# ---- block 1 ----
[src/rtl/uart_key_echo_if.sv]
// ============================================================================
// Module   : uart_key_echo_if
// Purpose  : Serial pins and received-key bus of the UART keyboard front end.
// Revision : 1.0  initial release
// ============================================================================
`default_nettype none

interface uart_key_echo_if;
  logic       RX;
  logic       TX;
  logic [7:0] keys;

  modport master (output RX, input TX, input keys);
  modport slave  (input RX, output TX, output keys);
endinterface

`default_nettype wire

[src/rtl/uart_key_echo.sv]
// ============================================================================
// Module   : uart_key_echo
// Purpose  : 8N1 UART receiver holding the last good byte on keys; the echo
//            transmitter is built only when UART_ECHO_EN is defined.
// Revision : 1.0  initial release
// ============================================================================
`default_nettype none

module uart_key_echo #(
  parameter int CLK_FREQ = 100_000_000,
  parameter int BAUD     = 9600
) (
  input  wire logic       CLK,
  input  wire logic       RESET,
  uart_key_echo_if.slave  bus
);

  localparam int                 c_DIV      = CLK_FREQ / (BAUD * 16);
  localparam int                 c_DIV_W    = (c_DIV > 1) ? $clog2(c_DIV) : 1;
  localparam logic [c_DIV_W-1:0] c_DIV_LAST = c_DIV_W'(c_DIV - 1);

  typedef enum logic [1:0] {
    ST_IDLE  = 2'd0,
    ST_START = 2'd1,
    ST_DATA  = 2'd2,
    ST_STOP  = 2'd3
  } state_t;

  logic [c_DIV_W-1:0] r_div_cnt;
  logic               r_tick;

  logic               r_rx_meta;
  logic               r_rx_sync;

  state_t             r_rx_state;
  logic [3:0]         r_rx_tick_cnt;
  logic [2:0]         r_rx_bit_cnt;
  logic [7:0]         r_rx_shift;
  logic [7:0]         r_keys;
  logic               r_rx_wait_high;

  // Shared 16x oversampling tick for both directions.
  always_ff @(posedge CLK or posedge RESET) begin
    if (RESET) begin
      r_div_cnt <= '0;
      r_tick    <= 1'b0;
    end else if (r_div_cnt == c_DIV_LAST) begin
      r_div_cnt <= '0;
      r_tick    <= 1'b1;
    end else begin
      r_div_cnt <= r_div_cnt + 1'b1;
      r_tick    <= 1'b0;
    end
  end

  always_ff @(posedge CLK or posedge RESET) begin
    if (RESET) begin
      r_rx_meta <= 1'b1;
      r_rx_sync <= 1'b1;
    end else begin
      r_rx_meta <= bus.RX;
      r_rx_sync <= r_rx_meta;
    end
  end

`ifdef UART_ECHO_EN
  logic r_rx_done;
`endif

  // Wait-high is set out of reset so a line held low never looks like a start.
  always_ff @(posedge CLK or posedge RESET) begin
    if (RESET) begin
      r_rx_state     <= ST_IDLE;
      r_rx_tick_cnt  <= 4'd0;
      r_rx_bit_cnt   <= 3'd0;
      r_rx_shift     <= 8'h00;
      r_keys         <= 8'h00;
      r_rx_wait_high <= 1'b1;
`ifdef UART_ECHO_EN
      r_rx_done      <= 1'b0;
`endif
    end else begin
`ifdef UART_ECHO_EN
      r_rx_done <= 1'b0;
`endif
      case (r_rx_state)
        ST_IDLE: begin
          if (r_rx_wait_high) begin
            if (r_rx_sync) r_rx_wait_high <= 1'b0;
          end else if (!r_rx_sync) begin
            r_rx_tick_cnt <= 4'd0;
            r_rx_state    <= ST_START;
          end
        end
        ST_START: begin
          if (r_tick) begin
            if (r_rx_tick_cnt == 4'd7) begin
              r_rx_tick_cnt <= 4'd0;
              r_rx_bit_cnt  <= 3'd0;
              r_rx_state    <= r_rx_sync ? ST_IDLE : ST_DATA;
            end else begin
              r_rx_tick_cnt <= r_rx_tick_cnt + 4'd1;
            end
          end
        end
        ST_DATA: begin
          if (r_tick) begin
            if (r_rx_tick_cnt == 4'd15) begin
              r_rx_tick_cnt <= 4'd0;
              r_rx_shift    <= {r_rx_sync, r_rx_shift[7:1]};
              if (r_rx_bit_cnt == 3'd7) r_rx_state <= ST_STOP;
              else                      r_rx_bit_cnt <= r_rx_bit_cnt + 3'd1;
            end else begin
              r_rx_tick_cnt <= r_rx_tick_cnt + 4'd1;
            end
          end
        end
        ST_STOP: begin
          if (r_tick) begin
            if (r_rx_tick_cnt == 4'd15) begin
              r_rx_tick_cnt <= 4'd0;
              r_rx_state    <= ST_IDLE;
              if (r_rx_sync) begin
                r_keys    <= r_rx_shift;
`ifdef UART_ECHO_EN
                r_rx_done <= 1'b1;
`endif
              end else begin
                r_rx_wait_high <= 1'b1;
              end
            end else begin
              r_rx_tick_cnt <= r_rx_tick_cnt + 4'd1;
            end
          end
        end
        default: r_rx_state <= ST_IDLE;
      endcase
    end
  end

  assign bus.keys = r_keys;

`ifdef UART_ECHO_EN
  state_t     r_tx_state;
  logic [3:0] r_tx_tick_cnt;
  logic [2:0] r_tx_bit_cnt;
  logic [7:0] r_tx_shift;
  logic [7:0] r_hold;
  logic       r_pending;
  logic       r_tx;

  // A new rx_done is applied after any load in the same cycle, so it wins.
  always_ff @(posedge CLK or posedge RESET) begin
    if (RESET) begin
      r_tx_state    <= ST_IDLE;
      r_tx_tick_cnt <= 4'd0;
      r_tx_bit_cnt  <= 3'd0;
      r_tx_shift    <= 8'h00;
      r_hold        <= 8'h00;
      r_pending     <= 1'b0;
      r_tx          <= 1'b1;
    end else begin
      case (r_tx_state)
        ST_IDLE: begin
          if (r_tick && r_pending) begin
            r_tx          <= 1'b0;
            r_tx_shift    <= r_hold;
            r_pending     <= 1'b0;
            r_tx_tick_cnt <= 4'd0;
            r_tx_state    <= ST_START;
          end
        end
        ST_START: begin
          if (r_tick) begin
            if (r_tx_tick_cnt == 4'd15) begin
              r_tx_tick_cnt <= 4'd0;
              r_tx_bit_cnt  <= 3'd0;
              r_tx          <= r_tx_shift[0];
              r_tx_state    <= ST_DATA;
            end else begin
              r_tx_tick_cnt <= r_tx_tick_cnt + 4'd1;
            end
          end
        end
        ST_DATA: begin
          if (r_tick) begin
            if (r_tx_tick_cnt == 4'd15) begin
              r_tx_tick_cnt <= 4'd0;
              if (r_tx_bit_cnt == 3'd7) begin
                r_tx       <= 1'b1;
                r_tx_state <= ST_STOP;
              end else begin
                r_tx_bit_cnt <= r_tx_bit_cnt + 3'd1;
                r_tx         <= r_tx_shift[1];
                r_tx_shift   <= {1'b0, r_tx_shift[7:1]};
              end
            end else begin
              r_tx_tick_cnt <= r_tx_tick_cnt + 4'd1;
            end
          end
        end
        ST_STOP: begin
          if (r_tick) begin
            if (r_tx_tick_cnt == 4'd15) begin
              r_tx_tick_cnt <= 4'd0;
              // Chain straight into the next start bit when a byte is waiting.
              if (r_pending) begin
                r_tx       <= 1'b0;
                r_tx_shift <= r_hold;
                r_pending  <= 1'b0;
                r_tx_state <= ST_START;
              end else begin
                r_tx_state <= ST_IDLE;
              end
            end else begin
              r_tx_tick_cnt <= r_tx_tick_cnt + 4'd1;
            end
          end
        end
        default: r_tx_state <= ST_IDLE;
      endcase

      if (r_rx_done) begin
        r_hold    <= r_keys;
        r_pending <= 1'b1;
      end
    end
  end

  assign bus.TX = r_tx;
`else
  assign bus.TX = 1'b1;
`endif

endmodule

`default_nettype wire

[src/flat_wrapper.sv]
// flat-port wrapper written by rule: the top's interface ports become plain ports
module uart_key_echo_flat 
#(
  parameter int CLK_FREQ = 100_000_000,
  parameter int BAUD     = 9600
)
  (CLK, RESET, bus_RX, bus_TX, bus_keys);
  uart_key_echo_if bus_i ();
  input  wire logic CLK;
  input  wire logic RESET;
  input wire logic [$bits(bus_i.RX)-1:0] bus_RX;
  output wire logic [$bits(bus_i.TX)-1:0] bus_TX;
  output wire logic [$bits(bus_i.keys)-1:0] bus_keys;
  assign bus_i.RX = bus_RX;
  assign bus_TX = bus_i.TX;
  assign bus_keys = bus_i.keys;
  uart_key_echo #(.CLK_FREQ(CLK_FREQ), .BAUD(BAUD)) u_core (.CLK(CLK), .RESET(RESET), .bus(bus_i));
endmodule
[config.mk]
export PLATFORM = sky130hd
export DESIGN_NAME = uart_key_echo_flat
export DESIGN_NICKNAME = d
export VERILOG_FILES = /design/src/rtl/uart_key_echo_if.sv /design/src/rtl/uart_key_echo.sv /design/src/flat_wrapper.sv
export SDC_FILE = /design/constraint.sdc
export NUM_CORES = 1
export LEC_CHECK = 0
export ABC_AREA = 1
export CORE_ASPECT_RATIO = 1.75
export CORE_MARGIN = 3
export CORE_UTILIZATION = 25
export CTS_CLUSTER_DIAMETER = 60
export DETAILED_ROUTE_END_ITERATION = 8
export PLACE_DENSITY = 0.48
export SETUP_SLACK_MARGIN = 0.3
export SLEW_MARGIN = 30
export SYNTH_ARGS = -nofsm -noshare
export SYNTH_HDL_FRONTEND = slang
export SYNTH_SLANG_ARGS = --single-unit
[constraint.sdc]
create_clock -name CLK -period 4.65 [get_ports CLK]
set_clock_uncertainty 0.2 [all_clocks]
set_input_delay 0.465 -clock CLK [delete_from_list [all_inputs] [get_ports CLK]]
set_output_delay 0.465 -clock CLK [all_outputs]
set_load 0.01 [all_outputs]
# ---- block 2 ----
## src/rtl/tlc_pkg.sv

```systemverilog
// Shared light codes, mode codes and FSM state encoding for the traffic phase controller.
// The FLASH state only exists when TLC_FLASH_EN is defined.
package tlc_pkg;

    localparam logic [1:0] LT_RED    = 2'b00;
    localparam logic [1:0] LT_YELLOW = 2'b01;
    localparam logic [1:0] LT_GREEN  = 2'b10;

    localparam logic [1:0] MODE_NORMAL = 2'b00;
    localparam logic [1:0] MODE_PED    = 2'b01;
    localparam logic [1:0] MODE_EMERG  = 2'b10;
    localparam logic [1:0] MODE_FLASH  = 2'b11;

    typedef enum logic [2:0] {
        ST_ALL_RED  = 3'd0,
        ST_GREEN    = 3'd1,
        ST_YELLOW   = 3'd2,
        ST_PED_WALK = 3'd3,
        ST_EMERG    = 3'd4
`ifdef TLC_FLASH_EN
        , ST_FLASH  = 3'd5
`endif
    } tlc_state_e;

endpackage

```

## src/rtl/tlc_phase_timer.sv

```systemverilog
// Down-counter that times each controller state; done is high while the count reads zero.
module tlc_phase_timer #(
    parameter int CNT_W = 8
) (
    input  logic             clk,
    input  logic             load,
    input  logic [CNT_W-1:0] load_val,
    output logic             done
);

    logic [CNT_W-1:0] count;

    // Saturates at zero so states held by mode (walk hold) keep reporting expiry.
    always_ff @(posedge clk) begin
        if (load) begin
            count <= load_val;
        end else if (count != '0) begin
            count <= count - 1'b1;
        end
    end

    assign done = (count == '0);

endmodule

```

## src/rtl/traffic_phase_controller.sv

```systemverilog
// N-approach round-robin intersection controller with pedestrian walk and emergency preemption.
// Define TLC_FLASH_EN to add the flashing-yellow mode (mode=11); otherwise mode=11 behaves as normal.
module traffic_phase_controller
    import tlc_pkg::*;
#(
    parameter int NUM_PHASES = 4,
    parameter int CNT_W      = 8,
    parameter int GREEN_CYC  = 20,
    parameter int YELLOW_CYC = 4,
    parameter int ALLRED_CYC = 2,
    parameter int PED_CYC    = 10,
    parameter int FLASH_CYC  = 8
) (
    input  logic                            clk,
    input  logic                            rst,
    input  logic [1:0]                      mode,
    input  logic                            ped_req,
    output logic [2*NUM_PHASES-1:0]         lights,
    output logic                            walk,
    output logic [$clog2(NUM_PHASES)-1:0]   phase,
    output logic                            ped_pending
);

    localparam int PH_W = $clog2(NUM_PHASES);
    localparam int CYC_MAX = (1 << CNT_W) - 1;

    localparam logic [CNT_W-1:0] GREEN_LD  = CNT_W'(GREEN_CYC - 1);
    localparam logic [CNT_W-1:0] YELLOW_LD = CNT_W'(YELLOW_CYC - 1);
    localparam logic [CNT_W-1:0] ALLRED_LD = CNT_W'(ALLRED_CYC - 1);
    localparam logic [CNT_W-1:0] PED_LD    = CNT_W'(PED_CYC - 1);

    if (NUM_PHASES < 2 || NUM_PHASES > 8 ||
        GREEN_CYC < 1 || GREEN_CYC > CYC_MAX || YELLOW_CYC < 1 || YELLOW_CYC > CYC_MAX ||
        ALLRED_CYC < 1 || ALLRED_CYC > CYC_MAX || PED_CYC < 1 || PED_CYC > CYC_MAX ||
        FLASH_CYC < 1 || FLASH_CYC > CYC_MAX) begin : g_param_check
        $error("traffic_phase_controller: parameter out of range");
    end

    tlc_state_e              state, state_nxt;
    logic [PH_W-1:0]         phase_nxt;
    logic                    ped_nxt, walk_nxt;
    logic [2*NUM_PHASES-1:0] lights_nxt;
    logic                    fsm_load, tmr_load, tmr_done;
    logic [CNT_W-1:0]        fsm_val, tmr_val;
`ifdef TLC_FLASH_EN
    localparam logic [CNT_W-1:0] FLASH_LD = CNT_W'(FLASH_CYC - 1);
    logic                    flash_on, flash_nxt;
`endif

    // Reset reloads the all-red clearance so the first green follows one full clearance.
    assign tmr_load = rst | fsm_load;
    assign tmr_val  = rst ? ALLRED_LD : fsm_val;

    tlc_phase_timer #(.CNT_W(CNT_W)) u_timer (
        .clk      (clk),
        .load     (tmr_load),
        .load_val (tmr_val),
        .done     (tmr_done)
    );

    function automatic logic [2*NUM_PHASES-1:0] approach_lights(input tlc_state_e st,
                                                                 input logic [PH_W-1:0] ph);
        logic [2*NUM_PHASES-1:0] l;
        l = '0;
        for (int i = 0; i < NUM_PHASES; i++) begin
            if (PH_W'(i) == ph) begin
                if (st == ST_GREEN)       l[2*i +: 2] = LT_GREEN;
                else if (st == ST_YELLOW) l[2*i +: 2] = LT_YELLOW;
            end
        end
        return l;
    endfunction

    always_comb begin
        state_nxt = state;
        phase_nxt = phase;
        ped_nxt   = ped_pending | ped_req;
        fsm_load  = 1'b0;
        fsm_val   = ALLRED_LD;
`ifdef TLC_FLASH_EN
        flash_nxt = flash_on;
`endif
        case (state)
            ST_ALL_RED: begin
                if (tmr_done) begin
                    fsm_load = 1'b1;
                    if (mode == MODE_EMERG) begin
                        state_nxt = ST_EMERG;
                    end
`ifdef TLC_FLASH_EN
                    else if (mode == MODE_FLASH) begin
                        state_nxt = ST_FLASH;
                        fsm_val   = FLASH_LD;
                        flash_nxt = 1'b1;
                    end
`endif
                    else if (ped_pending || mode == MODE_PED) begin
                        // A button press on this same edge is served by this walk.
                        state_nxt = ST_PED_WALK;
                        fsm_val   = PED_LD;
                        ped_nxt   = 1'b0;
                    end else begin
                        state_nxt = ST_GREEN;
                        fsm_val   = GREEN_LD;
                    end
                end
            end
            ST_GREEN: begin
                if (tmr_done || mode == MODE_EMERG) begin
                    state_nxt = ST_YELLOW;
                    fsm_load  = 1'b1;
                    fsm_val   = YELLOW_LD;
                end
            end
            ST_YELLOW: begin
                if (tmr_done) begin
                    state_nxt = ST_ALL_RED;
                    fsm_load  = 1'b1;
                    phase_nxt = (phase == PH_W'(NUM_PHASES - 1)) ? '0 : phase + 1'b1;
                end
            end
            ST_PED_WALK: begin
                if (mode == MODE_EMERG || (tmr_done && mode != MODE_PED)) begin
                    state_nxt = ST_ALL_RED;
                    fsm_load  = 1'b1;
                end
            end
            ST_EMERG: begin
                if (mode != MODE_EMERG) begin
                    state_nxt = ST_ALL_RED;
                    fsm_load  = 1'b1;
                end
            end
`ifdef TLC_FLASH_EN
            ST_FLASH: begin
                if (mode != MODE_FLASH) begin
                    state_nxt = ST_ALL_RED;
                    fsm_load  = 1'b1;
                end else if (tmr_done) begin
                    fsm_load  = 1'b1;
                    fsm_val   = FLASH_LD;
                    flash_nxt = ~flash_on;
                end
            end
`endif
            default: begin
                state_nxt = ST_ALL_RED;
                fsm_load  = 1'b1;
            end
        endcase

        walk_nxt = (state_nxt == ST_PED_WALK);
`ifdef TLC_FLASH_EN
        if (state_nxt == ST_FLASH) begin
            lights_nxt = flash_nxt ? {NUM_PHASES{LT_YELLOW}} : '0;
        end else begin
            lights_nxt = approach_lights(state_nxt, phase_nxt);
        end
`else
        lights_nxt = approach_lights(state_nxt, phase_nxt);
`endif
    end

    always_ff @(posedge clk) begin
        if (rst) begin
            state       <= ST_ALL_RED;
            phase       <= '0;
            ped_pending <= 1'b0;
            lights      <= '0;
            walk        <= 1'b0;
`ifdef TLC_FLASH_EN
            flash_on    <= 1'b0;
`endif
        end else begin
            state       <= state_nxt;
            phase       <= phase_nxt;
            ped_pending <= ped_nxt;
            lights      <= lights_nxt;
            walk        <= walk_nxt;
`ifdef TLC_FLASH_EN
            flash_on    <= flash_nxt;
`endif
        end
    end

endmodule

```

## config.mk

```make
export PLATFORM = sky130hd
export DESIGN_NAME = traffic_phase_controller
export DESIGN_NICKNAME = d
export VERILOG_FILES = /design/src/rtl/tlc_pkg.sv /design/src/rtl/tlc_phase_timer.sv /design/src/rtl/traffic_phase_controller.sv
export SDC_FILE = /design/constraint.sdc
export NUM_CORES = 1
export LEC_CHECK = 0
export CAP_MARGIN = 30
export CORE_AREA = 10 10 79 81
export CTS_BUF_LIST = sky130_fd_sc_hd__clkbuf_4 sky130_fd_sc_hd__clkbuf_8
export CTS_CLUSTER_SIZE = 8
export DETAILED_ROUTE_END_ITERATION = 8
export DIE_AREA = 0 0 89 91
export PLACE_DENSITY = 0.55
export SYNTH_ARGS = -nofsm -noshare
export SYNTH_HDL_FRONTEND = slang
export SYNTH_HIERARCHICAL = 1
export SYNTH_SLANG_ARGS = --single-unit
```

## constraint.sdc

```tcl
create_clock -name clk -period 2.9 [get_ports clk]
set_clock_uncertainty 0.15 [all_clocks]
set_input_delay 0.29 -clock clk [delete_from_list [all_inputs] [get_ports clk]]
set_output_delay 0.29 -clock clk [all_outputs]
set_load 0.1 [all_outputs]
```

# ---- block 3 ----
===== config.mk =====
export PLATFORM = sky130hd
export DESIGN_NAME = branch_redirect_ctrl
export DESIGN_NICKNAME = d
export VERILOG_FILES = /design/src/rtl/branch_redirect_ctrl.sv
export SDC_FILE = /design/constraint.sdc
export NUM_CORES = 1
export LEC_CHECK = 0
export ABC_AREA = 1
export CELL_PAD_IN_SITES_DETAIL_PLACEMENT = 0
export CELL_PAD_IN_SITES_GLOBAL_PLACEMENT = 1
export CORE_ASPECT_RATIO = 1.25
export CORE_MARGIN = 2
export CORE_UTILIZATION = 43
export DETAILED_ROUTE_END_ITERATION = 10
export PLACE_DENSITY = 0.92
export SLEW_MARGIN = 10
export SYNTH_ARGS = -nofsm -noshare
export SYNTH_HDL_FRONTEND = slang
export SYNTH_SLANG_ARGS = --single-unit

===== constraint.sdc =====
create_clock -name clk -period 10.54 [get_ports clk]
set_input_delay 1.581 -clock clk [delete_from_list [all_inputs] [get_ports clk]]
set_output_delay 1.581 -clock clk [all_outputs]
set_load 0.1 [all_outputs]

===== src/rtl/branch_redirect_ctrl.sv =====
// Branch resolution controller for the execute stage.
// Latches one branch, evaluates it in a dedicated cycle, and on a mispredict
// hands a corrected PC to fetch (valid/ready-style handshake), then holds a
// fixed-length flush of the younger IF/ID instructions. Execute is stalled
// whenever the controller is not idle. Taken and mispredict counts are kept in
// saturating statistics counters.
//
// Handshakes:
//   br_valid/br_ready: a branch transfers on a rising edge where both are high.
//     br_ready is high exactly in IDLE, so br_valid elsewhere is ignored.
//   redirect_valid/redirect_ack: the redirect transfers on a rising edge where
//     both are high. redirect_valid and redirect_pc stay stable until then.
//     redirect_ack without redirect_valid has no effect.
module branch_redirect_ctrl #(
    parameter int XLEN         = 32,
    parameter int FLUSH_CYCLES = 2,
    parameter int CNT_W        = 16
) (
    input  logic             clk,
    input  logic             rst,
    input  logic             br_valid,
    output logic             br_ready,
    input  logic [2:0]       br_op,
    input  logic             br_jump,
    input  logic [XLEN-1:0]  rs1_val,
    input  logic [XLEN-1:0]  rs2_val,
    input  logic [XLEN-1:0]  br_pc,
    input  logic [XLEN-1:0]  br_imm,
    input  logic             br_pred_taken,
    output logic             redirect_valid,
    output logic [XLEN-1:0]  redirect_pc,
    input  logic             redirect_ack,
    output logic             flush,
    output logic             stall,
    output logic             misalign_err,
    output logic [CNT_W-1:0] taken_cnt,
    output logic [CNT_W-1:0] mispred_cnt,
    output logic [1:0]       dbg_state
);

    // Flush down-counter sized to hold FLUSH_CYCLES itself.
    localparam int FC_W = (FLUSH_CYCLES < 2) ? 1 : $clog2(FLUSH_CYCLES + 1);
    localparam logic [FC_W-1:0] FC_LOAD = FC_W'(FLUSH_CYCLES);
    localparam logic [FC_W-1:0] FC_LAST = FC_W'(1);

    // Branch condition encodings on br_op.
    localparam logic [2:0] OP_BEQ  = 3'b000;
    localparam logic [2:0] OP_BNE  = 3'b001;
    localparam logic [2:0] OP_BLT  = 3'b100;
    localparam logic [2:0] OP_BGE  = 3'b101;
    localparam logic [2:0] OP_BLTU = 3'b110;
    localparam logic [2:0] OP_BGEU = 3'b111;

    typedef enum logic [1:0] {
        S_IDLE     = 2'd0,
        S_EVAL     = 2'd1,
        S_REDIRECT = 2'd2,
        S_FLUSH    = 2'd3
    } state_t;

    state_t state_q;

    // Branch captured at accept; execute may change its inputs afterwards.
    logic [2:0]      op_q;
    logic            jump_q;
    logic            pred_q;
    logic [XLEN-1:0] a_q;
    logic [XLEN-1:0] b_q;
    logic [XLEN-1:0] pc_q;
    logic [XLEN-1:0] imm_q;

    // Registered outputs.
    logic             br_ready_q;
    logic             stall_q;
    logic             redirect_valid_q;
    logic [XLEN-1:0]  redirect_pc_q;
    logic             flush_q;
    logic             misalign_q;
    logic [CNT_W-1:0] taken_cnt_q;
    logic [CNT_W-1:0] mispred_cnt_q;
    logic [FC_W-1:0]  flush_cnt_q;

    // Combinational evaluation of the latched branch, consumed only in EVAL.
    logic             cond;
    logic             taken;
    logic             target_misaligned;
    logic             mispredict;
    logic [XLEN-1:0]  target;
    logic [XLEN-1:0]  seq_pc;
    logic [XLEN-1:0]  redirect_pc_d;
    logic [CNT_W-1:0] taken_cnt_d;
    logic [CNT_W-1:0] mispred_cnt_d;

    // Condition decode, outcome, target arithmetic and saturating increments.
    always_comb begin
        cond = 1'b0;
        case (op_q)
            OP_BEQ:  cond = (a_q == b_q);
            OP_BNE:  cond = (a_q != b_q);
            OP_BLT:  cond = ($signed(a_q) <  $signed(b_q));
            OP_BGE:  cond = ($signed(a_q) >= $signed(b_q));
            OP_BLTU: cond = (a_q <  b_q);
            OP_BGEU: cond = (a_q >= b_q);
            default: cond = 1'b0;   // 010/011 reserved: never taken
        endcase

        taken             = jump_q | cond;
        target            = pc_q + imm_q;          // wraps modulo 2^XLEN
        seq_pc            = pc_q + XLEN'(4);       // wraps modulo 2^XLEN
        target_misaligned = (target[1:0] != 2'b00);
        mispredict        = (taken != pred_q);
        redirect_pc_d     = taken ? target : seq_pc;

        taken_cnt_d   = (taken_cnt_q == '1)   ? taken_cnt_q   : taken_cnt_q + CNT_W'(1);
        mispred_cnt_d = (mispred_cnt_q == '1) ? mispred_cnt_q : mispred_cnt_q + CNT_W'(1);
    end

    // Controller FSM: state, latched branch, all registered outputs and counters.
    always_ff @(posedge clk or posedge rst) begin
        if (rst) begin
            state_q          <= S_IDLE;
            op_q             <= '0;
            jump_q           <= 1'b0;
            pred_q           <= 1'b0;
            a_q              <= '0;
            b_q              <= '0;
            pc_q             <= '0;
            imm_q            <= '0;
            br_ready_q       <= 1'b1;
            stall_q          <= 1'b0;
            redirect_valid_q <= 1'b0;
            redirect_pc_q    <= '0;
            flush_q          <= 1'b0;
            misalign_q       <= 1'b0;
            taken_cnt_q      <= '0;
            mispred_cnt_q    <= '0;
            flush_cnt_q      <= '0;
        end else begin
            // misalign_err is a single-cycle pulse unless EVAL re-asserts it.
            misalign_q <= 1'b0;

            case (state_q)
                S_IDLE: begin
                    if (br_valid && br_ready_q) begin
                        op_q       <= br_op;
                        jump_q     <= br_jump;
                        pred_q     <= br_pred_taken;
                        a_q        <= rs1_val;
                        b_q        <= rs2_val;
                        pc_q       <= br_pc;
                        imm_q      <= br_imm;
                        state_q    <= S_EVAL;
                        br_ready_q <= 1'b0;
                        stall_q    <= 1'b1;
                    end
                end

                S_EVAL: begin
                    if (taken && target_misaligned) begin
                        // Faulting target: report it, but neither redirect nor count.
                        misalign_q <= 1'b1;
                        state_q    <= S_IDLE;
                        br_ready_q <= 1'b1;
                        stall_q    <= 1'b0;
                    end else begin
                        if (taken) begin
                            taken_cnt_q <= taken_cnt_d;
                        end
                        if (mispredict) begin
                            redirect_pc_q    <= redirect_pc_d;
                            redirect_valid_q <= 1'b1;
                            flush_q          <= 1'b1;
                            state_q          <= S_REDIRECT;
                        end else begin
                            state_q    <= S_IDLE;
                            br_ready_q <= 1'b1;
                            stall_q    <= 1'b0;
                        end
                    end
                end

                S_REDIRECT: begin
                    // Hold the request stable until fetch takes it.
                    if (redirect_ack) begin
                        redirect_valid_q <= 1'b0;
                        mispred_cnt_q    <= mispred_cnt_d;
                        flush_cnt_q      <= FC_LOAD;
                        state_q          <= S_FLUSH;
                    end
                end

                S_FLUSH: begin
                    // flush stays high for FLUSH_CYCLES cycles after the ack edge.
                    flush_cnt_q <= flush_cnt_q - FC_W'(1);
                    if (flush_cnt_q <= FC_LAST) begin
                        flush_cnt_q <= '0;
                        flush_q     <= 1'b0;
                        state_q     <= S_IDLE;
                        br_ready_q  <= 1'b1;
                        stall_q     <= 1'b0;
                    end
                end

                default: begin
                    state_q          <= S_IDLE;
                    br_ready_q       <= 1'b1;
                    stall_q          <= 1'b0;
                    redirect_valid_q <= 1'b0;
                    flush_q          <= 1'b0;
                end
            endcase
        end
    end

    assign br_ready       = br_ready_q;
    assign stall          = stall_q;
    assign redirect_valid = redirect_valid_q;
    assign redirect_pc    = redirect_pc_q;
    assign flush          = flush_q;
    assign misalign_err   = misalign_q;
    assign taken_cnt      = taken_cnt_q;
    assign mispred_cnt    = mispred_cnt_q;
    assign dbg_state      = state_q;

endmodule


Block 1, PDN straps and rails:
Scale bar: 20 um. Pins as bars on the die edge.
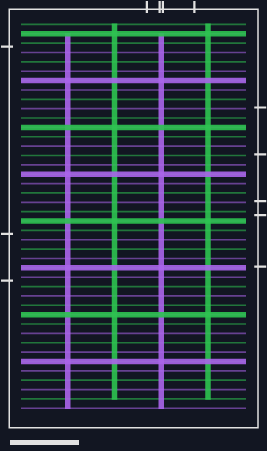
legend:
  VDD:
    colour: green
  VSS:
    colour: purple
met5 straps: 8
rows: 41
met4 straps: 4
met1 rails: 42

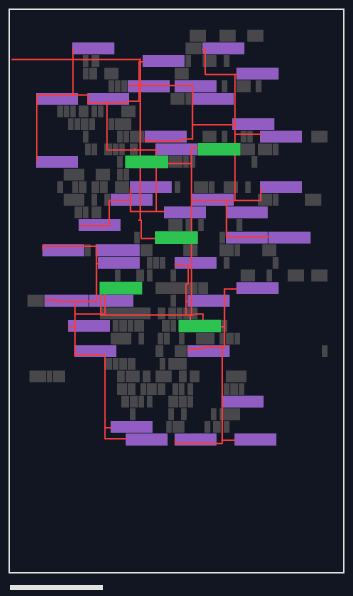
Block 1: routed clock nets over the placement
Scale bar: 20 um.
legend:
  clock-net drivers:
    colour: green
    count: 5
  clock wires:
    colour: red
    length: 575 um
  flip-flops:
    colour: purple
    count: 39
routed clock nets: 6

==> results.toml, block 1 <==
# yosys + openroad results
[yosys]
synth_seq_share_pct = 51.7
yosysTopAreaCellShare_pct = 47.6
yosys-stat-area_um2 = 1890
yosys.area.top_type = "dfrtp_1"
common_cells = "nand2_1, dfrtp_1, inv_1, o21ai_2, nand3_1"
syn_area_um2 = 1890

[critical_path]
reg2reg_from = "u_core.r_rx_tick_cnt[1]"
cpPeakStageDelay_ns = 0.54

[clocking]
tritoncts = "yes"
clk_latency_ns = 0.28

[worst_hold_path]
min_path_type = "flip-flop to flip-flop"

[grt]
grt_max_degree = 40
grt_usage_pct = 8.49

[status]
outcome = "finished, final reports clean"

[final_layout]
buffer_area_share_pct = 4.79
seq-cell-share_pct = 43.6
syn_to_final_growth_pct = 18.7
diodes = 0
comb_share_pct = 34.0

[power_and_ir_drop]
power.leakage_nw = 1.03
powerDensity_nw_per_um2 = 329

[floorplanning]
die-width_um = 71.8
tap_cells = 86

[placement]
io_buffers = 10
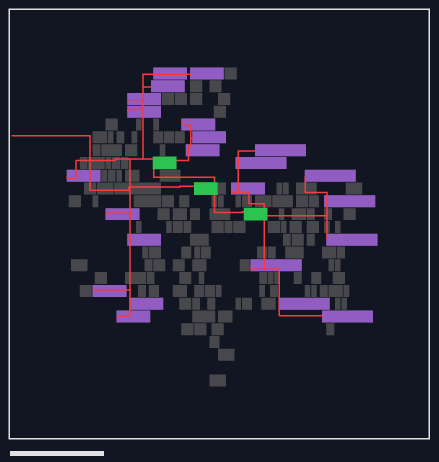
Block 2: routed clock nets over the placement
Scale bar: 20 um.
legend:
  flip-flops:
    colour: purple
    count: 23
  clock wires:
    colour: red
    length: 303 um
  clock-net drivers:
    colour: green
    count: 3
routed clock nets: 4
Latency at later pin: 0.27 ns
Clock group: 0.000206 W

==> results.toml, block 2 <==
# yosys + openroad results
[detailed_routing]
wl_met1_mm = 1.31
drt_wl_total_mm = 2.91
firstDrtPassIters = 4
drtIter0Drc = 69
wl_per_cell_um = 13.3

[floorplanning]
die_h_um = 91
die_area_um2 = 8100
die-width_um = 89

[power_and_ir_drop]
clkPwrFrac_pct = 22.3
switching_share_pct = 33.9
powerDensity_nw_per_um2 = 587
netSwitchingPower_w = 0.000314

[final_layout]
diodes = 0
fill_cells = 486
comb_share_pct = 46.7
clock_area_share_pct = 3.01
lay_top_count = "buf_4"

[yosys]
edf_count = 8
synth_seq_share_pct = 40.0
top_cell = "dfxtp_1"
top_cells_by_area = "dfxtp_1, edfxtp_1, nor2_1"
yosys-stat-area_um2 = 1350
yosysWarnings = 6
ys_cells = 145
syn_inst = 145
mux_share_pct = 0.741
yosys.area.top_type = "dfxtp_1"

[clocking]
htree_levels = 1
cts_resized = 0

[timing]
rsz0062_at_grt = "no"
min_period_ns = 2.60
final.setup.worst_slack_ns = 0.301
slew_headroom_pct = 62.6
whs_ns = 0.421
fmax_ghz = 0.385

[critical_path]
reg2reg_from = "u_timer/count[0]"
critPathArrivalTime_ns = 2.59

[status]
outcome = "finished, final reports clean"

[grt]
grt_pass1_vias = 1084
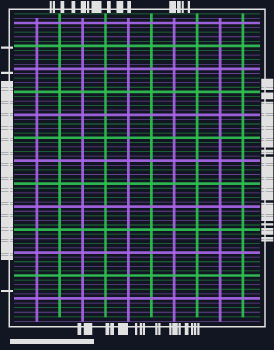
Block 3: PDN straps and rails
Scale bar: 50 um. Pins as bars on the die edge.
legend:
  VSS:
    colour: purple
  VDD:
    colour: green
met1 rails: 68
rows: 67
met5 straps: 13
met4 straps: 10

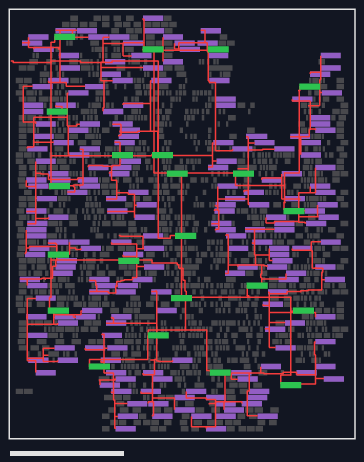
Block 3: routed clock nets over the placement
Scale bar: 50 um.
legend:
  flip-flops:
    colour: purple
    count: 206
  clock wires:
    colour: red
    length: 2700 um
  clock-net drivers:
    colour: green
    count: 22
routed clock nets: 23
Clock group: 0.000774 W
skew final: 0.00804 ns
share of total power in the clock network: 14.9%

==> results.toml, block 3 <==
# yosys + openroad results
[detailed_routing]
highest_layer = "met5"
drtIter0Drc = 379
wl_met1_mm = 11.6
firstDrtPassIters = 5
wl_per_cell_um = 14.9
avgViaCountPerCell = 5.00

[clocking]
htree_levels = 1
cts_resized = 0
numCtsBuffers = 22

[final_layout]
mostFrequentLayoutCells = "nand2_1, clkdlybuf4s50_1, dfrtp_1"
fill_cells = 2449
seq_cell_count = 206
final_layout_size_suffix_gt1_share_pct = 9.72
final_core_util_pct = 55.1
stdcell_count = 1889

[timing]
slew_headroom_pct = 30.3
whs_ns = 0.471
min_period_ns = 4.31
final.setup.worst_slack_ns = 6.23

[critical_path]
critPathLaunch = "a_q[23]"
cpPeakStageDelay_ns = 0.87
cp.depth = 16
worstPathCellList = "ha_1 -> a21oi_1 -> o21a_1 -> nand2_1 -> a21oi_1 -> nand3_1 -> nand2_1 -> nor2_1 -> nor2_4 -> nand3_4 -> nand2_1 -> nand2_1 -> nand2_2 -> nand3_1 -> nand2_1 -> nand2_1"
reg2reg_from = "a_q[23]"
cp-endpoint = "stall"
end_kind = "flip-flop"
rr_worst_depth = 16

[power_and_ir_drop]
switching_share_pct = 49.2
powerComb_w = 0.00305
p_int_w = 0.00265
power.leakage_nw = 6.84

[placement]
place_congestion = 0.898
preCtsSetupSlack_ns = 6.06
placed_cells = 1848
dpl-instance-area_um2 = 13900
io_buffers = 207

[worst_hold_path]
hold_depth = 2

[grt]
use_met3_pct = 5.51
grt_max_degree = 129
grt_pass1_wl_mm = 45.9

[yosys]
ys_sh_xor_pct = 5.39
async_flop_share_pct = 100
avgSynthCellArea_um2 = 8.69
common_cells = "nand2_1, dfrtp_1, inv_1, nor2_1, a21oi_1"
mux_share_pct = 8.39
ys_top_logic_family = "simple AND/OR/NAND/NOR gates"
synth_seq_share_pct = 44.7
syn_inst = 1329
synth.ff_latch_count = 206

[status]
outcome = "finished, final reports clean"

[floorplanning]
die_h_um = 187
fp-utilization_pct = 43.5
die-width_um = 151
die_area_um2 = 28200

==> notes/layouts.md <==
Pictures saved along the way, in no particular order.

Placement by cell class.
shot_01.png
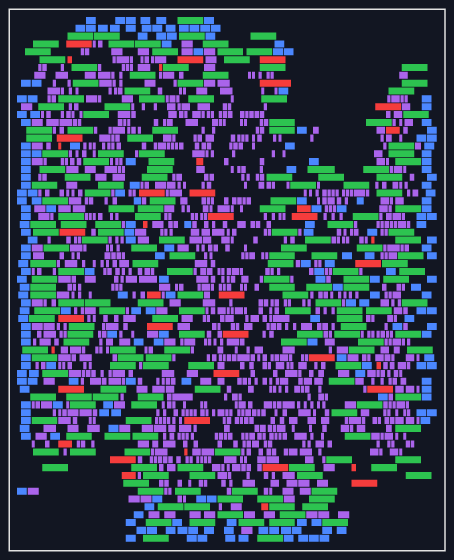
shot_02.png
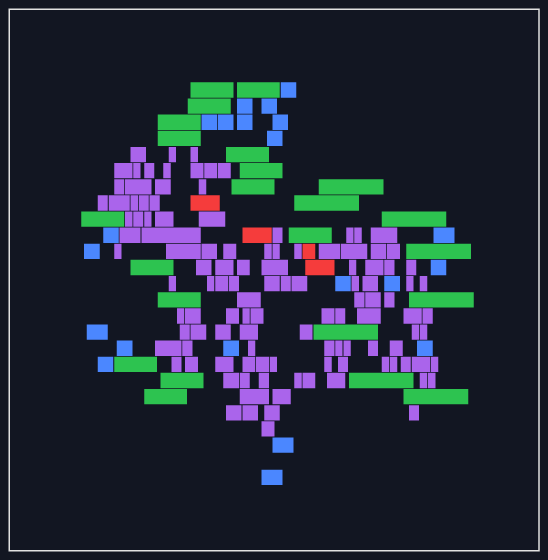
shot_03.png
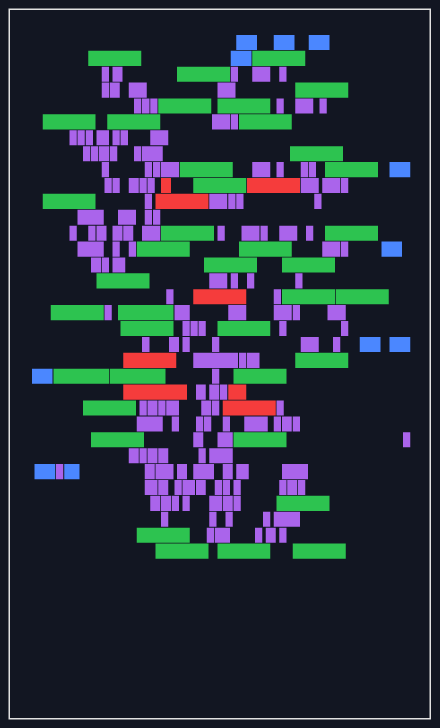
- block 1 = shot_03.png
- block 3 = shot_01.png
- block 2 = shot_02.png
The one with the fewest sequential cells is shot_02.png.
The one with the fewest cells is shot_02.png.


# ---- block 4 ----
<file path="config.mk">
export PLATFORM = sky130hd
export DESIGN_NAME = bus_arbiter
export DESIGN_NICKNAME = d
export VERILOG_FILES = /design/src/rtl/bus_arbiter.sv
export SDC_FILE = /design/constraint.sdc
export NUM_CORES = 1
export LEC_CHECK = 0
export CORE_AREA = 2 2 105 107
export DETAILED_ROUTE_END_ITERATION = 8
export DIE_AREA = 0 0 107 109
export PLACE_DENSITY = 0.68
export SYNTH_ARGS = -nofsm -noshare
export SYNTH_HDL_FRONTEND = slang
export SYNTH_SLANG_ARGS = --single-unit
</file>
<file path="constraint.sdc">
create_clock -name clk -period 5 [get_ports clk]
set_input_delay 1.25 -clock clk [delete_from_list [all_inputs] [get_ports clk]]
set_output_delay 1.25 -clock clk [all_outputs]
set_load 0.05 [all_outputs]
</file>
<file path="src/rtl/bus_arbiter.sv">
// Two-master arbiter for the word-addressed system bus with per-transaction timeout.
// Build option: define ARB_ROUND_ROBIN_EN for alternating priority; default is fixed m1 priority.
module bus_arbiter #(
  parameter int unsigned TO_CYCLES = 255,
  parameter int unsigned TO_WIDTH  = 16
) (
  input  logic        clk,
  input  logic        rst,
  input  logic        m0_stb,
  input  logic        m0_we,
  input  logic [21:0] m0_addr,
  input  logic [31:0] m0_dout,
  output logic [31:0] m0_din,
  output logic        m0_ack,
  input  logic        m1_stb,
  input  logic        m1_we,
  input  logic [21:0] m1_addr,
  input  logic [31:0] m1_dout,
  output logic [31:0] m1_din,
  output logic        m1_ack,
  output logic        bus_stb,
  output logic        bus_we,
  output logic [21:0] bus_addr,
  output logic [31:0] bus_dout,
  input  logic [31:0] bus_din,
  input  logic        bus_ack,
  output logic        bus_err
);

  typedef enum logic [1:0] {
    IDLE,
    GNT0,
    GNT1
  } state_t;

  state_t              state, state_nxt;
  logic [TO_WIDTH-1:0] to_cnt, to_cnt_nxt;
  logic                last_gnt, last_gnt_nxt;  // 1 = m1 was granted last

  logic        sel_m1;
  logic        g_stb;
  logic        g_we;
  logic [21:0] g_addr;
  logic [31:0] g_dout;
  logic        expired;
  logic        m1_wins;
  logic        t_ack;
  logic [31:0] t_din;

  assign sel_m1  = (state == GNT1);
  assign g_stb   = sel_m1 ? m1_stb  : m0_stb;
  assign g_we    = sel_m1 ? m1_we   : m0_we;
  assign g_addr  = sel_m1 ? m1_addr : m0_addr;
  assign g_dout  = sel_m1 ? m1_dout : m0_dout;
  assign expired = (to_cnt == TO_WIDTH'(TO_CYCLES - 1));

`ifdef ARB_ROUND_ROBIN_EN
  assign m1_wins = ~last_gnt;
`else
  assign m1_wins = 1'b1;
`endif

  always_ff @(posedge clk) begin
    if (rst) begin
      state    <= IDLE;
      to_cnt   <= '0;
      last_gnt <= 1'b1;
    end else begin
      state    <= state_nxt;
      to_cnt   <= to_cnt_nxt;
      last_gnt <= last_gnt_nxt;
    end
  end

  always_comb begin
    state_nxt    = state;
    to_cnt_nxt   = to_cnt;
    last_gnt_nxt = last_gnt;
    bus_stb      = 1'b0;
    bus_we       = 1'b0;
    bus_addr     = '0;
    bus_dout     = '0;
    bus_err      = 1'b0;
    t_ack        = 1'b0;
    t_din        = '0;

    case (state)
      IDLE: begin
        to_cnt_nxt = '0;
        if (m1_stb && (!m0_stb || m1_wins)) begin
          state_nxt = GNT1;
        end else if (m0_stb) begin
          state_nxt = GNT0;
        end
      end

      GNT0, GNT1: begin
        bus_stb  = g_stb;
        bus_we   = g_we;
        bus_addr = g_addr;
        bus_dout = g_dout;
        // Ack is tested before expiry so a late-but-valid ack is never turned into an error.
        if (!g_stb) begin
          state_nxt  = IDLE;
          to_cnt_nxt = '0;
        end else if (bus_ack) begin
          t_ack        = 1'b1;
          t_din        = bus_din;
          state_nxt    = IDLE;
          to_cnt_nxt   = '0;
          last_gnt_nxt = sel_m1;
        end else if (expired) begin
          t_ack        = 1'b1;
          t_din        = '1;
          bus_err      = 1'b1;
          state_nxt    = IDLE;
          to_cnt_nxt   = '0;
          last_gnt_nxt = sel_m1;
        end else begin
          to_cnt_nxt = to_cnt + TO_WIDTH'(1);
        end
      end

      default: begin
        state_nxt  = IDLE;
        to_cnt_nxt = '0;
      end
    endcase
  end

  assign m0_ack = t_ack & ~sel_m1;
  assign m1_ack = t_ack &  sel_m1;
  assign m0_din = sel_m1 ? '0 : t_din;
  assign m1_din = sel_m1 ? t_din : '0;

endmodule

</file>
# ---- block 5 ----
## config.mk

```make
export PLATFORM = sky130hd
export DESIGN_NAME = mips_reg_file
export DESIGN_NICKNAME = d
export VERILOG_FILES = /design/src/rtl/mips_pkg.sv /design/src/rtl/mips_reg_file.sv
export SDC_FILE = /design/constraint.sdc
export NUM_CORES = 2
export LEC_CHECK = 0
export CAP_MARGIN = 10
export CORE_MARGIN = 2
export CORE_UTILIZATION = 60
export CTS_CLUSTER_SIZE = 28
export DETAILED_ROUTE_END_ITERATION = 8
export PLACE_DENSITY = 0.82
export SLEW_MARGIN = 40
export SYNTH_ARGS = -nofsm -noshare
export SYNTH_HDL_FRONTEND = slang
export SYNTH_SLANG_ARGS = --single-unit
```

## constraint.sdc

```tcl
create_clock -name clk -period 4.7 [get_ports clk]
set_input_delay 1.175 -clock clk [delete_from_list [all_inputs] [get_ports clk]]
set_output_delay 1.175 -clock clk [all_outputs]
set_load 0.1 [all_outputs]
```

## src/rtl/mips_pkg.sv

```systemverilog
// Shared constants for the single-cycle MIPS datapath: widths, named
// register indices and ALU control encodings used by decode, ALU and benches.
package mips_pkg;

   localparam int DATA_W   = 32;
   localparam int ADDR_W   = 5;
   localparam int NUM_REGS = 2 ** ADDR_W;

   localparam logic [ADDR_W-1:0] REG_ZERO = 5'd0;
   localparam logic [ADDR_W-1:0] REG_AT   = 5'd1;
   localparam logic [ADDR_W-1:0] REG_SP   = 5'd29;
   localparam logic [ADDR_W-1:0] REG_RA   = 5'd31;

   typedef enum logic [1:0] {
      ALU_ADD = 2'b00,
      ALU_SUB = 2'b01
   } alu_ctl_e;

endpackage

```

## src/rtl/mips_reg_file.sv

```systemverilog
// Architectural register file: two combinational read ports feeding the ALU,
// one synchronous write port for writeback, and a 2-bit carry/zero status
// register. Register 0 reads as zero regardless of writes or forwarding.
module mips_reg_file
   import mips_pkg::*;
#(
   parameter int DATA_W = mips_pkg::DATA_W,
   parameter int ADDR_W = mips_pkg::ADDR_W,
   parameter bit BYPASS = 1'b1
) (
   input  logic              clk,
   input  logic              rst_n,
   input  logic [ADDR_W-1:0] rs_addr,
   input  logic [ADDR_W-1:0] rt_addr,
   output logic [DATA_W-1:0] rd1,
   output logic [DATA_W-1:0] rd2,
   input  logic              we,
   input  logic [ADDR_W-1:0] wr_addr,
   input  logic [DATA_W-1:0] wr_data,
   input  logic              flag_we,
   input  logic              c_in,
   input  logic              z_in,
   output logic              c_q,
   output logic              z_q
);

   localparam int                N_ENT    = 2 ** ADDR_W;
   localparam logic [ADDR_W-1:0] ZERO_IDX = '0;

   logic [DATA_W-1:0] regs [N_ENT];
   logic              wr_live;

   // A write qualifies only when enabled and not aimed at the hardwired zero.
   assign wr_live = we && (wr_addr != ZERO_IDX);

   // Register array: async clear, every qualifying edge writes unconditionally.
   always_ff @(posedge clk or negedge rst_n) begin
      if (!rst_n) begin
         for (int i = 0; i < N_ENT; i++) begin
            regs[i] <= '0;
         end
      end else if (wr_live) begin
         regs[wr_addr] <= wr_data;
      end
   end

   // Read port 1: array read, optional same-cycle forward, zero index wins.
   always_comb begin
      rd1 = regs[rs_addr];
      if (BYPASS && wr_live && (wr_addr == rs_addr)) begin
         rd1 = wr_data;
      end
      if (rs_addr == ZERO_IDX) begin
         rd1 = '0;
      end
   end

   // Read port 2: same structure as port 1, indexed by rt_addr.
   always_comb begin
      rd2 = regs[rt_addr];
      if (BYPASS && wr_live && (wr_addr == rt_addr)) begin
         rd2 = wr_data;
      end
      if (rt_addr == ZERO_IDX) begin
         rd2 = '0;
      end
   end

   // Status flags: capture ALU carry/zero when enabled, otherwise hold.
   always_ff @(posedge clk or negedge rst_n) begin
      if (!rst_n) begin
         c_q <= 1'b0;
         z_q <= 1'b0;
      end else if (flag_we) begin
         c_q <= c_in;
         z_q <= z_in;
      end
   end

   // An unknown write index with the enable up would corrupt an arbitrary entry.
   always_ff @(posedge clk) begin
      if (rst_n && we) begin
         assert (!$isunknown(wr_addr));
      end
   end

endmodule

```

# ---- block 6 ----
`config.mk`:
```
export PLATFORM = sky130hd
export DESIGN_NAME = mem_arbiter
export DESIGN_NICKNAME = d
export VERILOG_FILES = /design/src/rtl/mem_arbiter.sv
export SDC_FILE = /design/constraint.sdc
export NUM_CORES = 1
export LEC_CHECK = 0
export ABC_AREA = 1
export CORE_AREA = 2 2 170 172
export DETAILED_ROUTE_END_ITERATION = 8
export DIE_AREA = 0 0 172 174
export PLACE_DENSITY_LB_ADDON = 0.05
export SLEW_MARGIN = 20
export SYNTH_ARGS = -nofsm -noshare
export SYNTH_HDL_FRONTEND = slang
export SYNTH_HIERARCHICAL = 1
export SYNTH_SLANG_ARGS = --single-unit
export TNS_END_PERCENT = 20
```
`constraint.sdc`:
```
create_clock -name CLK -period 2 [get_ports CLK]
set_input_delay 0.4 -clock CLK [delete_from_list [all_inputs] [get_ports CLK]]
set_output_delay 0.4 -clock CLK [all_outputs]
set_load 0.01 [all_outputs]
```
`src/rtl/mem_arbiter.sv`:
```
// Round-robin arbiter that shares one RAM port among NREQ cache requesters.
// It owns one transaction at a time and acks only the granted requester.

module mem_arbiter_lane (
  input  logic ren_i,
  input  logic wen_i,
  input  logic is_grant_i,
  input  logic ack_i,
  output logic active_o,
  output logic wait_o
);
  assign active_o = ren_i | wen_i;
  assign wait_o   = ~(is_grant_i & ack_i);
endmodule

module mem_arbiter #(
  parameter int NREQ   = 4,
  parameter int ADDR_W = 32,
  parameter int DATA_W = 32
) (
  input  logic                     CLK,
  input  logic                     nRST,
  input  logic [NREQ-1:0]          req_ren,
  input  logic [NREQ-1:0]          req_wen,
  input  logic [NREQ*ADDR_W-1:0]   req_addr,
  input  logic [NREQ*DATA_W-1:0]   req_store,
  output logic [NREQ-1:0]          req_wait,
  output logic [DATA_W-1:0]        req_load,
  output logic                     ramREN,
  output logic                     ramWEN,
  output logic [ADDR_W-1:0]        ramaddr,
  output logic [DATA_W-1:0]        ramstore,
  input  logic [DATA_W-1:0]        ramload,
  input  logic [1:0]               ramstate,
  output logic                     ram_err,
  output logic [31:0]              grant_cnt
);
  localparam int GW = $clog2(NREQ);
  localparam logic [1:0] RS_ACCESS = 2'd2;
  localparam logic [1:0] RS_ERROR  = 2'd3;

  typedef enum logic {IDLE, OWN} state_t;

  state_t            state_q, state_d;
  logic [GW-1:0]     grant_q, grant_d;
  logic [GW-1:0]     rr_q, rr_d;
  logic              err_q, err_d;
  logic [31:0]       cnt_q, cnt_d;

  logic [NREQ-1:0][ADDR_W-1:0] addr_arr;
  logic [NREQ-1:0][DATA_W-1:0] store_arr;
  logic [NREQ-1:0]             active;
  logic                        g_active, ack;
  logic                        pick_found;
  logic [GW-1:0]               pick_idx, grant_inc;
  int                          pidx;

  assign addr_arr  = req_addr;
  assign store_arr = req_store;
  assign g_active  = active[grant_q];
  assign ack       = (state_q == OWN) && g_active && (ramstate == RS_ACCESS);
  assign grant_inc = (grant_q == GW'(NREQ-1)) ? '0 : grant_q + 1'b1;

  for (genvar gi = 0; gi < NREQ; gi++) begin : g_lane
    mem_arbiter_lane u_lane (
      .ren_i      (req_ren[gi]),
      .wen_i      (req_wen[gi]),
      .is_grant_i (grant_q == GW'(gi)),
      .ack_i      (ack),
      .active_o   (active[gi]),
      .wait_o     (req_wait[gi])
    );
  end

  // Scan downward so the lowest offset from rr_q wins.
  always_comb begin
    pick_found = 1'b0;
    pick_idx   = '0;
    pidx       = 0;
    for (int k = NREQ-1; k >= 0; k--) begin
      pidx = int'(rr_q) + k;
      if (pidx >= NREQ) pidx = pidx - NREQ;
      if (active[GW'(pidx)]) begin
        pick_found = 1'b1;
        pick_idx   = GW'(pidx);
      end
    end
  end

  always_comb begin
    state_d  = state_q;
    grant_d  = grant_q;
    rr_d     = rr_q;
    err_d    = err_q;
    cnt_d    = cnt_q;
    ramREN   = 1'b0;
    ramWEN   = 1'b0;
    ramaddr  = '0;
    ramstore = '0;
    case (state_q)
      IDLE: begin
        if (pick_found) begin
          grant_d = pick_idx;
          state_d = OWN;
        end
      end
      OWN: begin
        if (!g_active) begin
          state_d = IDLE;
        end else begin
          ramWEN   = req_wen[grant_q];
          ramREN   = req_ren[grant_q] & ~req_wen[grant_q];
          ramaddr  = addr_arr[grant_q];
          ramstore = store_arr[grant_q];
          if (ramstate == RS_ACCESS) begin
            state_d = IDLE;
            rr_d    = grant_inc;
            cnt_d   = cnt_q + 32'd1;
          end else if (ramstate == RS_ERROR) begin
            err_d = 1'b1;
          end
        end
      end
      default: state_d = IDLE;
    endcase
  end

  always_ff @(posedge CLK or negedge nRST) begin
    if (!nRST) begin
      state_q <= IDLE;
      grant_q <= '0;
      rr_q    <= '0;
      err_q   <= 1'b0;
      cnt_q   <= '0;
    end else begin
      state_q <= state_d;
      grant_q <= grant_d;
      rr_q    <= rr_d;
      err_q   <= err_d;
      cnt_q   <= cnt_d;
    end
  end

  assign req_load  = ramload;
  assign ram_err   = err_q;
  assign grant_cnt = cnt_q;
endmodule

```
# ---- block 7 ----
[config.mk]
export PLATFORM = sky130hd
export DESIGN_NAME = psk_symbol_scheduler
export DESIGN_NICKNAME = d
export VERILOG_FILES = /design/src/rtl/psk_pkg.sv /design/src/rtl/psk_gray_mapper.sv /design/src/rtl/psk_symbol_scheduler.sv
export SDC_FILE = /design/constraint.sdc
export NUM_CORES = 1
export LEC_CHECK = 0
export ABC_AREA = 1
export CORE_MARGIN = 2
export CORE_UTILIZATION = 54
export DETAILED_ROUTE_END_ITERATION = 8
export GPL_TIMING_DRIVEN = 0
export HOLD_SLACK_MARGIN = 0.08
export PLACE_DENSITY = 0.81
export SYNTH_ARGS = -nofsm -noshare
export SYNTH_HDL_FRONTEND = slang
export SYNTH_SLANG_ARGS = --single-unit
[constraint.sdc]
create_clock -name clk -period 1.78 [get_ports clk]
set_input_delay 0.178 -clock clk [delete_from_list [all_inputs] [get_ports clk]]
set_output_delay 0.178 -clock clk [all_outputs]
set_load 0.005 [all_outputs]
[src/rtl/psk_pkg.sv]
// Shared types and Gray-map helpers for the PSK symbol scheduler.
package psk_pkg;

  typedef enum logic {
    MODE_QPSK = 1'b0,
    MODE_8PSK = 1'b1
  } psk_mode_t;

  typedef enum logic {
    ST_IDLE = 1'b0,
    ST_HOLD = 1'b1
  } sched_state_t;

  localparam int unsigned QPSK_BPS = 2;
  localparam int unsigned PSK8_BPS = 3;

  // QPSK dibit -> phase index on the odd 45-degree points (45/135/225/315 deg).
  function automatic logic [2:0] qpsk_gray(input logic [1:0] bits);
    logic [2:0] ph;
    case (bits)
      2'b00:   ph = 3'b001;
      2'b01:   ph = 3'b011;
      2'b11:   ph = 3'b101;
      2'b10:   ph = 3'b111;
      default: ph = 3'b001;
    endcase
    return ph;
  endfunction

  // 8-PSK tribit -> phase index, adjacent phases differ by one bit.
  function automatic logic [2:0] psk8_gray(input logic [2:0] bits);
    logic [2:0] ph;
    case (bits)
      3'b000:  ph = 3'b000;
      3'b001:  ph = 3'b001;
      3'b011:  ph = 3'b010;
      3'b010:  ph = 3'b011;
      3'b110:  ph = 3'b100;
      3'b111:  ph = 3'b101;
      3'b101:  ph = 3'b110;
      3'b100:  ph = 3'b111;
      default: ph = 3'b000;
    endcase
    return ph;
  endfunction

endpackage

[src/rtl/psk_gray_mapper.sv]
// Combinational raw-bits to phase-index mapper. QPSK uses raw[1:0] only.
module psk_gray_mapper
  import psk_pkg::*;
(
  input  psk_mode_t  mode,
  input  logic [2:0] raw,
  output logic [2:0] phase
);

  // Pick the constellation map for the latched modulation
  always_comb begin
    phase = qpsk_gray(raw[1:0]);
    if (mode == MODE_8PSK) phase = psk8_gray(raw);
  end

endmodule

[src/rtl/psk_symbol_scheduler.sv]
// Serial bit assembler, one-entry pending symbol buffer and hold timer that
// drives a phase multiplexer with gapless PSK symbols.
//
// state | meaning
// IDLE  | no symbol on air, phase_sel = IDLE_PHASE, waiting for pending symbol
// HOLD  | symbol on air, hold counter runs 0..SYM_CYCLES-1
module psk_symbol_scheduler
  import psk_pkg::*;
#(
  parameter int unsigned SYM_CYCLES = 8,
  parameter logic [2:0]  IDLE_PHASE = 3'b000
) (
  input  logic       clk,
  input  logic       rst_n,
  input  logic       mode,
  input  logic       bit_valid,
  input  logic       bit_data,
  output logic       bit_ready,
  output logic [2:0] phase_sel,
  output logic       sym_strobe,
  output logic       tx_active,
  output logic       underrun
);

  localparam logic [7:0] CNT_LAST = 8'(SYM_CYCLES - 1);

  sched_state_t state_q, state_d;
  psk_mode_t    mode_q;
  logic [7:0]   cnt_q;
  logic [1:0]   asm_cnt_q;
  logic [1:0]   asm_bits_q;
  logic         pend_full_q;
  logic [2:0]   pend_phase_q;
  logic [2:0]   phase_q;
  logic         strobe_q;
  logic         underrun_q;

  logic [1:0]   asm_last_idx;
  logic         hold_end;
  logic         consume;
  logic         asm_last;
  logic         accept;
  logic         sym_done;
  logic [2:0]   mapped;

  // Handshake and symbol-boundary decode
  always_comb begin
    asm_last_idx = (mode_q == MODE_8PSK) ? 2'(PSK8_BPS - 1) : 2'(QPSK_BPS - 1);
    hold_end     = (state_q == ST_HOLD) && (cnt_q == CNT_LAST);
    consume      = pend_full_q && ((state_q == ST_IDLE) || hold_end);
    asm_last     = (asm_cnt_q == asm_last_idx);
    // Only stall the bit that would complete a symbol with nowhere to go
    bit_ready    = !(asm_last && pend_full_q && !consume);
    accept       = bit_valid && bit_ready;
    sym_done     = accept && asm_last;
  end

  psk_gray_mapper u_mapper (
    .mode  (mode_q),
    .raw   ({asm_bits_q, bit_data}),
    .phase (mapped)
  );

  // FSM state register
  always_ff @(posedge clk) begin
    if (!rst_n) state_q <= ST_IDLE;
    else        state_q <= state_d;
  end

  // FSM next-state: leave IDLE on a pending symbol, return when none is ready
  always_comb begin
    state_d = state_q;
    case (state_q)
      ST_IDLE: if (pend_full_q) state_d = ST_HOLD;
      ST_HOLD: if (hold_end && !pend_full_q) state_d = ST_IDLE;
      default: state_d = ST_IDLE;
    endcase
  end

  // Mode latch only when nothing is in flight, so a symbol never mixes maps
  always_ff @(posedge clk) begin
    if (!rst_n) begin
      mode_q <= MODE_QPSK;
    end else if ((state_q == ST_IDLE) && (asm_cnt_q == 2'd0) && !pend_full_q) begin
      mode_q <= psk_mode_t'(mode);
    end
  end

  // MSB-first assembler and one-entry pending buffer
  always_ff @(posedge clk) begin
    if (!rst_n) begin
      asm_cnt_q    <= 2'd0;
      asm_bits_q   <= 2'b00;
      pend_full_q  <= 1'b0;
      pend_phase_q <= 3'b000;
    end else begin
      if (accept) begin
        asm_bits_q <= {asm_bits_q[0], bit_data};
        asm_cnt_q  <= asm_last ? 2'd0 : asm_cnt_q + 2'd1;
      end
      // A write on the consuming edge wins: the old entry has just left
      if (sym_done) begin
        pend_full_q  <= 1'b1;
        pend_phase_q <= mapped;
      end else if (consume) begin
        pend_full_q <= 1'b0;
      end
    end
  end

  // Hold timer, phase output register and event pulses
  always_ff @(posedge clk) begin
    if (!rst_n) begin
      cnt_q      <= 8'd0;
      phase_q    <= IDLE_PHASE;
      strobe_q   <= 1'b0;
      underrun_q <= 1'b0;
    end else begin
      strobe_q   <= consume;
      underrun_q <= hold_end && !pend_full_q;
      if (consume) begin
        phase_q <= pend_phase_q;
        cnt_q   <= 8'd0;
      end else if (hold_end) begin
        phase_q <= IDLE_PHASE;
        cnt_q   <= 8'd0;
      end else if (state_q == ST_HOLD) begin
        cnt_q <= cnt_q + 8'd1;
      end
    end
  end

  assign phase_sel  = phase_q;
  assign sym_strobe = strobe_q;
  assign underrun   = underrun_q;
  assign tx_active  = (state_q == ST_HOLD);

endmodule

# ---- block 8 ----
**config.mk**
```make
export PLATFORM = sky130hd
export DESIGN_NAME = branch_resolve_unit
export DESIGN_NICKNAME = d
export VERILOG_FILES = /design/src/rtl/rv_branch_pkg.sv /design/src/rtl/sat_counter2.sv /design/src/rtl/branch_resolve_unit.sv
export SDC_FILE = /design/constraint.sdc
export NUM_CORES = 1
export LEC_CHECK = 0
export CAP_MARGIN = 15
export CORE_ASPECT_RATIO = 1.5
export CORE_UTILIZATION = 40
export DETAILED_ROUTE_END_ITERATION = 8
export PLACE_DENSITY = 0.73
export SKIP_CTS_REPAIR_TIMING = 1
export SLEW_MARGIN = 20
export SYNTH_ARGS = -nofsm -noshare
export SYNTH_HDL_FRONTEND = slang
export SYNTH_HIERARCHICAL = 1
export SYNTH_SLANG_ARGS = --single-unit
```
**constraint.sdc**
```tcl
create_clock -name clk -period 5.6 [get_ports clk]
set_clock_uncertainty 0.05 [all_clocks]
set_input_delay 1.68 -clock clk [delete_from_list [all_inputs] [get_ports clk]]
set_output_delay 1.68 -clock clk [all_outputs]
set_load 0.01 [all_outputs]
```
**src/rtl/rv_branch_pkg.sv**
```systemverilog
// rv_branch_pkg: shared branch condition codes, predictor states and index-width helper
package rv_branch_pkg;
    localparam logic [2:0] F3_BEQ  = 3'b000;
    localparam logic [2:0] F3_BNE  = 3'b001;
    localparam logic [2:0] F3_BLT  = 3'b100;
    localparam logic [2:0] F3_BGE  = 3'b101;
    localparam logic [2:0] F3_BLTU = 3'b110;
    localparam logic [2:0] F3_BGEU = 3'b111;

    localparam logic [1:0] CTR_SNT = 2'b00;
    localparam logic [1:0] CTR_WNT = 2'b01;
    localparam logic [1:0] CTR_WT  = 2'b10;
    localparam logic [1:0] CTR_ST  = 2'b11;

    function automatic int idx_w(input int entries);
        return $clog2(entries);
    endfunction
endpackage

```
**src/rtl/sat_counter2.sv**
```systemverilog
// sat_counter2: one 2-bit saturating predictor counter with inc/dec enables
module sat_counter2
    import rv_branch_pkg::*;
#(
    parameter logic [1:0] CTR_INIT = CTR_WNT
) (
    input  logic       clk,
    input  logic       reset,
    input  logic       inc,
    input  logic       dec,
    output logic [1:0] ctr
);
    always_ff @(posedge clk or posedge reset) begin
        if (reset)
            ctr <= CTR_INIT;
        else
            ctr <= (inc && ctr != CTR_ST)  ? ctr + 2'd1 :
                   (dec && ctr != CTR_SNT) ? ctr - 2'd1 : ctr;
    end
endmodule

```
**src/rtl/branch_resolve_unit.sv**
```systemverilog
// branch_resolve_unit: resolves RV32I conditional branches in EX and trains a 2-bit BHT
module branch_resolve_unit
    import rv_branch_pkg::*;
#(
    parameter int         XLEN        = 32,
    parameter int         BHT_ENTRIES = 16,
    parameter logic [1:0] CTR_INIT    = CTR_WNT,
    parameter int         CNT_W       = 16
) (
    input  logic             clk,
    input  logic             reset,
    input  logic [XLEN-1:0]  if_pc,
    output logic             if_pred_taken,
    input  logic             ex_valid,
    input  logic             ex_branch,
    input  logic [2:0]       ex_funct3,
    input  logic [XLEN-1:0]  ex_rs1,
    input  logic [XLEN-1:0]  ex_rs2,
    input  logic [XLEN-1:0]  ex_pc,
    input  logic             ex_pred_taken,
    output logic             br_taken,
    output logic             mispredict,
    output logic             illegal_br,
    output logic [CNT_W-1:0] mispred_count
);
    localparam int IW = idx_w(BHT_ENTRIES);

    logic [1:0]    ctrs [BHT_ENTRIES];
    logic [IW-1:0] if_idx, ex_idx;
    logic          live, illegal, upd, taken, eq, lt, ltu;

    assign if_idx        = if_pc[IW+1:2];
    assign ex_idx        = ex_pc[IW+1:2];
    assign if_pred_taken = ctrs[if_idx][1];

    // a pending mispredict means the instruction now in EX is on the wrong path
    assign live    = ex_valid & ex_branch & ~mispredict;
    assign illegal = ex_funct3[2:1] == 2'b01;
    assign upd     = live & ~illegal;

    always_comb begin
        eq    = ex_rs1 == ex_rs2;
        lt    = $signed(ex_rs1) < $signed(ex_rs2);
        ltu   = ex_rs1 < ex_rs2;
        taken = (ex_funct3 == F3_BEQ)  ? eq   :
                (ex_funct3 == F3_BNE)  ? !eq  :
                (ex_funct3 == F3_BLT)  ? lt   :
                (ex_funct3 == F3_BGE)  ? !lt  :
                (ex_funct3 == F3_BLTU) ? ltu  :
                (ex_funct3 == F3_BGEU) ? !ltu : 1'b0;
    end

    for (genvar g = 0; g < BHT_ENTRIES; g++) begin : g_bht
        sat_counter2 #(.CTR_INIT(CTR_INIT)) u_ctr (
            .clk   (clk),
            .reset (reset),
            .inc   (upd & taken & (ex_idx == IW'(g))),
            .dec   (upd & ~taken & (ex_idx == IW'(g))),
            .ctr   (ctrs[g])
        );
    end

    always_ff @(posedge clk or posedge reset) begin
        if (reset) begin
            br_taken      <= 1'b0;
            mispredict    <= 1'b0;
            illegal_br    <= 1'b0;
            mispred_count <= '0;
        end else begin
            br_taken      <= upd & taken;
            mispredict    <= upd & (taken != ex_pred_taken);
            illegal_br    <= live & illegal;
            mispred_count <= (mispredict && mispred_count != '1) ? mispred_count + 1'b1 : mispred_count;
        end
    end
endmodule

```

==> gallery <==
PDN straps and rails.
(a)
Scale bar: 20 um. Pins as bars on the die edge.
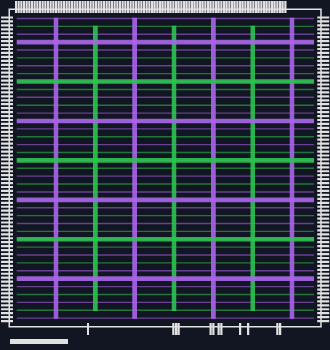
(b)
Scale bar: 10 um. Pins as bars on the die edge.
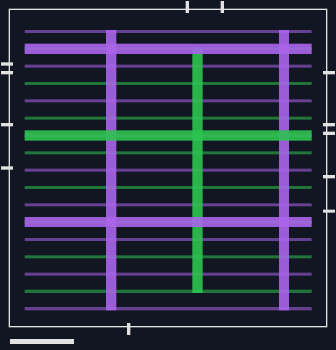
(c)
Scale bar: 100 um. Pins as bars on the die edge.
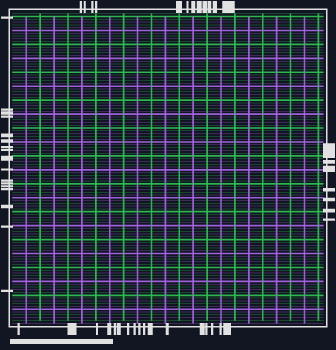
(d)
Scale bar: 20 um. Pins as bars on the die edge.
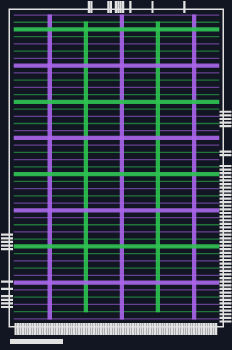
(e)
Scale bar: 50 um. Pins as bars on the die edge.
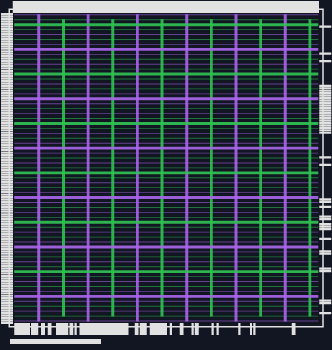
Of these, smallest die: (b)
Of these, largest die: (c)
block 6: (e)
block 8: (d)
block 4: (a)
block 5: (c)
block 7: (b)

Block 7, clock wiring as the flow saved it:
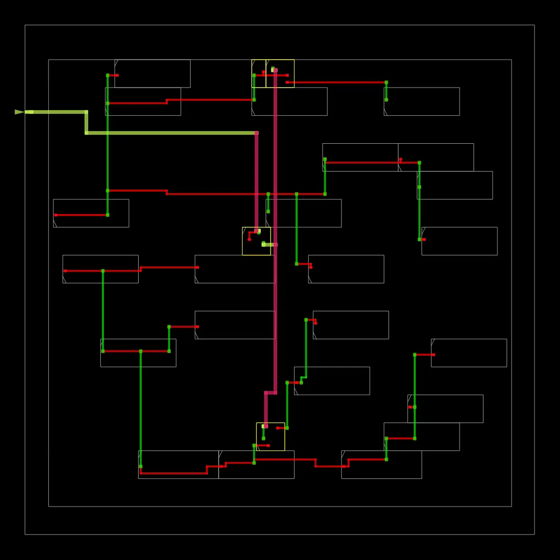
Clock Sinks: 23
skew final: 0.00427 ns

==> results.toml, block 7 <==
# yosys + openroad results
[timing]
timing_worst_slew_pin_value_ns = 0.330
drv_slew = 0
min_period_ns = 1.72
fin_tns_setup_ns = 0

[yosys]
yosys-stat-area_um2 = 1120
edf_count = 0
syn_inst = 145
mux_share_pct = 0
avgSynthCellArea_um2 = 7.75
syn_nets = 155
ys_cells = 145
simple_gate_area_share_pct = 30.6
yosys.area_share.aoi_pct = 11.1
ys_sh_xor_pct = 1.56

[clocking]
clk_latency_ns = 0.31
htree_levels = 1
clockRootBuffer = "clkbuf_4"
cts_setup_buffers = 2

[final_layout]
largest_register = "cnt_q"
design_area_um2 = 1350
largest_reg_flops = 8
mostFrequentLayoutCells = "inv_1, nand2_1, nor2_1, dfxtp_1, clkdlybuf4s50_1"
logic_gates = 95
lay_top_count = "inv_1"
seq-cell-share_pct = 34.4
finalNetCount = 176
clkbuf_count = 4
comb_share_pct = 41.9
dominant_cells = "combinational gates"
buffer_area_share_pct = 12.6
final_core_util_pct = 68.9
final_layout_size_suffix_gt1_share_pct = 18.8
seq_cell_count = 23

[floorplanning]
fp-utilization_pct = 57.3
die_area_um2 = 2460
die_h_um = 49.6
core_area_um2 = 1960

[power_and_ir_drop]
power_w = 0.00104
clkPwrFrac_pct = 23.7
powerDensity_nw_per_um2 = 770
power.leakage_nw = 0.573
seqPwrFrac_pct = 54.5

[critical_path]
cpPeakStageDelay_ns = 0.34
worst_path_max_delay_cell = "dfxtp_2"
cp.depth = 6
cp-endpoint = "bit_ready"
cp.required_ns = 1.60
rr_worst_depth = 8
crit_path_max_fanout = 5
critPathArrivalTime_ns = 1.54
worstPathCellList = "ha_2 -> nand3_2 -> nor2_4 -> nor2_4 -> nand2_4 -> dlygate4sd2_1"
critPathMostFrequentCell = "nor2_4"
reg2reg_to = "phase_sel[0]"

[detailed_routing]
highest_layer = "met4"
wl_met1_mm = 1.01
final_antenna_net_count = 0

[grt]
use_met3_pct = 3.03
grt_pass1_wl_mm = 3.77
grt_usage_pct = 19.6

[placement]
io_buffers = 11

[run]
warnings = 28

[status]
outcome = "finished, final reports clean"
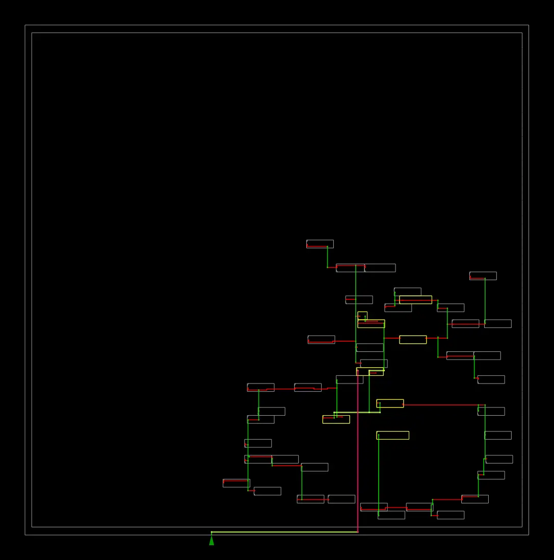
Block 6: clock wiring as the flow saved it
Latency at later pin: 0.28 ns
total CTS buffers: 5

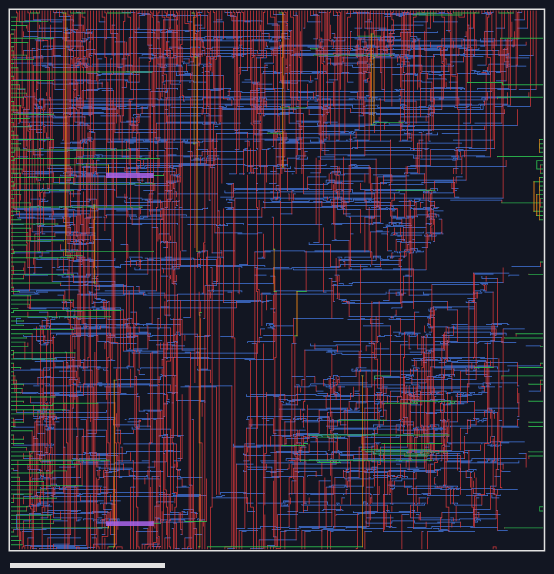
Block 6: metal layers overlaid
Scale bar: 50 um.
legend:
  M3:
    colour: green
    wire_length: 1850 um
  M5:
    colour: purple
    wire_length: 27.6 um
  M4:
    colour: orange
    wire_length: 559 um
  M1:
    colour: blue
    wire_length: 13600 um
  M2:
    colour: red
    wire_length: 18300 um

==> results.toml, block 6 <==
# yosys + openroad results
[status]
outcome = "finished, violations left"
failed_checks = "negative setup slack"

[final_layout]
seq_cell_count = 38
seq_area_um2 = 956
buffer_area_share_pct = 44.1
num-nonclk-buffers = 462
mostFrequentLayoutCells = "nor2_1, clkdlybuf4s50_1, nand2_1"

[grt]
grt_pass1_vias = 7788
use_met3_pct = 4.14
antenna_found_initial = 11
use_met1_pct = 25.2

[power_and_ir_drop]
peakVddDrop_mv = 0.454
seqPwrFrac_pct = 9.0
powerComb_w = 0.00971
powerDensity_nw_per_um2 = 1160

[critical_path]
cp-endpoint = "ramaddr[7]"
worst_path_max_delay_cell = "dfrtp_4"
cp_num_buf_inv = 3
end_kind = "output port"
r2r_slack_ns = 0.12

[clocking]
htree_levels = 2
cts_buffer_depth = 2
tritoncts = "yes"

[timing]
final.setup.worst_slack_ns = -0.247
fin_tns_setup_ns = -14.76
finalSetupViolCount = 70
timing_worst_slew_pin_value_ns = 0.465

[yosys]
synth.ff_latch_count = 38
syn_inst = 961

[floorplanning]
core_area_um2 = 28200

[worst_hold_path]
min_path_type = "primary input to asynchronous set/reset pin"

[placement]
dpl-instance-area_um2 = 9520

[detailed_routing]
drt_wl_total_mm = 34.3
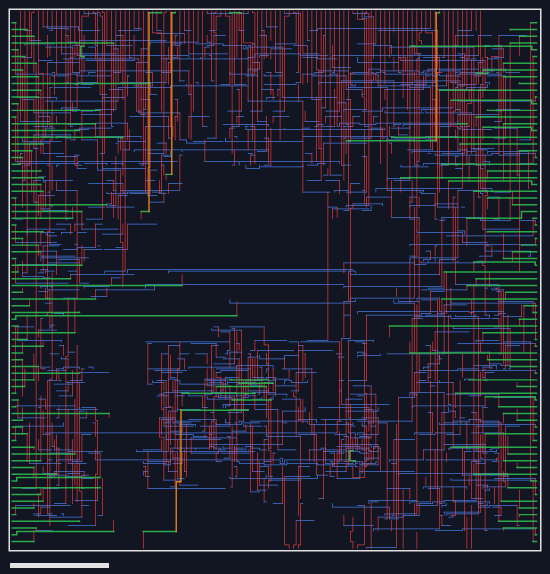
Block 4: metal layers overlaid
Scale bar: 20 um.
legend:
  M2:
    colour: red
    wire_length: 6050 um
  M1:
    colour: blue
    wire_length: 4360 um
  M4:
    colour: orange
    wire_length: 124 um
  M3:
    colour: green
    wire_length: 1390 um

==> results.toml, block 4 <==
# yosys + openroad results
[grt]
grt_max_degree = 46
grt_pass1_wl_mm = 17.8
met2_usage_pct = 35.0

[power_and_ir_drop]
p_int_w = 0.000584
powerDensity_nw_per_um2 = 190
clkPwrFrac_pct = 10.6
powerClk_w = 0.000117

[critical_path]
reg2reg_from = "to_cnt[2]"
reg2reg_to = "state[0]"
rr_worst_depth = 4
start_kind = "primary input"
crit_path_max_fanout = 29

[worst_hold_path]
min_path_type = "flip-flop to flip-flop"

[timing]
post-route-period-util_pct = 86.5
hold_viol_final = 0
finalSetupViolCount = 0
final.setup.worst_slack_ns = 0.675
timing_worst_slew_pin_value_ns = 0.569
clock_skew_ns = 0.00231
min_period_ns = 4.33

[final_layout]
final_core_util_pct = 55.0
clock_area_share_pct = 0.943
seq-cell-share_pct = 6.17
seq_area_um2 = 360
buffer_area_share_pct = 58.2
comb_share_pct = 31.0
mostFrequentLayoutCells = "clkdlybuf4s50_1, nor2_1, buf_12"
syn_to_final_growth_pct = 153
largest_register = "to_cnt"

[clocking]
cts.clk_slew.worst_paths_ns = 0.07
clock_sinks = 18
htree_levels = 1
clockRootBuffer = "clkbuf_8"
cts_buffer_depth = 2
numCtsBuffers = 3
clk_latency_ns = 0.25

[placement]
io_buffers = 269
place_hpwl_mm = 10.1
preCtsSetupSlack_ns = 0.665

[floorplanning]
tap_cells = 140
fp-utilization_pct = 21.7
die-width_um = 107

[yosys]
flop_cell = "dfxtp_1"
synthAdderAreaFrac_pct = 2.17
yosysWarnings = 0

[detailed_routing]
wl_met2_mm = 6.05
drtIter0Drc = 260
avgViaCountPerCell = 4.48
highest_layer = "met4"
firstDrtPassIters = 4

[status]
outcome = "finished, final reports clean"
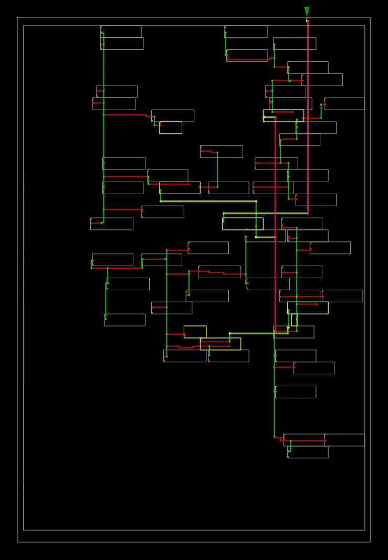
Block 8: clock wiring as the flow saved it
Clock group: 0.000316 W
Clock Sinks: 51
clkbuf count: 8
total CTS buffers: 5

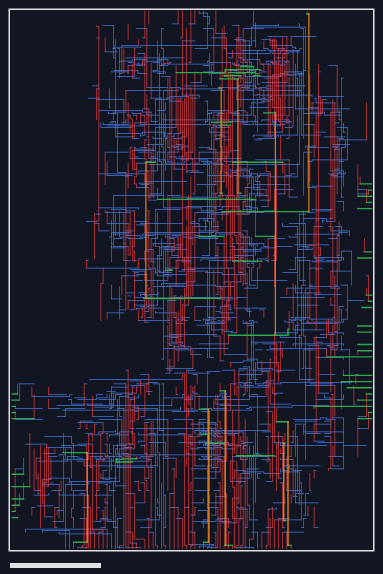
Block 8: metal layers overlaid
Scale bar: 20 um.
legend:
  M3:
    colour: green
    wire_length: 293 um
  M2:
    colour: red
    wire_length: 5140 um
  M1:
    colour: blue
    wire_length: 3310 um
  M4:
    colour: orange
    wire_length: 298 um

==> results.toml, block 8 <==
# yosys + openroad results
[final_layout]
finalNetCount = 684
final-comb-area_um2 = 1970
mostFrequentLayoutCells = "clkdlybuf4s50_1, inv_1, a21oi_1"
clock_area_share_pct = 3.19
num-nonclk-buffers = 102
buffer_area_share_pct = 20.7
diodes = 0
lay_top_count = "clkdlybuf4s50_1"
final_core_util_pct = 55.6

[critical_path]
r2r_slack_ns = 3.33
cp.required_ns = 3.87
crit_path_max_fanout = 4
critPathLaunch = "if_pc[2]"
worst_path_max_delay_cell = "mux4_2"
cpPeakStageDelay_ns = 0.52
cp.depth = 5
worstPathCellList = "clkdlybuf4s50_1 -> buf_4 -> mux4_2 -> mux4_2 -> clkdlybuf4s50_1"
start_kind = "primary input"
cp-endpoint = "if_pred_taken"
reg2reg_from = "mispredict"

[yosys]
synth.distinct_cells = 41
yosys.area.top_type = "dfrtp_1"
ys_sh_xor_pct = 3.85
simple_gate_area_share_pct = 15.3
syn_area_um2 = 3640
yosys.area_share.aoi_pct = 20.1
async_flop_share_pct = 100
avgSynthCellArea_um2 = 8.77
yosys-stat-area_um2 = 3640

[detailed_routing]
drt_wl_total_mm = 9.04
drc = 0
routed-wl-met3_um = 292
firstDrtPassIters = 4
drtIter0Drc = 184
highest_layer = "met4"

[floorplanning]
die_area_um2 = 9500
die_h_um = 119
boundaryPins = 156
die-width_um = 79.9

[power_and_ir_drop]
seqPwrFrac_pct = 45.0
power.leakage_nw = 2.45
peakVddDrop_mv = 0.189
p_int_w = 0.000744
power_w = 0.00101
netSwitchingPower_w = 0.000264

[status]
outcome = "finished, final reports clean"

[worst_hold_path]
whs_endpoint = "mispred_count[9]"
min_path_type = "flip-flop to flip-flop"
hp-start = "mispred_count[9]"

[placement]
dpl-instance-area_um2 = 4750
placed_cells = 618
place_hpwl_mm = 7.29
io_buffers = 99
place_congestion = 0.841

[timing]
hold_viol_final = 0
post-route-period-util_pct = 98.1
slew_headroom_pct = 49.3

[grt]
met2_usage_pct = 39.0
use_met3_pct = 2.91
gr-total-overflow = 0
grt_pass1_wl_mm = 14.7

[clocking]
cts_buffer_depth = 2
tritoncts = "yes"
clk_latency_ns = 0.29

[run]
drv_cap = 0
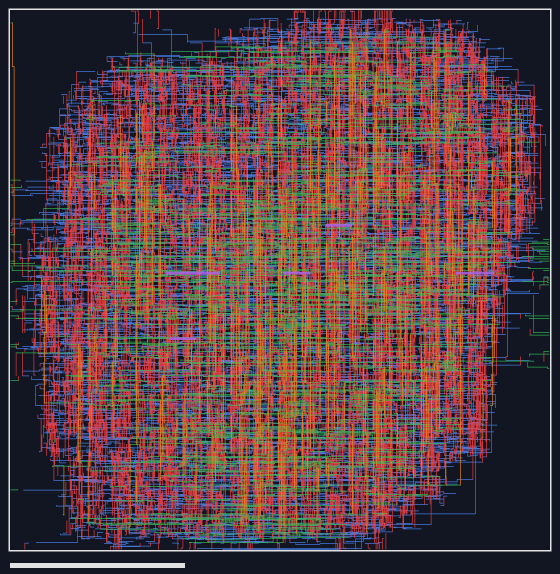
Block 5: metal layers overlaid
Scale bar: 100 um.
legend:
  M5:
    colour: purple
    wire_length: 91.1 um
  M1:
    colour: blue
    wire_length: 68.2 mm
  M2:
    colour: red
    wire_length: 82.8 mm
  M4:
    colour: orange
    wire_length: 15300 um
  M3:
    colour: green
    wire_length: 26.4 mm

==> results.toml, block 5 <==
# yosys + openroad results
[grt]
top_usage_layer = "met2"
gr-total-overflow = 0
antenna_found_initial = 6

[timing]
final.setup.worst_slack_ns = -0.0959
drv_slew = 0
post-route-period-util_pct = 102
finalSetupViolCount = 5
clock_skew_ns = 0
min_period_ns = 4.80

[floorplanning]
core_area_um2 = 91700
die-width_um = 308
fp-utilization_pct = 60.6

[yosys]
syn_nets = 3972
ys_cells = 3919
top_cell = "dfrtp_1"
synth.distinct_cells = 64
syn_inst = 3919
synth_seq_share_pct = 46.2
yosys.area_share.aoi_pct = 5.48

[critical_path]
crit_path_max_fanout = 9
r2r_slack_ns = 3.85
critPathArrivalTime_ns = 3.62
critPathMostFrequentCell = "buf_4"

[final_layout]
comb_share_pct = 43.4
final_core_util_pct = 71.3
num-nonclk-buffers = 551
lay_top_count = "dfrtp_1"
dominant_cells = "combinational gates"
diodes = 6
design_area_um2 = 65400
mostFrequentLayoutCells = "dfrtp_1, mux2_2, mux4_2"
final-comb-area_um2 = 28300
seq_area_um2 = 25700

[power_and_ir_drop]
power.leakage_nw = 28.7
seqPwrFrac_pct = 43.2

[status]
outcome = "finished, violations left"
failed_checks = "design-rule violations, negative setup slack"

[placement]
dpl-instance-area_um2 = 61400
preCtsSetupSlack_ns = -0.300

[detailed_routing]
drc = 1
wl_met2_mm = 82.8
highest_layer = "met5"
drtIter0Drc = 6350
final_antenna_net_count = 0

[clocking]
htree_levels = 3
cts_buffer_depth = 3
tritoncts = "yes"
clk_latency_ns = 0.72

# ---- block 9 ----
Block 9, metal layers overlaid:
Scale bar: 20 um.
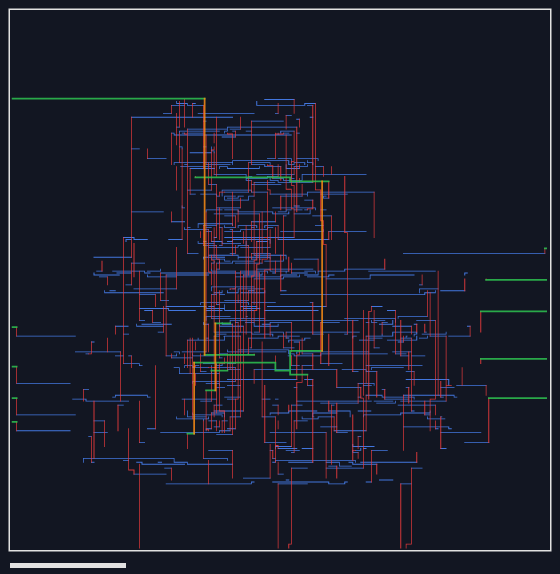

[src/rtl/decodificador_de_teclado.sv]
`default_nettype none
// ============================================================================
// Module   : decodificador_de_teclado
// Purpose  : 4x4 matrix keypad scanner and decoder. Drives one row low at a
//            time, samples the active-low columns through a 2-flop
//            synchronizer, debounces press and release, and presents the hex
//            code of the accepted key with a level-valid flag.
// Ports    : clk          system clock
//            rst          asynchronous active-high reset
//            col_matriz   [3:0] column lines, active-low, asynchronous input
//            lin_matriz   [3:0] row drive, active-low, one-hot-low
//            tecla_value  [3:0] code of the last accepted key
//            tecla_valid        high while a debounced key is held
// Revision : 1.0 - initial release
// ============================================================================
module decodificador_de_teclado #(
  parameter int DEBOUNCE_CYCLES = 100,
  parameter int SCAN_DWELL      = 8
) (
  input  logic       clk,
  input  logic       rst,
  input  logic [3:0] col_matriz,
  output logic [3:0] lin_matriz,
  output logic [3:0] tecla_value,
  output logic       tecla_valid
);

  localparam int c_dwell_w = (SCAN_DWELL > 1) ? $clog2(SCAN_DWELL) : 1;
  localparam int c_deb_w   = $clog2(DEBOUNCE_CYCLES + 1);

  localparam logic [c_dwell_w-1:0] c_dwell_last = c_dwell_w'(SCAN_DWELL - 1);
  localparam logic [c_deb_w-1:0]   c_deb_last   = c_deb_w'(DEBOUNCE_CYCLES - 1);

  typedef enum logic [1:0] {
    SCAN      = 2'd0,
    DEB_PRESS = 2'd1,
    PRESSED   = 2'd2,
    DEB_REL   = 2'd3
  } state_t;

  state_t               r_state;
  logic [3:0]           r_col_meta;
  logic [3:0]           r_col_s;
  logic [1:0]           r_row;
  logic [1:0]           r_col_idx;
  logic [c_dwell_w-1:0] r_dwell;
  logic [c_deb_w-1:0]   r_deb;

  logic [3:0] w_low;
  logic       w_single;
  logic       w_idle;
  logic [1:0] w_col_idx;

  // Exactly one column low: non-zero and a power of two.
  assign w_low    = ~r_col_s;
  assign w_single = (w_low != 4'd0) && ((w_low & (w_low - 4'd1)) == 4'd0);
  assign w_idle   = (r_col_s == 4'hF);

  always_comb begin
    w_col_idx = 2'd0;
    case (w_low)
      4'b0001: w_col_idx = 2'd0;
      4'b0010: w_col_idx = 2'd1;
      4'b0100: w_col_idx = 2'd2;
      4'b1000: w_col_idx = 2'd3;
      default: w_col_idx = 2'd0;
    endcase
  end

  function automatic logic [3:0] f_row_drive(input logic [1:0] row);
    f_row_drive = ~(4'b0001 << row);
  endfunction

  function automatic logic [3:0] f_key(input logic [1:0] row, input logic [1:0] col);
    logic [3:0] k;
    case ({row, col})
      4'b00_00: k = 4'h1;
      4'b00_01: k = 4'h2;
      4'b00_10: k = 4'h3;
      4'b00_11: k = 4'hA;
      4'b01_00: k = 4'h4;
      4'b01_01: k = 4'h5;
      4'b01_10: k = 4'h6;
      4'b01_11: k = 4'hB;
      4'b10_00: k = 4'h7;
      4'b10_01: k = 4'h8;
      4'b10_10: k = 4'h9;
      4'b10_11: k = 4'hC;
      4'b11_00: k = 4'hF;
      4'b11_01: k = 4'h0;
      4'b11_10: k = 4'hE;
      default:  k = 4'hD;
    endcase
    f_key = k;
  endfunction

  always_ff @(posedge clk or posedge rst) begin
    if (rst) begin
      r_state     <= SCAN;
      r_col_meta  <= 4'hF;
      r_col_s     <= 4'hF;
      r_row       <= 2'd0;
      r_col_idx   <= 2'd0;
      r_dwell     <= '0;
      r_deb       <= '0;
      lin_matriz  <= 4'b1110;
      tecla_value <= 4'h0;
      tecla_valid <= 1'b0;
    end else begin
      r_col_meta <= col_matriz;
      r_col_s    <= r_col_meta;

      case (r_state)
        SCAN: begin
          // Columns are only trusted in the last dwell cycle, once the row
          // drive has had time to settle through the synchronizer.
          if (r_dwell == c_dwell_last) begin
            r_dwell <= '0;
            if (w_single) begin
              r_col_idx <= w_col_idx;
              r_deb     <= '0;
              r_state   <= DEB_PRESS;
            end else begin
              r_row      <= r_row + 2'd1;
              lin_matriz <= f_row_drive(r_row + 2'd1);
            end
          end else begin
            r_dwell <= r_dwell + 1'b1;
          end
        end

        DEB_PRESS: begin
          if (w_single && (w_col_idx == r_col_idx)) begin
            if (r_deb == c_deb_last) begin
              tecla_value <= f_key(r_row, r_col_idx);
              tecla_valid <= 1'b1;
              r_deb       <= '0;
              r_state     <= PRESSED;
            end else begin
              r_deb <= r_deb + 1'b1;
            end
          end else if (w_single) begin
            // Finger slid to a neighbouring column on the same row.
            r_col_idx <= w_col_idx;
            r_deb     <= '0;
          end else begin
            // Released or ghosting: resume scanning from the same row.
            r_dwell <= '0;
            r_state <= SCAN;
          end
        end

        PRESSED: begin
          if (w_idle) begin
            r_deb   <= '0;
            r_state <= DEB_REL;
          end
        end

        DEB_REL: begin
          if (w_idle) begin
            if (r_deb == c_deb_last) begin
              tecla_valid <= 1'b0;
              r_deb       <= '0;
              r_dwell     <= '0;
              r_state     <= SCAN;
            end else begin
              r_deb <= r_deb + 1'b1;
            end
          end else begin
            r_state <= PRESSED;
          end
        end

        default: r_state <= SCAN;
      endcase
    end
  end

endmodule
`default_nettype wire

[config.mk]
export PLATFORM = sky130hd
export DESIGN_NAME = decodificador_de_teclado
export DESIGN_NICKNAME = d
export VERILOG_FILES = /design/src/rtl/decodificador_de_teclado.sv
export SDC_FILE = /design/constraint.sdc
export NUM_CORES = 1
export LEC_CHECK = 0
export CAP_MARGIN = 20
export CORE_MARGIN = 10
export CORE_UTILIZATION = 35
export DETAILED_ROUTE_END_ITERATION = 7
export RECOVER_POWER = 50
export REMOVE_ABC_BUFFERS = 1
export SYNTH_ARGS = -nofsm -noshare
export SYNTH_HDL_FRONTEND = slang
export SYNTH_SLANG_ARGS = --single-unit
[constraint.sdc]
create_clock -name clk -period 4.2 [get_ports clk]
set_input_delay 0.84 -clock clk [delete_from_list [all_inputs] [get_ports clk]]
set_output_delay 0.84 -clock clk [all_outputs]
set_load 0.02 [all_outputs]
# ---- block 10 ----
## src/rtl/keypad_scan_ctrl.sv

```systemverilog
// Column-scan sequencer, row debouncer, key encoder and key-code FIFO for a 4x3 keypad.
// Define KEYPAD_AUTOREPEAT_EN to re-emit a held key every REPEAT_CYCLES cycles.
module keypad_scan_ctrl #(
  parameter int SCAN_DIV      = 1000,
  parameter int DB_CYCLES     = 5000,
  parameter int REPEAT_CYCLES = 2000000,
  parameter int FIFO_DEPTH    = 4
) (
  input  logic       CLK,
  input  logic       reset_n,
  input  logic [2:0] ROWS,
  output logic [3:0] COLS,
  output logic       KEY_VALID,
  output logic [3:0] KEY_DATA,
  input  logic       KEY_ACK,
  output logic       KEY_HELD,
  output logic       OVERFLOW
);

  if (SCAN_DIV < 2 || DB_CYCLES < 2 || REPEAT_CYCLES < 2 || FIFO_DEPTH < 2 ||
      (FIFO_DEPTH & (FIFO_DEPTH - 1)) != 0) begin : g_bad_params
    $error("keypad_scan_ctrl: illegal parameter value");
  end

  typedef enum logic [1:0] {S_SCAN, S_DEBOUNCE, S_EMIT, S_WAIT_RELEASE} state_t;

  localparam int DIV_W = $clog2(SCAN_DIV);
  localparam int DB_W  = $clog2(DB_CYCLES);
  localparam int PTR_W = $clog2(FIFO_DEPTH);
  localparam int CNT_W = PTR_W + 1;
  localparam logic [DIV_W-1:0] DIV_LAST = DIV_W'(SCAN_DIV - 1);
  localparam logic [DB_W-1:0]  DB_LAST  = DB_W'(DB_CYCLES - 1);
  localparam logic [CNT_W-1:0] CNT_FULL = CNT_W'(FIFO_DEPTH);

  logic [2:0]       r_rs_meta, r_rs;
  state_t           r_state, w_state_nx;
  logic [DIV_W-1:0] r_div, w_div_nx;
  logic [DB_W-1:0]  r_db, w_db_nx;
  logic [1:0]       r_col, w_col_nx;
  logic [2:0]       r_cap, w_cap_nx;
`ifdef KEYPAD_AUTOREPEAT_EN
  localparam int REP_W = $clog2(REPEAT_CYCLES);
  localparam logic [REP_W-1:0] REP_LAST = REP_W'(REPEAT_CYCLES - 1);
  logic [REP_W-1:0] r_rep, w_rep_nx;
`endif

  logic [3:0]       r_mem [FIFO_DEPTH];
  logic [PTR_W-1:0] r_wr, r_rd;
  logic [CNT_W-1:0] r_cnt;
  logic             r_ovf;
  logic             w_full, w_pop, w_push, w_emit;
  logic [3:0]       w_code;

  // Priority C > A > E; column D carries *, 0, #.
  function automatic logic [3:0] encode(input logic [1:0] col, input logic [2:0] rs);
    logic [1:0] row;
    if (rs[2])      row = 2'd0;
    else if (rs[1]) row = 2'd1;
    else            row = 2'd2;
    unique case (col)
      2'd0:    encode = 4'd1 + {2'b00, row};
      2'd1:    encode = 4'd4 + {2'b00, row};
      2'd2:    encode = 4'd7 + {2'b00, row};
      default: encode = (row == 2'd0) ? 4'd10 : (row == 2'd1) ? 4'd0 : 4'd11;
    endcase
  endfunction

  // NOTE: clocked state uses non-blocking assignments so every flop samples pre-edge values.
  always_ff @(posedge CLK) begin
    if (!reset_n) begin
      r_rs_meta <= '0;
      r_rs      <= '0;
    end else begin
      r_rs_meta <= ROWS;
      r_rs      <= r_rs_meta;
    end
  end

  always_ff @(posedge CLK) begin
    if (!reset_n) begin
      r_state <= S_SCAN;
      r_div   <= '0;
      r_db    <= '0;
      r_col   <= '0;
      r_cap   <= '0;
`ifdef KEYPAD_AUTOREPEAT_EN
      r_rep   <= '0;
`endif
    end else begin
      r_state <= w_state_nx;
      r_div   <= w_div_nx;
      r_db    <= w_db_nx;
      r_col   <= w_col_nx;
      r_cap   <= w_cap_nx;
`ifdef KEYPAD_AUTOREPEAT_EN
      r_rep   <= w_rep_nx;
`endif
    end
  end

  // NOTE: every next-state signal is defaulted first so no path leaves it unassigned (no latches).
  always_comb begin
    w_state_nx = r_state;
    w_div_nx   = r_div;
    w_db_nx    = r_db;
    w_col_nx   = r_col;
    w_cap_nx   = r_cap;
`ifdef KEYPAD_AUTOREPEAT_EN
    w_rep_nx   = '0;
`endif
    unique case (r_state)
      S_SCAN: begin
        w_db_nx = '0;
        if (r_div == DIV_LAST) begin
          w_div_nx = '0;
          if (r_rs != 3'b000) begin
            w_cap_nx   = r_rs;
            w_state_nx = S_DEBOUNCE;
          end else begin
            w_col_nx = r_col + 2'd1;
          end
        end else begin
          w_div_nx = r_div + 1'b1;
        end
      end
      S_DEBOUNCE: begin
        if (r_rs != r_cap) begin
          w_state_nx = S_SCAN;
          w_div_nx   = '0;
          w_db_nx    = '0;
        end else if (r_db == DB_LAST) begin
          w_state_nx = S_EMIT;
          w_db_nx    = '0;
        end else begin
          w_db_nx = r_db + 1'b1;
        end
      end
      S_EMIT: begin
        w_state_nx = S_WAIT_RELEASE;
        w_db_nx    = '0;
      end
      S_WAIT_RELEASE: begin
        if (r_rs != 3'b000) begin
          w_db_nx = '0;
        end else if (r_db == DB_LAST) begin
          w_state_nx = S_SCAN;
          w_db_nx    = '0;
          w_div_nx   = '0;
          w_col_nx   = r_col + 2'd1;
        end else begin
          w_db_nx = r_db + 1'b1;
        end
`ifdef KEYPAD_AUTOREPEAT_EN
        // A changed row pattern leaves w_rep_nx at its cleared default.
        if (r_rs == r_cap) begin
          if (r_rep == REP_LAST) w_state_nx = S_EMIT;
          else                   w_rep_nx   = r_rep + 1'b1;
        end
`endif
      end
      default: w_state_nx = S_SCAN;
    endcase
  end

  assign w_code = encode(r_col, r_cap);
  assign w_emit = (r_state == S_EMIT);
  assign w_full = (r_cnt == CNT_FULL);
  assign w_pop  = (r_cnt != '0) && KEY_ACK;
  assign w_push = w_emit && (!w_full || w_pop);

  // NOTE: the storage array is not reset; emptiness is tracked by r_cnt and KEY_DATA is gated on it.
  always_ff @(posedge CLK) begin
    if (w_push) r_mem[r_wr] <= w_code;
  end

  always_ff @(posedge CLK) begin
    if (!reset_n) begin
      r_wr  <= '0;
      r_rd  <= '0;
      r_cnt <= '0;
      r_ovf <= 1'b0;
    end else begin
      if (w_push) r_wr <= r_wr + 1'b1;
      if (w_pop)  r_rd <= r_rd + 1'b1;
      unique case ({w_push, w_pop})
        2'b10:   r_cnt <= r_cnt + 1'b1;
        2'b01:   r_cnt <= r_cnt - 1'b1;
        default: r_cnt <= r_cnt;
      endcase
      if (w_emit && w_full && !w_pop) r_ovf <= 1'b1;
    end
  end

  assign COLS      = 4'b1000 >> r_col;
  assign KEY_VALID = (r_cnt != '0);
  assign KEY_DATA  = KEY_VALID ? r_mem[r_rd] : 4'd0;
  assign KEY_HELD  = (r_state != S_SCAN);
  assign OVERFLOW  = r_ovf;

endmodule

```

## config.mk

```make
export PLATFORM = sky130hd
export DESIGN_NAME = keypad_scan_ctrl
export DESIGN_NICKNAME = d
export VERILOG_FILES = /design/src/rtl/keypad_scan_ctrl.sv
export SDC_FILE = /design/constraint.sdc
export NUM_CORES = 1
export LEC_CHECK = 0
export CAP_MARGIN = 20
export CORE_AREA = 2 2 77 98
export CTS_CLUSTER_SIZE = 12
export DETAILED_ROUTE_END_ITERATION = 10
export DIE_AREA = 0 0 79 100
export GPL_TIMING_DRIVEN = 0
export SETUP_SLACK_MARGIN = 0.2
export SLEW_MARGIN = 20
export SYNTH_ARGS = -nofsm -noshare
export SYNTH_HDL_FRONTEND = slang
export SYNTH_SLANG_ARGS = --single-unit
```

## constraint.sdc

```tcl
create_clock -name CLK -period 2.5 [get_ports CLK]
set_input_delay 0.75 -clock CLK [delete_from_list [all_inputs] [get_ports CLK]]
set_output_delay 0.75 -clock CLK [all_outputs]
set_load 0.01 [all_outputs]
```

# ---- block 11 ----
### src/rtl/counter_sequencer.sv
// ---------------------------------------------------------------------------
// counter_sequencer
//   Owns a WIDTH-bit up/down counter and runs programmed bursts: each pass
//   counts from cfg_first to cfg_last (modulo 2^WIDTH), and the pass is
//   repeated cfg_reps times (0 is treated as 1). All outputs are registered.
//
//   Optional feature macro: COUNTER_SEQ_PAUSE_EN
//     When defined, adds a 'pause' input that freezes the counter, the
//     repetition count and the state while in RUN. abort is still honoured.
//
// Ports:
//   clk        rising-edge clock
//   reset      asynchronous reset, active low
//   start      begin a burst (IDLE only; ignored while busy)
//   abort      terminate the active burst; overrides start in IDLE
//   cfg_first  first count value of each pass
//   cfg_last   last count value of each pass
//   cfg_dir    0 = count up, 1 = count down
//   cfg_reps   number of passes (0 -> 1)
//   pause      (COUNTER_SEQ_PAUSE_EN only) stall RUN
//   Q          counter value
//   busy       high in LOAD, RUN and DONE
//   pass_done  one-cycle pulse at end of each pass
//   done       one-cycle pulse at end of the burst
//   reps_left  passes remaining, including the current one
// ---------------------------------------------------------------------------
module counter_sequencer #(
   parameter int WIDTH  = 3,
   parameter int REPS_W = 4
) (
   input  logic              clk,
   input  logic              reset,
   input  logic              start,
   input  logic              abort,
   input  logic [WIDTH-1:0]  cfg_first,
   input  logic [WIDTH-1:0]  cfg_last,
   input  logic              cfg_dir,
   input  logic [REPS_W-1:0] cfg_reps,
`ifdef COUNTER_SEQ_PAUSE_EN
   input  logic              pause,
`endif
   output logic [WIDTH-1:0]  Q,
   output logic              busy,
   output logic              pass_done,
   output logic              done,
   output logic [REPS_W-1:0] reps_left
);

   typedef enum logic [1:0] {S_IDLE, S_LOAD, S_RUN, S_DONE} state_t;

   state_t              state, state_n;
   logic [WIDTH-1:0]    first_r, last_r, q_n;
   logic                dir_r;
   logic [REPS_W-1:0]   reps_r, reps_n;
   logic                pd_n, dn_n, latch;
   logic                stall;

`ifdef COUNTER_SEQ_PAUSE_EN
   assign stall = pause;
`else
   assign stall = 1'b0;
`endif

   // State, counter, outputs and the burst configuration snapshot.
   always_ff @(posedge clk or negedge reset) begin
      if (!reset) begin
         state     <= S_IDLE;
         Q         <= '0;
         reps_left <= '0;
         busy      <= 1'b0;
         pass_done <= 1'b0;
         done      <= 1'b0;
         first_r   <= '0;
         last_r    <= '0;
         dir_r     <= 1'b0;
         reps_r    <= '0;
      end else begin
         state     <= state_n;
         Q         <= q_n;
         reps_left <= reps_n;
         busy      <= (state_n != S_IDLE);
         pass_done <= pd_n;
         done      <= dn_n;
         // Snapshot so later cfg_* changes cannot disturb the running burst.
         if (latch) begin
            first_r <= cfg_first;
            last_r  <= cfg_last;
            dir_r   <= cfg_dir;
            reps_r  <= cfg_reps;
         end
      end
   end

   always_comb begin
      state_n = state;
      q_n     = Q;
      reps_n  = reps_left;
      pd_n    = 1'b0;
      dn_n    = 1'b0;
      latch   = 1'b0;
      case (state)
         S_IDLE: begin
            if (start && !abort) begin
               latch   = 1'b1;
               state_n = S_LOAD;
            end
         end
         S_LOAD: begin
            if (abort) begin
               state_n = S_IDLE;
            end else begin
               q_n     = first_r;
               reps_n  = (reps_r == '0) ? REPS_W'(1) : reps_r;
               state_n = S_RUN;
            end
         end
         S_RUN: begin
            // abort wins over a pass/burst end landing in the same cycle.
            if (abort) begin
               state_n = S_IDLE;
            end else if (!stall) begin
               if (Q != last_r) begin
                  q_n = dir_r ? Q - 1'b1 : Q + 1'b1;
               end else if (reps_left > REPS_W'(1)) begin
                  q_n    = first_r;
                  reps_n = reps_left - 1'b1;
                  pd_n   = 1'b1;
               end else begin
                  // Final pass: Q holds last through DONE and afterwards.
                  reps_n  = '0;
                  pd_n    = 1'b1;
                  dn_n    = 1'b1;
                  state_n = S_DONE;
               end
            end
         end
         S_DONE: begin
            state_n = S_IDLE;
         end
         default: begin
            state_n = S_IDLE;
         end
      endcase
   end

endmodule

### config.mk
export PLATFORM = sky130hd
export DESIGN_NAME = counter_sequencer
export DESIGN_NICKNAME = d
export VERILOG_FILES = /design/src/rtl/counter_sequencer.sv
export SDC_FILE = /design/constraint.sdc
export NUM_CORES = 1
export LEC_CHECK = 0
export CAP_MARGIN = 40
export CORE_MARGIN = 3
export CORE_UTILIZATION = 45
export CTS_CLUSTER_DIAMETER = 120
export DETAILED_ROUTE_END_ITERATION = 12
export MAX_ROUTING_LAYER = met4
export PLACE_DENSITY = 0.74
export SLEW_MARGIN = 30
export SYNTH_ARGS = -nofsm -noshare
export SYNTH_HDL_FRONTEND = slang
export SYNTH_SLANG_ARGS = --single-unit
export TNS_END_PERCENT = 20
### constraint.sdc
create_clock -name clk -period 1.7 [get_ports clk]
set_clock_uncertainty 0.1 [all_clocks]
set_input_delay 0.51 -clock clk [delete_from_list [all_inputs] [get_ports clk]]
set_output_delay 0.51 -clock clk [all_outputs]
set_load 0.02 [all_outputs]

==> layout pictures side by side <==
PDN straps and rails.
Scale bar: 20 um. Pins as bars on the die edge.
Plate I
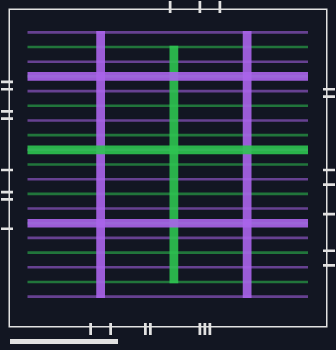
Plate II
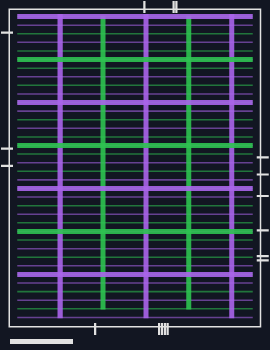
Plate III
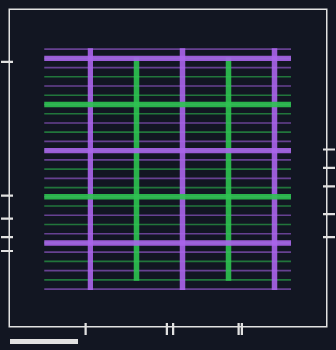
| from | picture |
|---|---|
| block 11 | Plate I |
| block 9 | Plate III |
| block 10 | Plate II |

Block 9, placement by cell class:
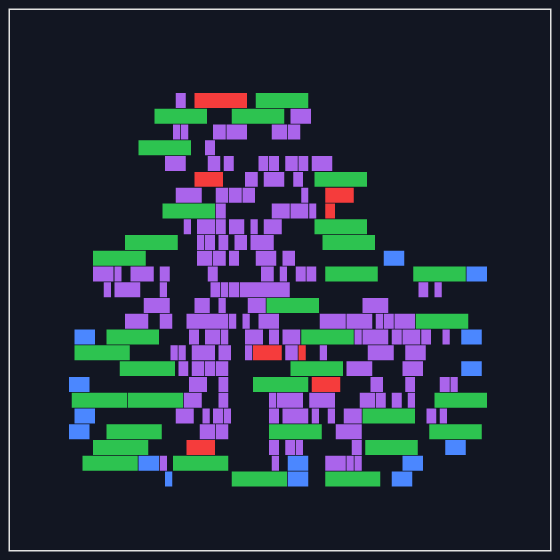
legend:
  clock drivers and dummy loads:
    colour: red
    cells: 8
  remaining buffers and delay cells:
    colour: blue
    cells: 15
  remaining logic cells:
    colour: purple
    cells: 144
  registers:
    colour: green
    cells: 33

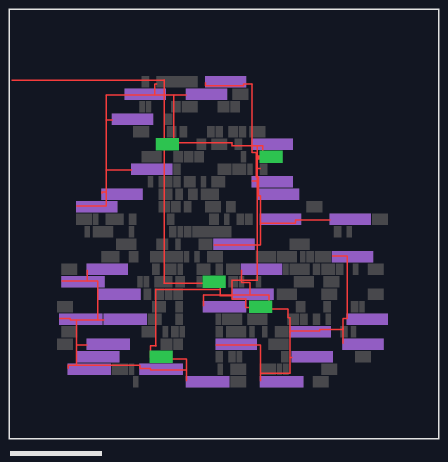
Block 9: routed clock nets over the placement
Scale bar: 20 um.
legend:
  clock-net drivers:
    colour: green
    count: 5
  flip-flops:
    colour: purple
    count: 33
  clock wires:
    colour: red
    length: 527 um
routed clock nets: 6
skew final: 0.0102 ns
Clock group: 0.000271 W
share of total power in the clock network: 24.7%
Latency at later pin: 0.30 ns

## Picture notes: 'metal layers overlaid' of block 9
legend:
  M4:
    colour: orange
    wire_length: 97.2 um
  M3:
    colour: green
    wire_length: 150 um
  M1:
    colour: blue
    wire_length: 1790 um
  M2:
    colour: red
    wire_length: 1520 um

==> results.toml, block 9 <==
# yosys + openroad results
[yosys]
syn_area_um2 = 1870
ys_top_logic_family = "simple AND/OR/NAND/NOR gates"
synth.distinct_cells = 50
mux_share_pct = 6.02
async_flop_share_pct = 100
top_cell = "dfrtp_1"
flop_cell = "dfrtp_1"
ys_sh_xor_pct = 1.40
yosys.area.top_type = "dfrtp_1"
ys_cells = 188
synth.ff_latch_count = 33
yosysWarnings = 0
synth_seq_share_pct = 44.9

[grt]
antenna_found_initial = 0
grt_pass1_wl_mm = 6.39
use_met3_pct = 3.36
grt_max_degree = 34
grt_pass1_vias = 1369

[power_and_ir_drop]
seq-power_w = 0.000461
powerComb_w = 0.000364
seqPwrFrac_pct = 42.1

[final_layout]
mostFrequentLayoutCells = "dfrtp_1, a21oi_1, nor2_1"
clock_area_share_pct = 4.77
clkbuf_count = 7
final_layout_size_suffix_gt1_share_pct = 13.0
seq_cell_count = 33
final-comb-area_um2 = 936
num-nonclk-buffers = 15
seq-cell-share_pct = 39.0
largest_register = "r_deb"

[placement]
dpl-instance-area_um2 = 2050
preCtsSetupSlack_ns = 1.61
placed_cells = 262
place_hpwl_mm = 2.50

[clocking]
clock_sinks = 33
cts.clk_slew.worst_paths_ns = 0.07
cts_setup_buffers = 0
htree_levels = 2
cts_buffer_depth = 2
tritoncts = "yes"

[critical_path]
reg2reg_from = "r_col_s[3]"
cp-endpoint = "lin_matriz[3]"
cp.depth = 5
critPathLaunch = "r_col_s[3]"
worst_path_max_delay_cell = "a21boi_1"
critPathTopFamily = "simple AND/OR/NAND/NOR gates"
r2r_slack_ns = 1.56
rr_worst_depth = 5
start_kind = "flip-flop"

[floorplanning]
core_area_um2 = 5140
die_area_um2 = 8670
boundaryPins = 15

[timing]
rsz0062_at_grt = "no"
final.setup.worst_slack_ns = 1.56
drv_slew = 34
timing_worst_slew_pin_value_ns = 1.75
min_period_ns = 2.64
fmax_ghz = 0.378
post-route-period-util_pct = 63.0

[worst_hold_path]
min_path_type = "flip-flop to flip-flop"
hold_depth = 0
hp-start = "r_col_meta[2]"

[detailed_routing]
wl_per_cell_um = 13.1
wl_met1_mm = 1.79
routed-wl-met3_um = 149
drtIter0Drc = 79
drc = 0

[run]
drv_cap = 1

[status]
outcome = "finished, violations left"
failed_checks = "max-capacitance violations, max-slew violations"
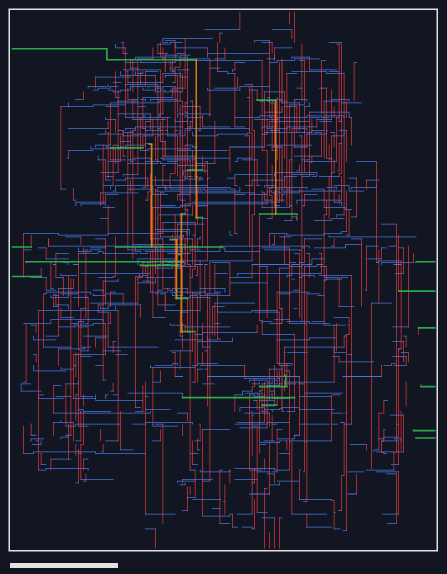
Block 10: metal layers overlaid
Scale bar: 20 um.
legend:
  M1:
    colour: blue
    wire_length: 2480 um
  M2:
    colour: red
    wire_length: 3020 um
  M3:
    colour: green
    wire_length: 181 um
  M4:
    colour: orange
    wire_length: 102 um

==> results.toml, block 10 <==
# yosys + openroad results
[yosys]
syn_area_um2 = 3060
syn_inst = 303
ys_sh_xor_pct = 6.59
avgSynthCellArea_um2 = 10.1
mux_share_pct = 5.24
yosysTopAreaCellShare_pct = 30.1
synth_seq_share_pct = 45.8

[final_layout]
clock_area_share_pct = 5.56
final_core_util_pct = 52.1
largest_reg_flops = 16
syn_to_final_growth_pct = 20.8
fill_cells = 677
logic_gates = 214
seq_area_um2 = 1410

[clocking]
clock_sinks = 62
numCtsBuffers = 9

[detailed_routing]
drt_wl_total_mm = 5.78
final_antenna_net_count = 0

[timing]
hold_viol_final = 0
final.setup.worst_slack_ns = 0.219
post-route-period-util_pct = 91.2

[critical_path]
end_kind = "output port"
crit_path_max_fanout = 6
cp_num_buf_inv = 3

[placement]
io_buffers = 15
place_hpwl_mm = 4.08

[worst_hold_path]
min_path_type = "flip-flop to flip-flop"
hold_depth = 1

[power_and_ir_drop]
netSwitchingPower_w = 0.000407
seqPwrFrac_pct = 51.5

[status]
outcome = "finished, final reports clean"
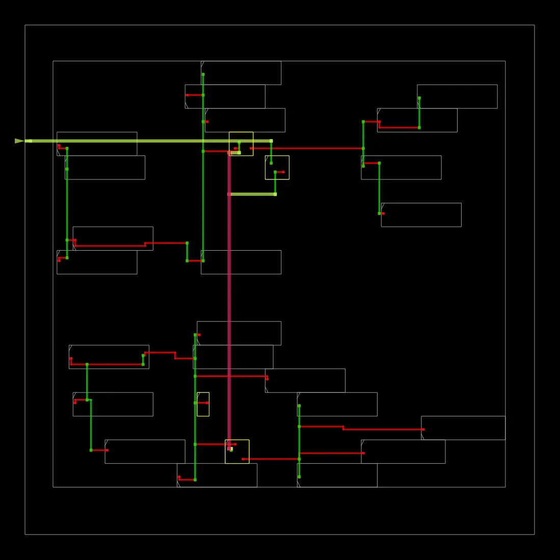
Block 11: clock wiring as the flow saved it
Clock Sinks: 23
flip-flops: 23
total CTS buffers: 3

==> results.toml, block 11 <==
# yosys + openroad results
[grt]
use_met3_pct = 3.29

[floorplanning]
fp-utilization_pct = 48.8
die-width_um = 58.5
core_area_um2 = 2540
rows = 18
tap_cells = 30

[yosys]
synthAdderAreaFrac_pct = 3.63
ys_sh_xor_pct = 4.63
yosys-stat-area_um2 = 1240
async_flop_share_pct = 100
common_cells = "dfrtp_1, inv_1, mux2_2, nand2_1, o21ai_0"
ys_top_logic_family = "AND-OR/OR-AND gates"

[timing]
hold_viol_final = 0
finalSetupViolCount = 2
min_period_ns = 1.75
drv_slew = 0
fin_tns_setup_ns = -0.0812
timing_worst_slew_pin_value_ns = 0.301
final.setup.worst_slack_ns = -0.0492

[clocking]
hold_buffers = 0
clockRootBuffer = "clkbuf_4"
tritoncts = "yes"
clk_latency_ns = 0.32
cts_setup_buffers = 0

[critical_path]
r2r_slack_ns = -0.05
cp_num_buf_inv = 1
critPathArrivalTime_ns = 1.87
critPathLaunch = "reps_left[0]"

[final_layout]
clkbuf_count = 4
logic_gates = 69
design_area_um2 = 1690
seq_area_um2 = 579
comb_share_pct = 38.6
stdcell_count = 177

[detailed_routing]
drc = 0
drtIter0Drc = 15
highest_layer = "met4"

[power_and_ir_drop]
power.leakage_nw = 0.737
seqPwrFrac_pct = 37.3
netSwitchingPower_w = 0.000902
peakVddDrop_mv = 0.904
powerClk_w = 0.000256

[placement]
place_congestion = 0.748

[run]
drv_cap = 0

[status]
outcome = "finished, violations left"
failed_checks = "negative setup slack"

# ---- block 12 ----
Block 12, PDN straps and rails:
Scale bar: 10 um. Pins as bars on the die edge.
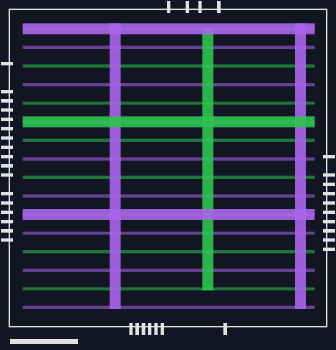
Block 12, placement by cell class:
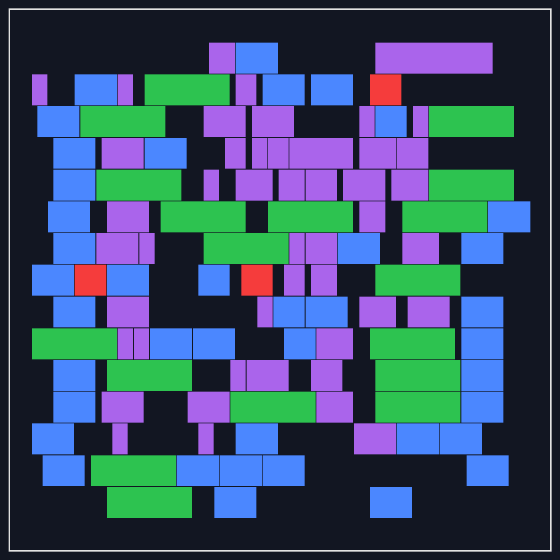
### config.mk
export PLATFORM = sky130hd
export DESIGN_NAME = uart_tx_arbiter
export DESIGN_NICKNAME = d
export VERILOG_FILES = /design/src/rtl/uart_tx_arbiter.sv
export SDC_FILE = /design/constraint.sdc
export NUM_CORES = 1
export LEC_CHECK = 0
export ABC_CLOCK_PERIOD_IN_PS = 2150
export CAP_MARGIN = 30
export CORE_MARGIN = 1.5
export CORE_UTILIZATION = 40
export CTS_BUF_LIST = sky130_fd_sc_hd__clkbuf_4
export CTS_CLUSTER_DIAMETER = 80
export DETAILED_ROUTE_END_ITERATION = 16
export HOLD_SLACK_MARGIN = 0.02
export PLACE_DENSITY = 0.76
export SLEW_MARGIN = 20
export SYNTH_ARGS = -nofsm -noshare
export SYNTH_HDL_FRONTEND = slang
export SYNTH_SLANG_ARGS = --single-unit
### constraint.sdc
create_clock -name clk -period 2.15 [get_ports clk]
set_clock_uncertainty 0.05 [all_clocks]
set_input_delay 0.3225 -clock clk [delete_from_list [all_inputs] [get_ports clk]]
set_output_delay 0.3225 -clock clk [all_outputs]
set_load 0.02 [all_outputs]
### src/rtl/uart_tx_arbiter.sv
// Purpose : round-robin arbiter sharing one UART tx serializer between NUM_REQ byte
//           sources; a granted requester keeps tx until its last byte has left.
// Latency : req_valid seen in IDLE/HOLD -> uout_valid/req_ready next cycle; tx_valid ->
//           IDLE/HOLD next cycle, so the earliest following launch is 2 cycles after tx_valid.
// Backpressure: req_ready is a one-cycle consume pulse; a byte is only taken when the arbiter
//           is in IDLE/HOLD, so requesters simply hold valid/data/last until req_ready.
//
// Ports:
//   clk, rst          rising-edge clock, synchronous active-high reset
//   req_valid/data/last  per-requester byte offer (data slice i = [8*i+7:8*i])
//   req_ready         one-cycle pulse: byte of requester i was consumed at the previous edge
//   grant             one-hot current owner of tx, 0 when idle
//   tx_data           byte presented to tx, held stable while the frame is sent
//   uout_valid        one-cycle launch strobe to tx
//   tx_valid          one-cycle frame-done pulse from tx
//   busy              arbiter not in IDLE
//   err               one-cycle watchdog abort pulse
//
// Optional feature: define UART_ARB_WDT_EN to enable the launch-to-tx_valid watchdog
// (WDT_CYCLES cycles). Without it err is tied low and WAIT lasts until tx_valid.

module uart_tx_arbiter #(
  parameter int NUM_REQ    = 2,
  parameter int WDT_CYCLES = 20000
) (
  input  logic                   clk,
  input  logic                   rst,
  input  logic [NUM_REQ-1:0]     req_valid,
  input  logic [8*NUM_REQ-1:0]   req_data,
  input  logic [NUM_REQ-1:0]     req_last,
  output logic [NUM_REQ-1:0]     req_ready,
  output logic [NUM_REQ-1:0]     grant,
  output logic [7:0]             tx_data,
  output logic                   uout_valid,
  input  logic                   tx_valid,
  output logic                   busy,
  output logic                   err
);

  localparam int PTR_W = (NUM_REQ > 1) ? $clog2(NUM_REQ) : 1;

  typedef enum logic [1:0] {
    S_IDLE = 2'd0,
    S_WAIT = 2'd1,
    S_HOLD = 2'd2
  } state_t;

  state_t               state_q, state_d;
  logic [PTR_W-1:0]     ptr_q, ptr_d;
  logic [PTR_W-1:0]     owner_q, owner_d;
  logic [NUM_REQ-1:0]   grant_q, grant_d;
  logic [NUM_REQ-1:0]   req_ready_q, req_ready_d;
  logic [7:0]           tx_data_q, tx_data_d;
  logic                 last_q, last_d;
  logic                 uout_valid_q, uout_valid_d;

`ifdef UART_ARB_WDT_EN
  logic [31:0]          wdt_q, wdt_d;
  logic                 err_q, err_d;
`endif

  logic                 pick_vld;
  logic [PTR_W-1:0]     pick_idx;
  logic                 load;
  logic [PTR_W-1:0]     load_idx;

  // Requester index modulo NUM_REQ; inputs never exceed 2*NUM_REQ-2.
  function automatic logic [PTR_W-1:0] wrap_idx(input int k);
    return PTR_W'(k % NUM_REQ);
  endfunction

  // Round-robin search starting at ptr_q, first valid requester wins.
  always_comb begin
    pick_vld = 1'b0;
    pick_idx = '0;
    for (int i = 0; i < NUM_REQ; i++) begin
      if (!pick_vld && req_valid[wrap_idx(int'(ptr_q) + i)]) begin
        pick_vld = 1'b1;
        pick_idx = wrap_idx(int'(ptr_q) + i);
      end
    end
  end

  always_comb begin
    state_d      = state_q;
    ptr_d        = ptr_q;
    owner_d      = owner_q;
    grant_d      = grant_q;
    tx_data_d    = tx_data_q;
    last_d       = last_q;
    req_ready_d  = '0;
    uout_valid_d = 1'b0;
    load         = 1'b0;
    load_idx     = owner_q;
`ifdef UART_ARB_WDT_EN
    wdt_d        = wdt_q;
    err_d        = 1'b0;
`endif

    case (state_q)
      S_IDLE: begin
        if (pick_vld) begin
          load     = 1'b1;
          load_idx = pick_idx;
        end
      end
      S_WAIT: begin
        if (tx_valid) begin
          if (last_q) begin
            grant_d = '0;
            ptr_d   = wrap_idx(int'(owner_q) + 1);
            state_d = S_IDLE;
          end else begin
            state_d = S_HOLD;
          end
        end
`ifdef UART_ARB_WDT_EN
        // Frame never completed: drop the rest of the packet and move on.
        else if (wdt_q == 32'(WDT_CYCLES - 1)) begin
          err_d   = 1'b1;
          grant_d = '0;
          ptr_d   = wrap_idx(int'(owner_q) + 1);
          state_d = S_IDLE;
        end else begin
          wdt_d = wdt_q + 32'd1;
        end
`endif
      end
      S_HOLD: begin
        // Packet lock: only the current owner may continue.
        if (req_valid[owner_q]) begin
          load     = 1'b1;
          load_idx = owner_q;
        end
      end
      default: state_d = S_IDLE;
    endcase

    if (load) begin
      owner_d      = load_idx;
      grant_d      = NUM_REQ'(1) << load_idx;
      req_ready_d  = NUM_REQ'(1) << load_idx;
      tx_data_d    = req_data[8*load_idx +: 8];
      last_d       = req_last[load_idx];
      uout_valid_d = 1'b1;
      state_d      = S_WAIT;
`ifdef UART_ARB_WDT_EN
      wdt_d        = '0;
`endif
    end
  end

  always_ff @(posedge clk) begin
    if (rst) begin
      state_q      <= S_IDLE;
      ptr_q        <= '0;
      owner_q      <= '0;
      grant_q      <= '0;
      req_ready_q  <= '0;
      tx_data_q    <= 8'h00;
      last_q       <= 1'b0;
      uout_valid_q <= 1'b0;
`ifdef UART_ARB_WDT_EN
      wdt_q        <= '0;
      err_q        <= 1'b0;
`endif
    end else begin
      state_q      <= state_d;
      ptr_q        <= ptr_d;
      owner_q      <= owner_d;
      grant_q      <= grant_d;
      req_ready_q  <= req_ready_d;
      tx_data_q    <= tx_data_d;
      last_q       <= last_d;
      uout_valid_q <= uout_valid_d;
`ifdef UART_ARB_WDT_EN
      wdt_q        <= wdt_d;
      err_q        <= err_d;
`endif
    end
  end

  assign grant      = grant_q;
  assign req_ready  = req_ready_q;
  assign tx_data    = tx_data_q;
  assign uout_valid = uout_valid_q;
  assign busy       = (state_q != S_IDLE);

`ifdef UART_ARB_WDT_EN
  assign err = err_q;
`else
  // Watchdog compiled out; the timeout parameter has no consumer.
  logic wdt_cycles_unused;
  assign wdt_cycles_unused = (WDT_CYCLES != 0);
  assign err = 1'b0;
`endif

endmodule

==> results.toml <==
# yosys + openroad results
[timing]
finalSetupViolCount = 0
min_period_ns = 1.98
rsz0062_at_grt = "no"
drv_slew = 0
hold_viol_final = 0

[worst_hold_path]
hold_depth = 1
min_path_type = "flip-flop to flip-flop"
whs_endpoint = "grant[1]"

[yosys]
async_flop_share_pct = 0
syn_nets = 93
flop_cell = "dfxtp_1"
yosysTopAreaCellShare_pct = 48.1
ys_sh_xor_pct = 0
common_cells = "dfxtp_1, nor2_1, a222oi_1, inv_1"
simple_gate_area_share_pct = 15.9
top_cells_by_area = "dfxtp_1, a222oi_1, nor2_1"
synth_seq_share_pct = 48.1
mux_share_pct = 1.34
top_cell = "dfxtp_1"
yosys-stat-area_um2 = 749
edf_count = 0
ys_cells = 70

[clocking]
numCtsBuffers = 3
cts_resized = 0
cts_buffer_depth = 2
clk_latency_ns = 0.29
clock_sinks = 18
tritoncts = "yes"
htree_levels = 1

[grt]
grt_max_degree = 12
grt_pass1_vias = 651
grt_pass1_wl_mm = 2.75
gr-total-overflow = 0
top_usage_layer = "met2"
antenna_found_initial = 0
use_met3_pct = 8.63

[detailed_routing]
highest_layer = "met4"
wl_met1_um = 772
drc = 0
avgViaCountPerCell = 5.23
final_antenna_net_count = 0

[floorplanning]
rows = 15
fp-utilization_pct = 42.9

[critical_path]
criticalPathCategory = "flip-flop to output port"
worst_path_max_delay_cell = "clkdlybuf4s50_1"
crit_path_max_fanout = 9
cpPeakStageDelay_ns = 0.59
cp.required_ns = 1.78
cp-endpoint = "busy"
rr_worst_depth = 4
cp.depth = 2
reg2reg_to = "tx_data[7]"

[final_layout]
finalNetCount = 133
num-nonclk-buffers = 40
fill_cells = 147
dominant_cells = "buffers"
final-comb-area_um2 = 340
seq-cell-share_pct = 31.2
clkbuf_count = 3

[status]
outcome = "finished, final reports clean"

[power_and_ir_drop]
p_int_w = 0.000534
combPwrFrac_pct = 26.2
powerComb_w = 0.000193
power_w = 0.000736
seqPwrFrac_pct = 51.4

[placement]
placed_cells = 130

[run]
warnings = 26
Notes on 'PDN straps and rails' of block 12 above:
legend:
  VDD:
    colour: green
  VSS:
    colour: purple
signal pins: 38
rows: 15
met1 rails: 16
core area: 1750 um2
Die Span Y: 46.3 um
VDD IR-drop max: 0.499 mV

Notes on 'placement by cell class' of block 12 above:
legend:
  remaining logic cells:
    colour: purple
    cells: 47
  clock-net drivers:
    colour: red
    cells: 3
  registers:
    colour: green
    cells: 18
  remaining buffers and delay cells:
    colour: blue
    cells: 40



==> screenshots <==
Routed clock nets over the placement.
picture 1
Scale bar: 20 um.
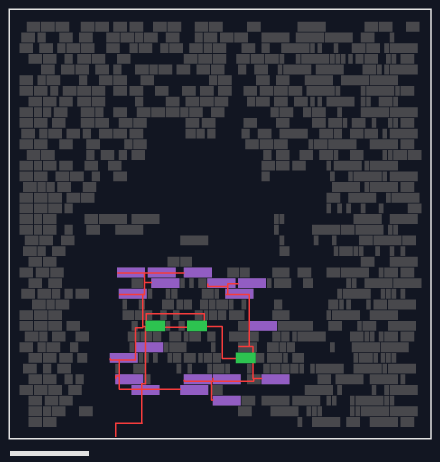
picture 2
Scale bar: 20 um.
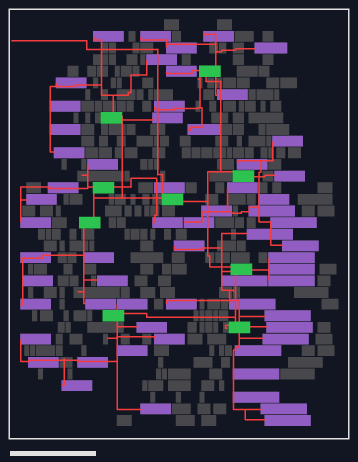
picture 3
Scale bar: 50 um.
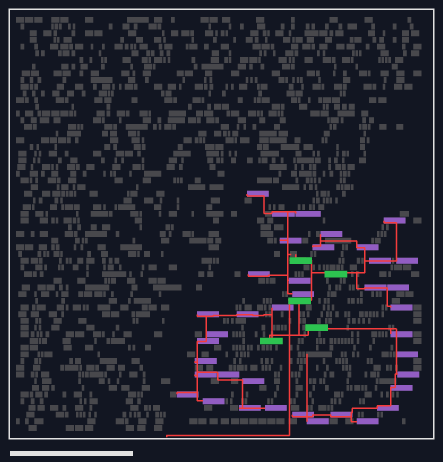
picture 4
Scale bar: 100 um.
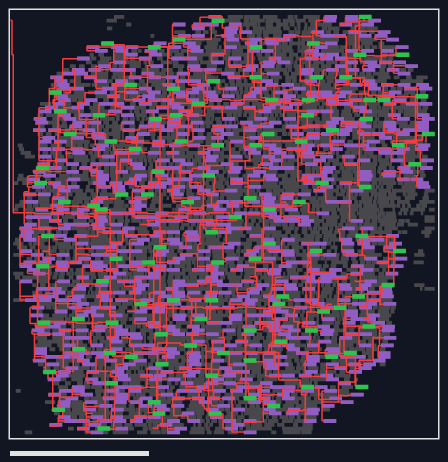
picture 5
Scale bar: 10 um.
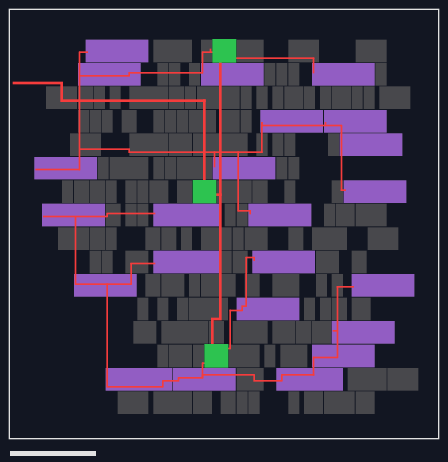
picture 6
Scale bar: 10 um.
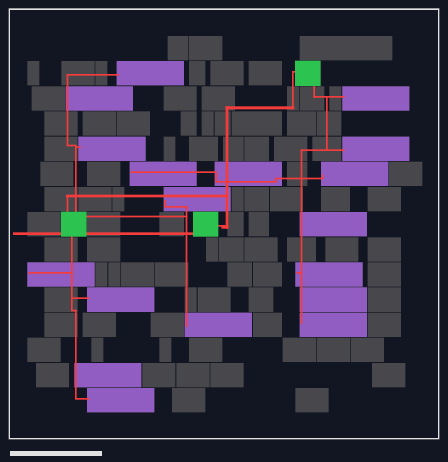
block 10: picture 2
block 12: picture 6
block 5: picture 4
block 7: picture 5
block 6: picture 3
block 4: picture 1
Of these, largest die: picture 4
Of these, most sequential cells: picture 4


==> notes/layouts.md <==
Pictures saved along the way, in no particular order.

Clock wiring as the flow saved it.
image #1
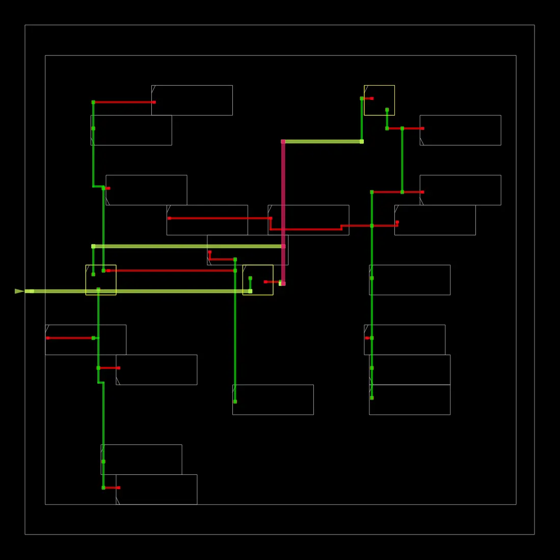
image #2
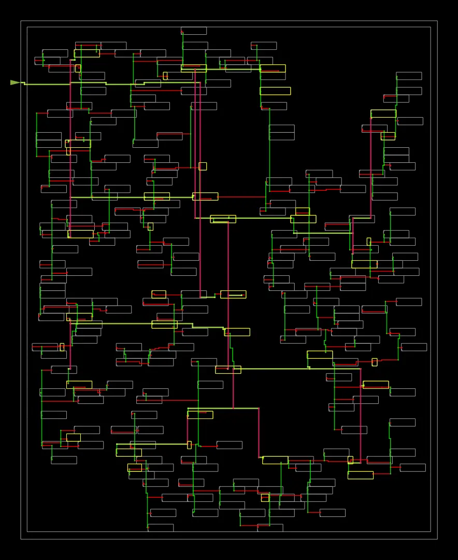
image #3
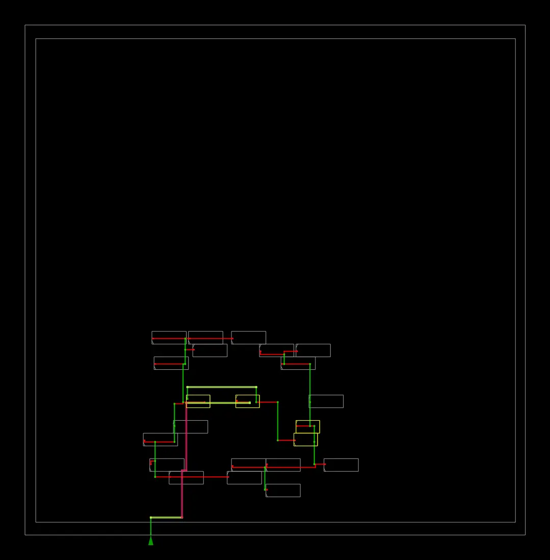
image #4
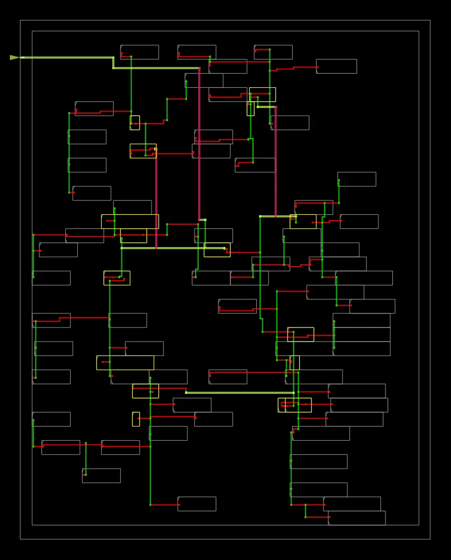
image #5
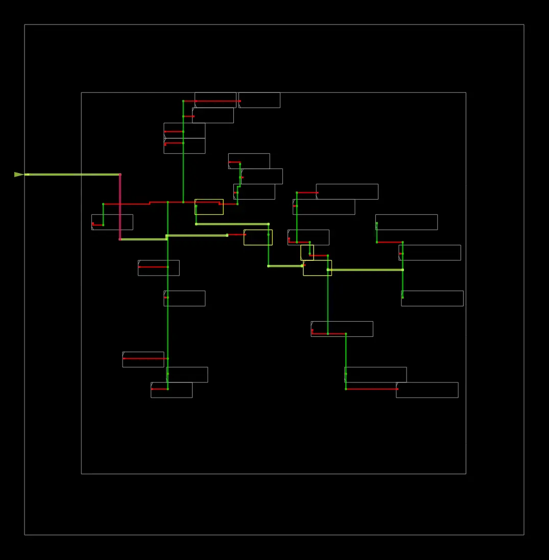
image #6
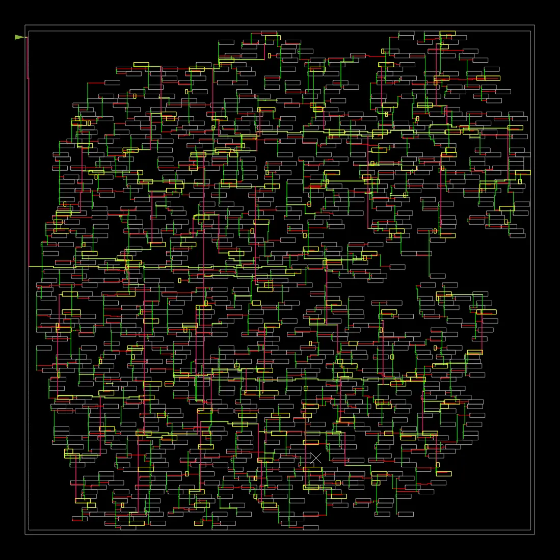
The one with the most clock buffers is image #6.
Block 5 is image #6.
Block 10 is image #4.
Block 3 is image #2.
Block 12 is image #1.
Block 4 is image #3.
Block 2 is image #5.

No activity file was given, so power comes from the tool's default toggle rates.
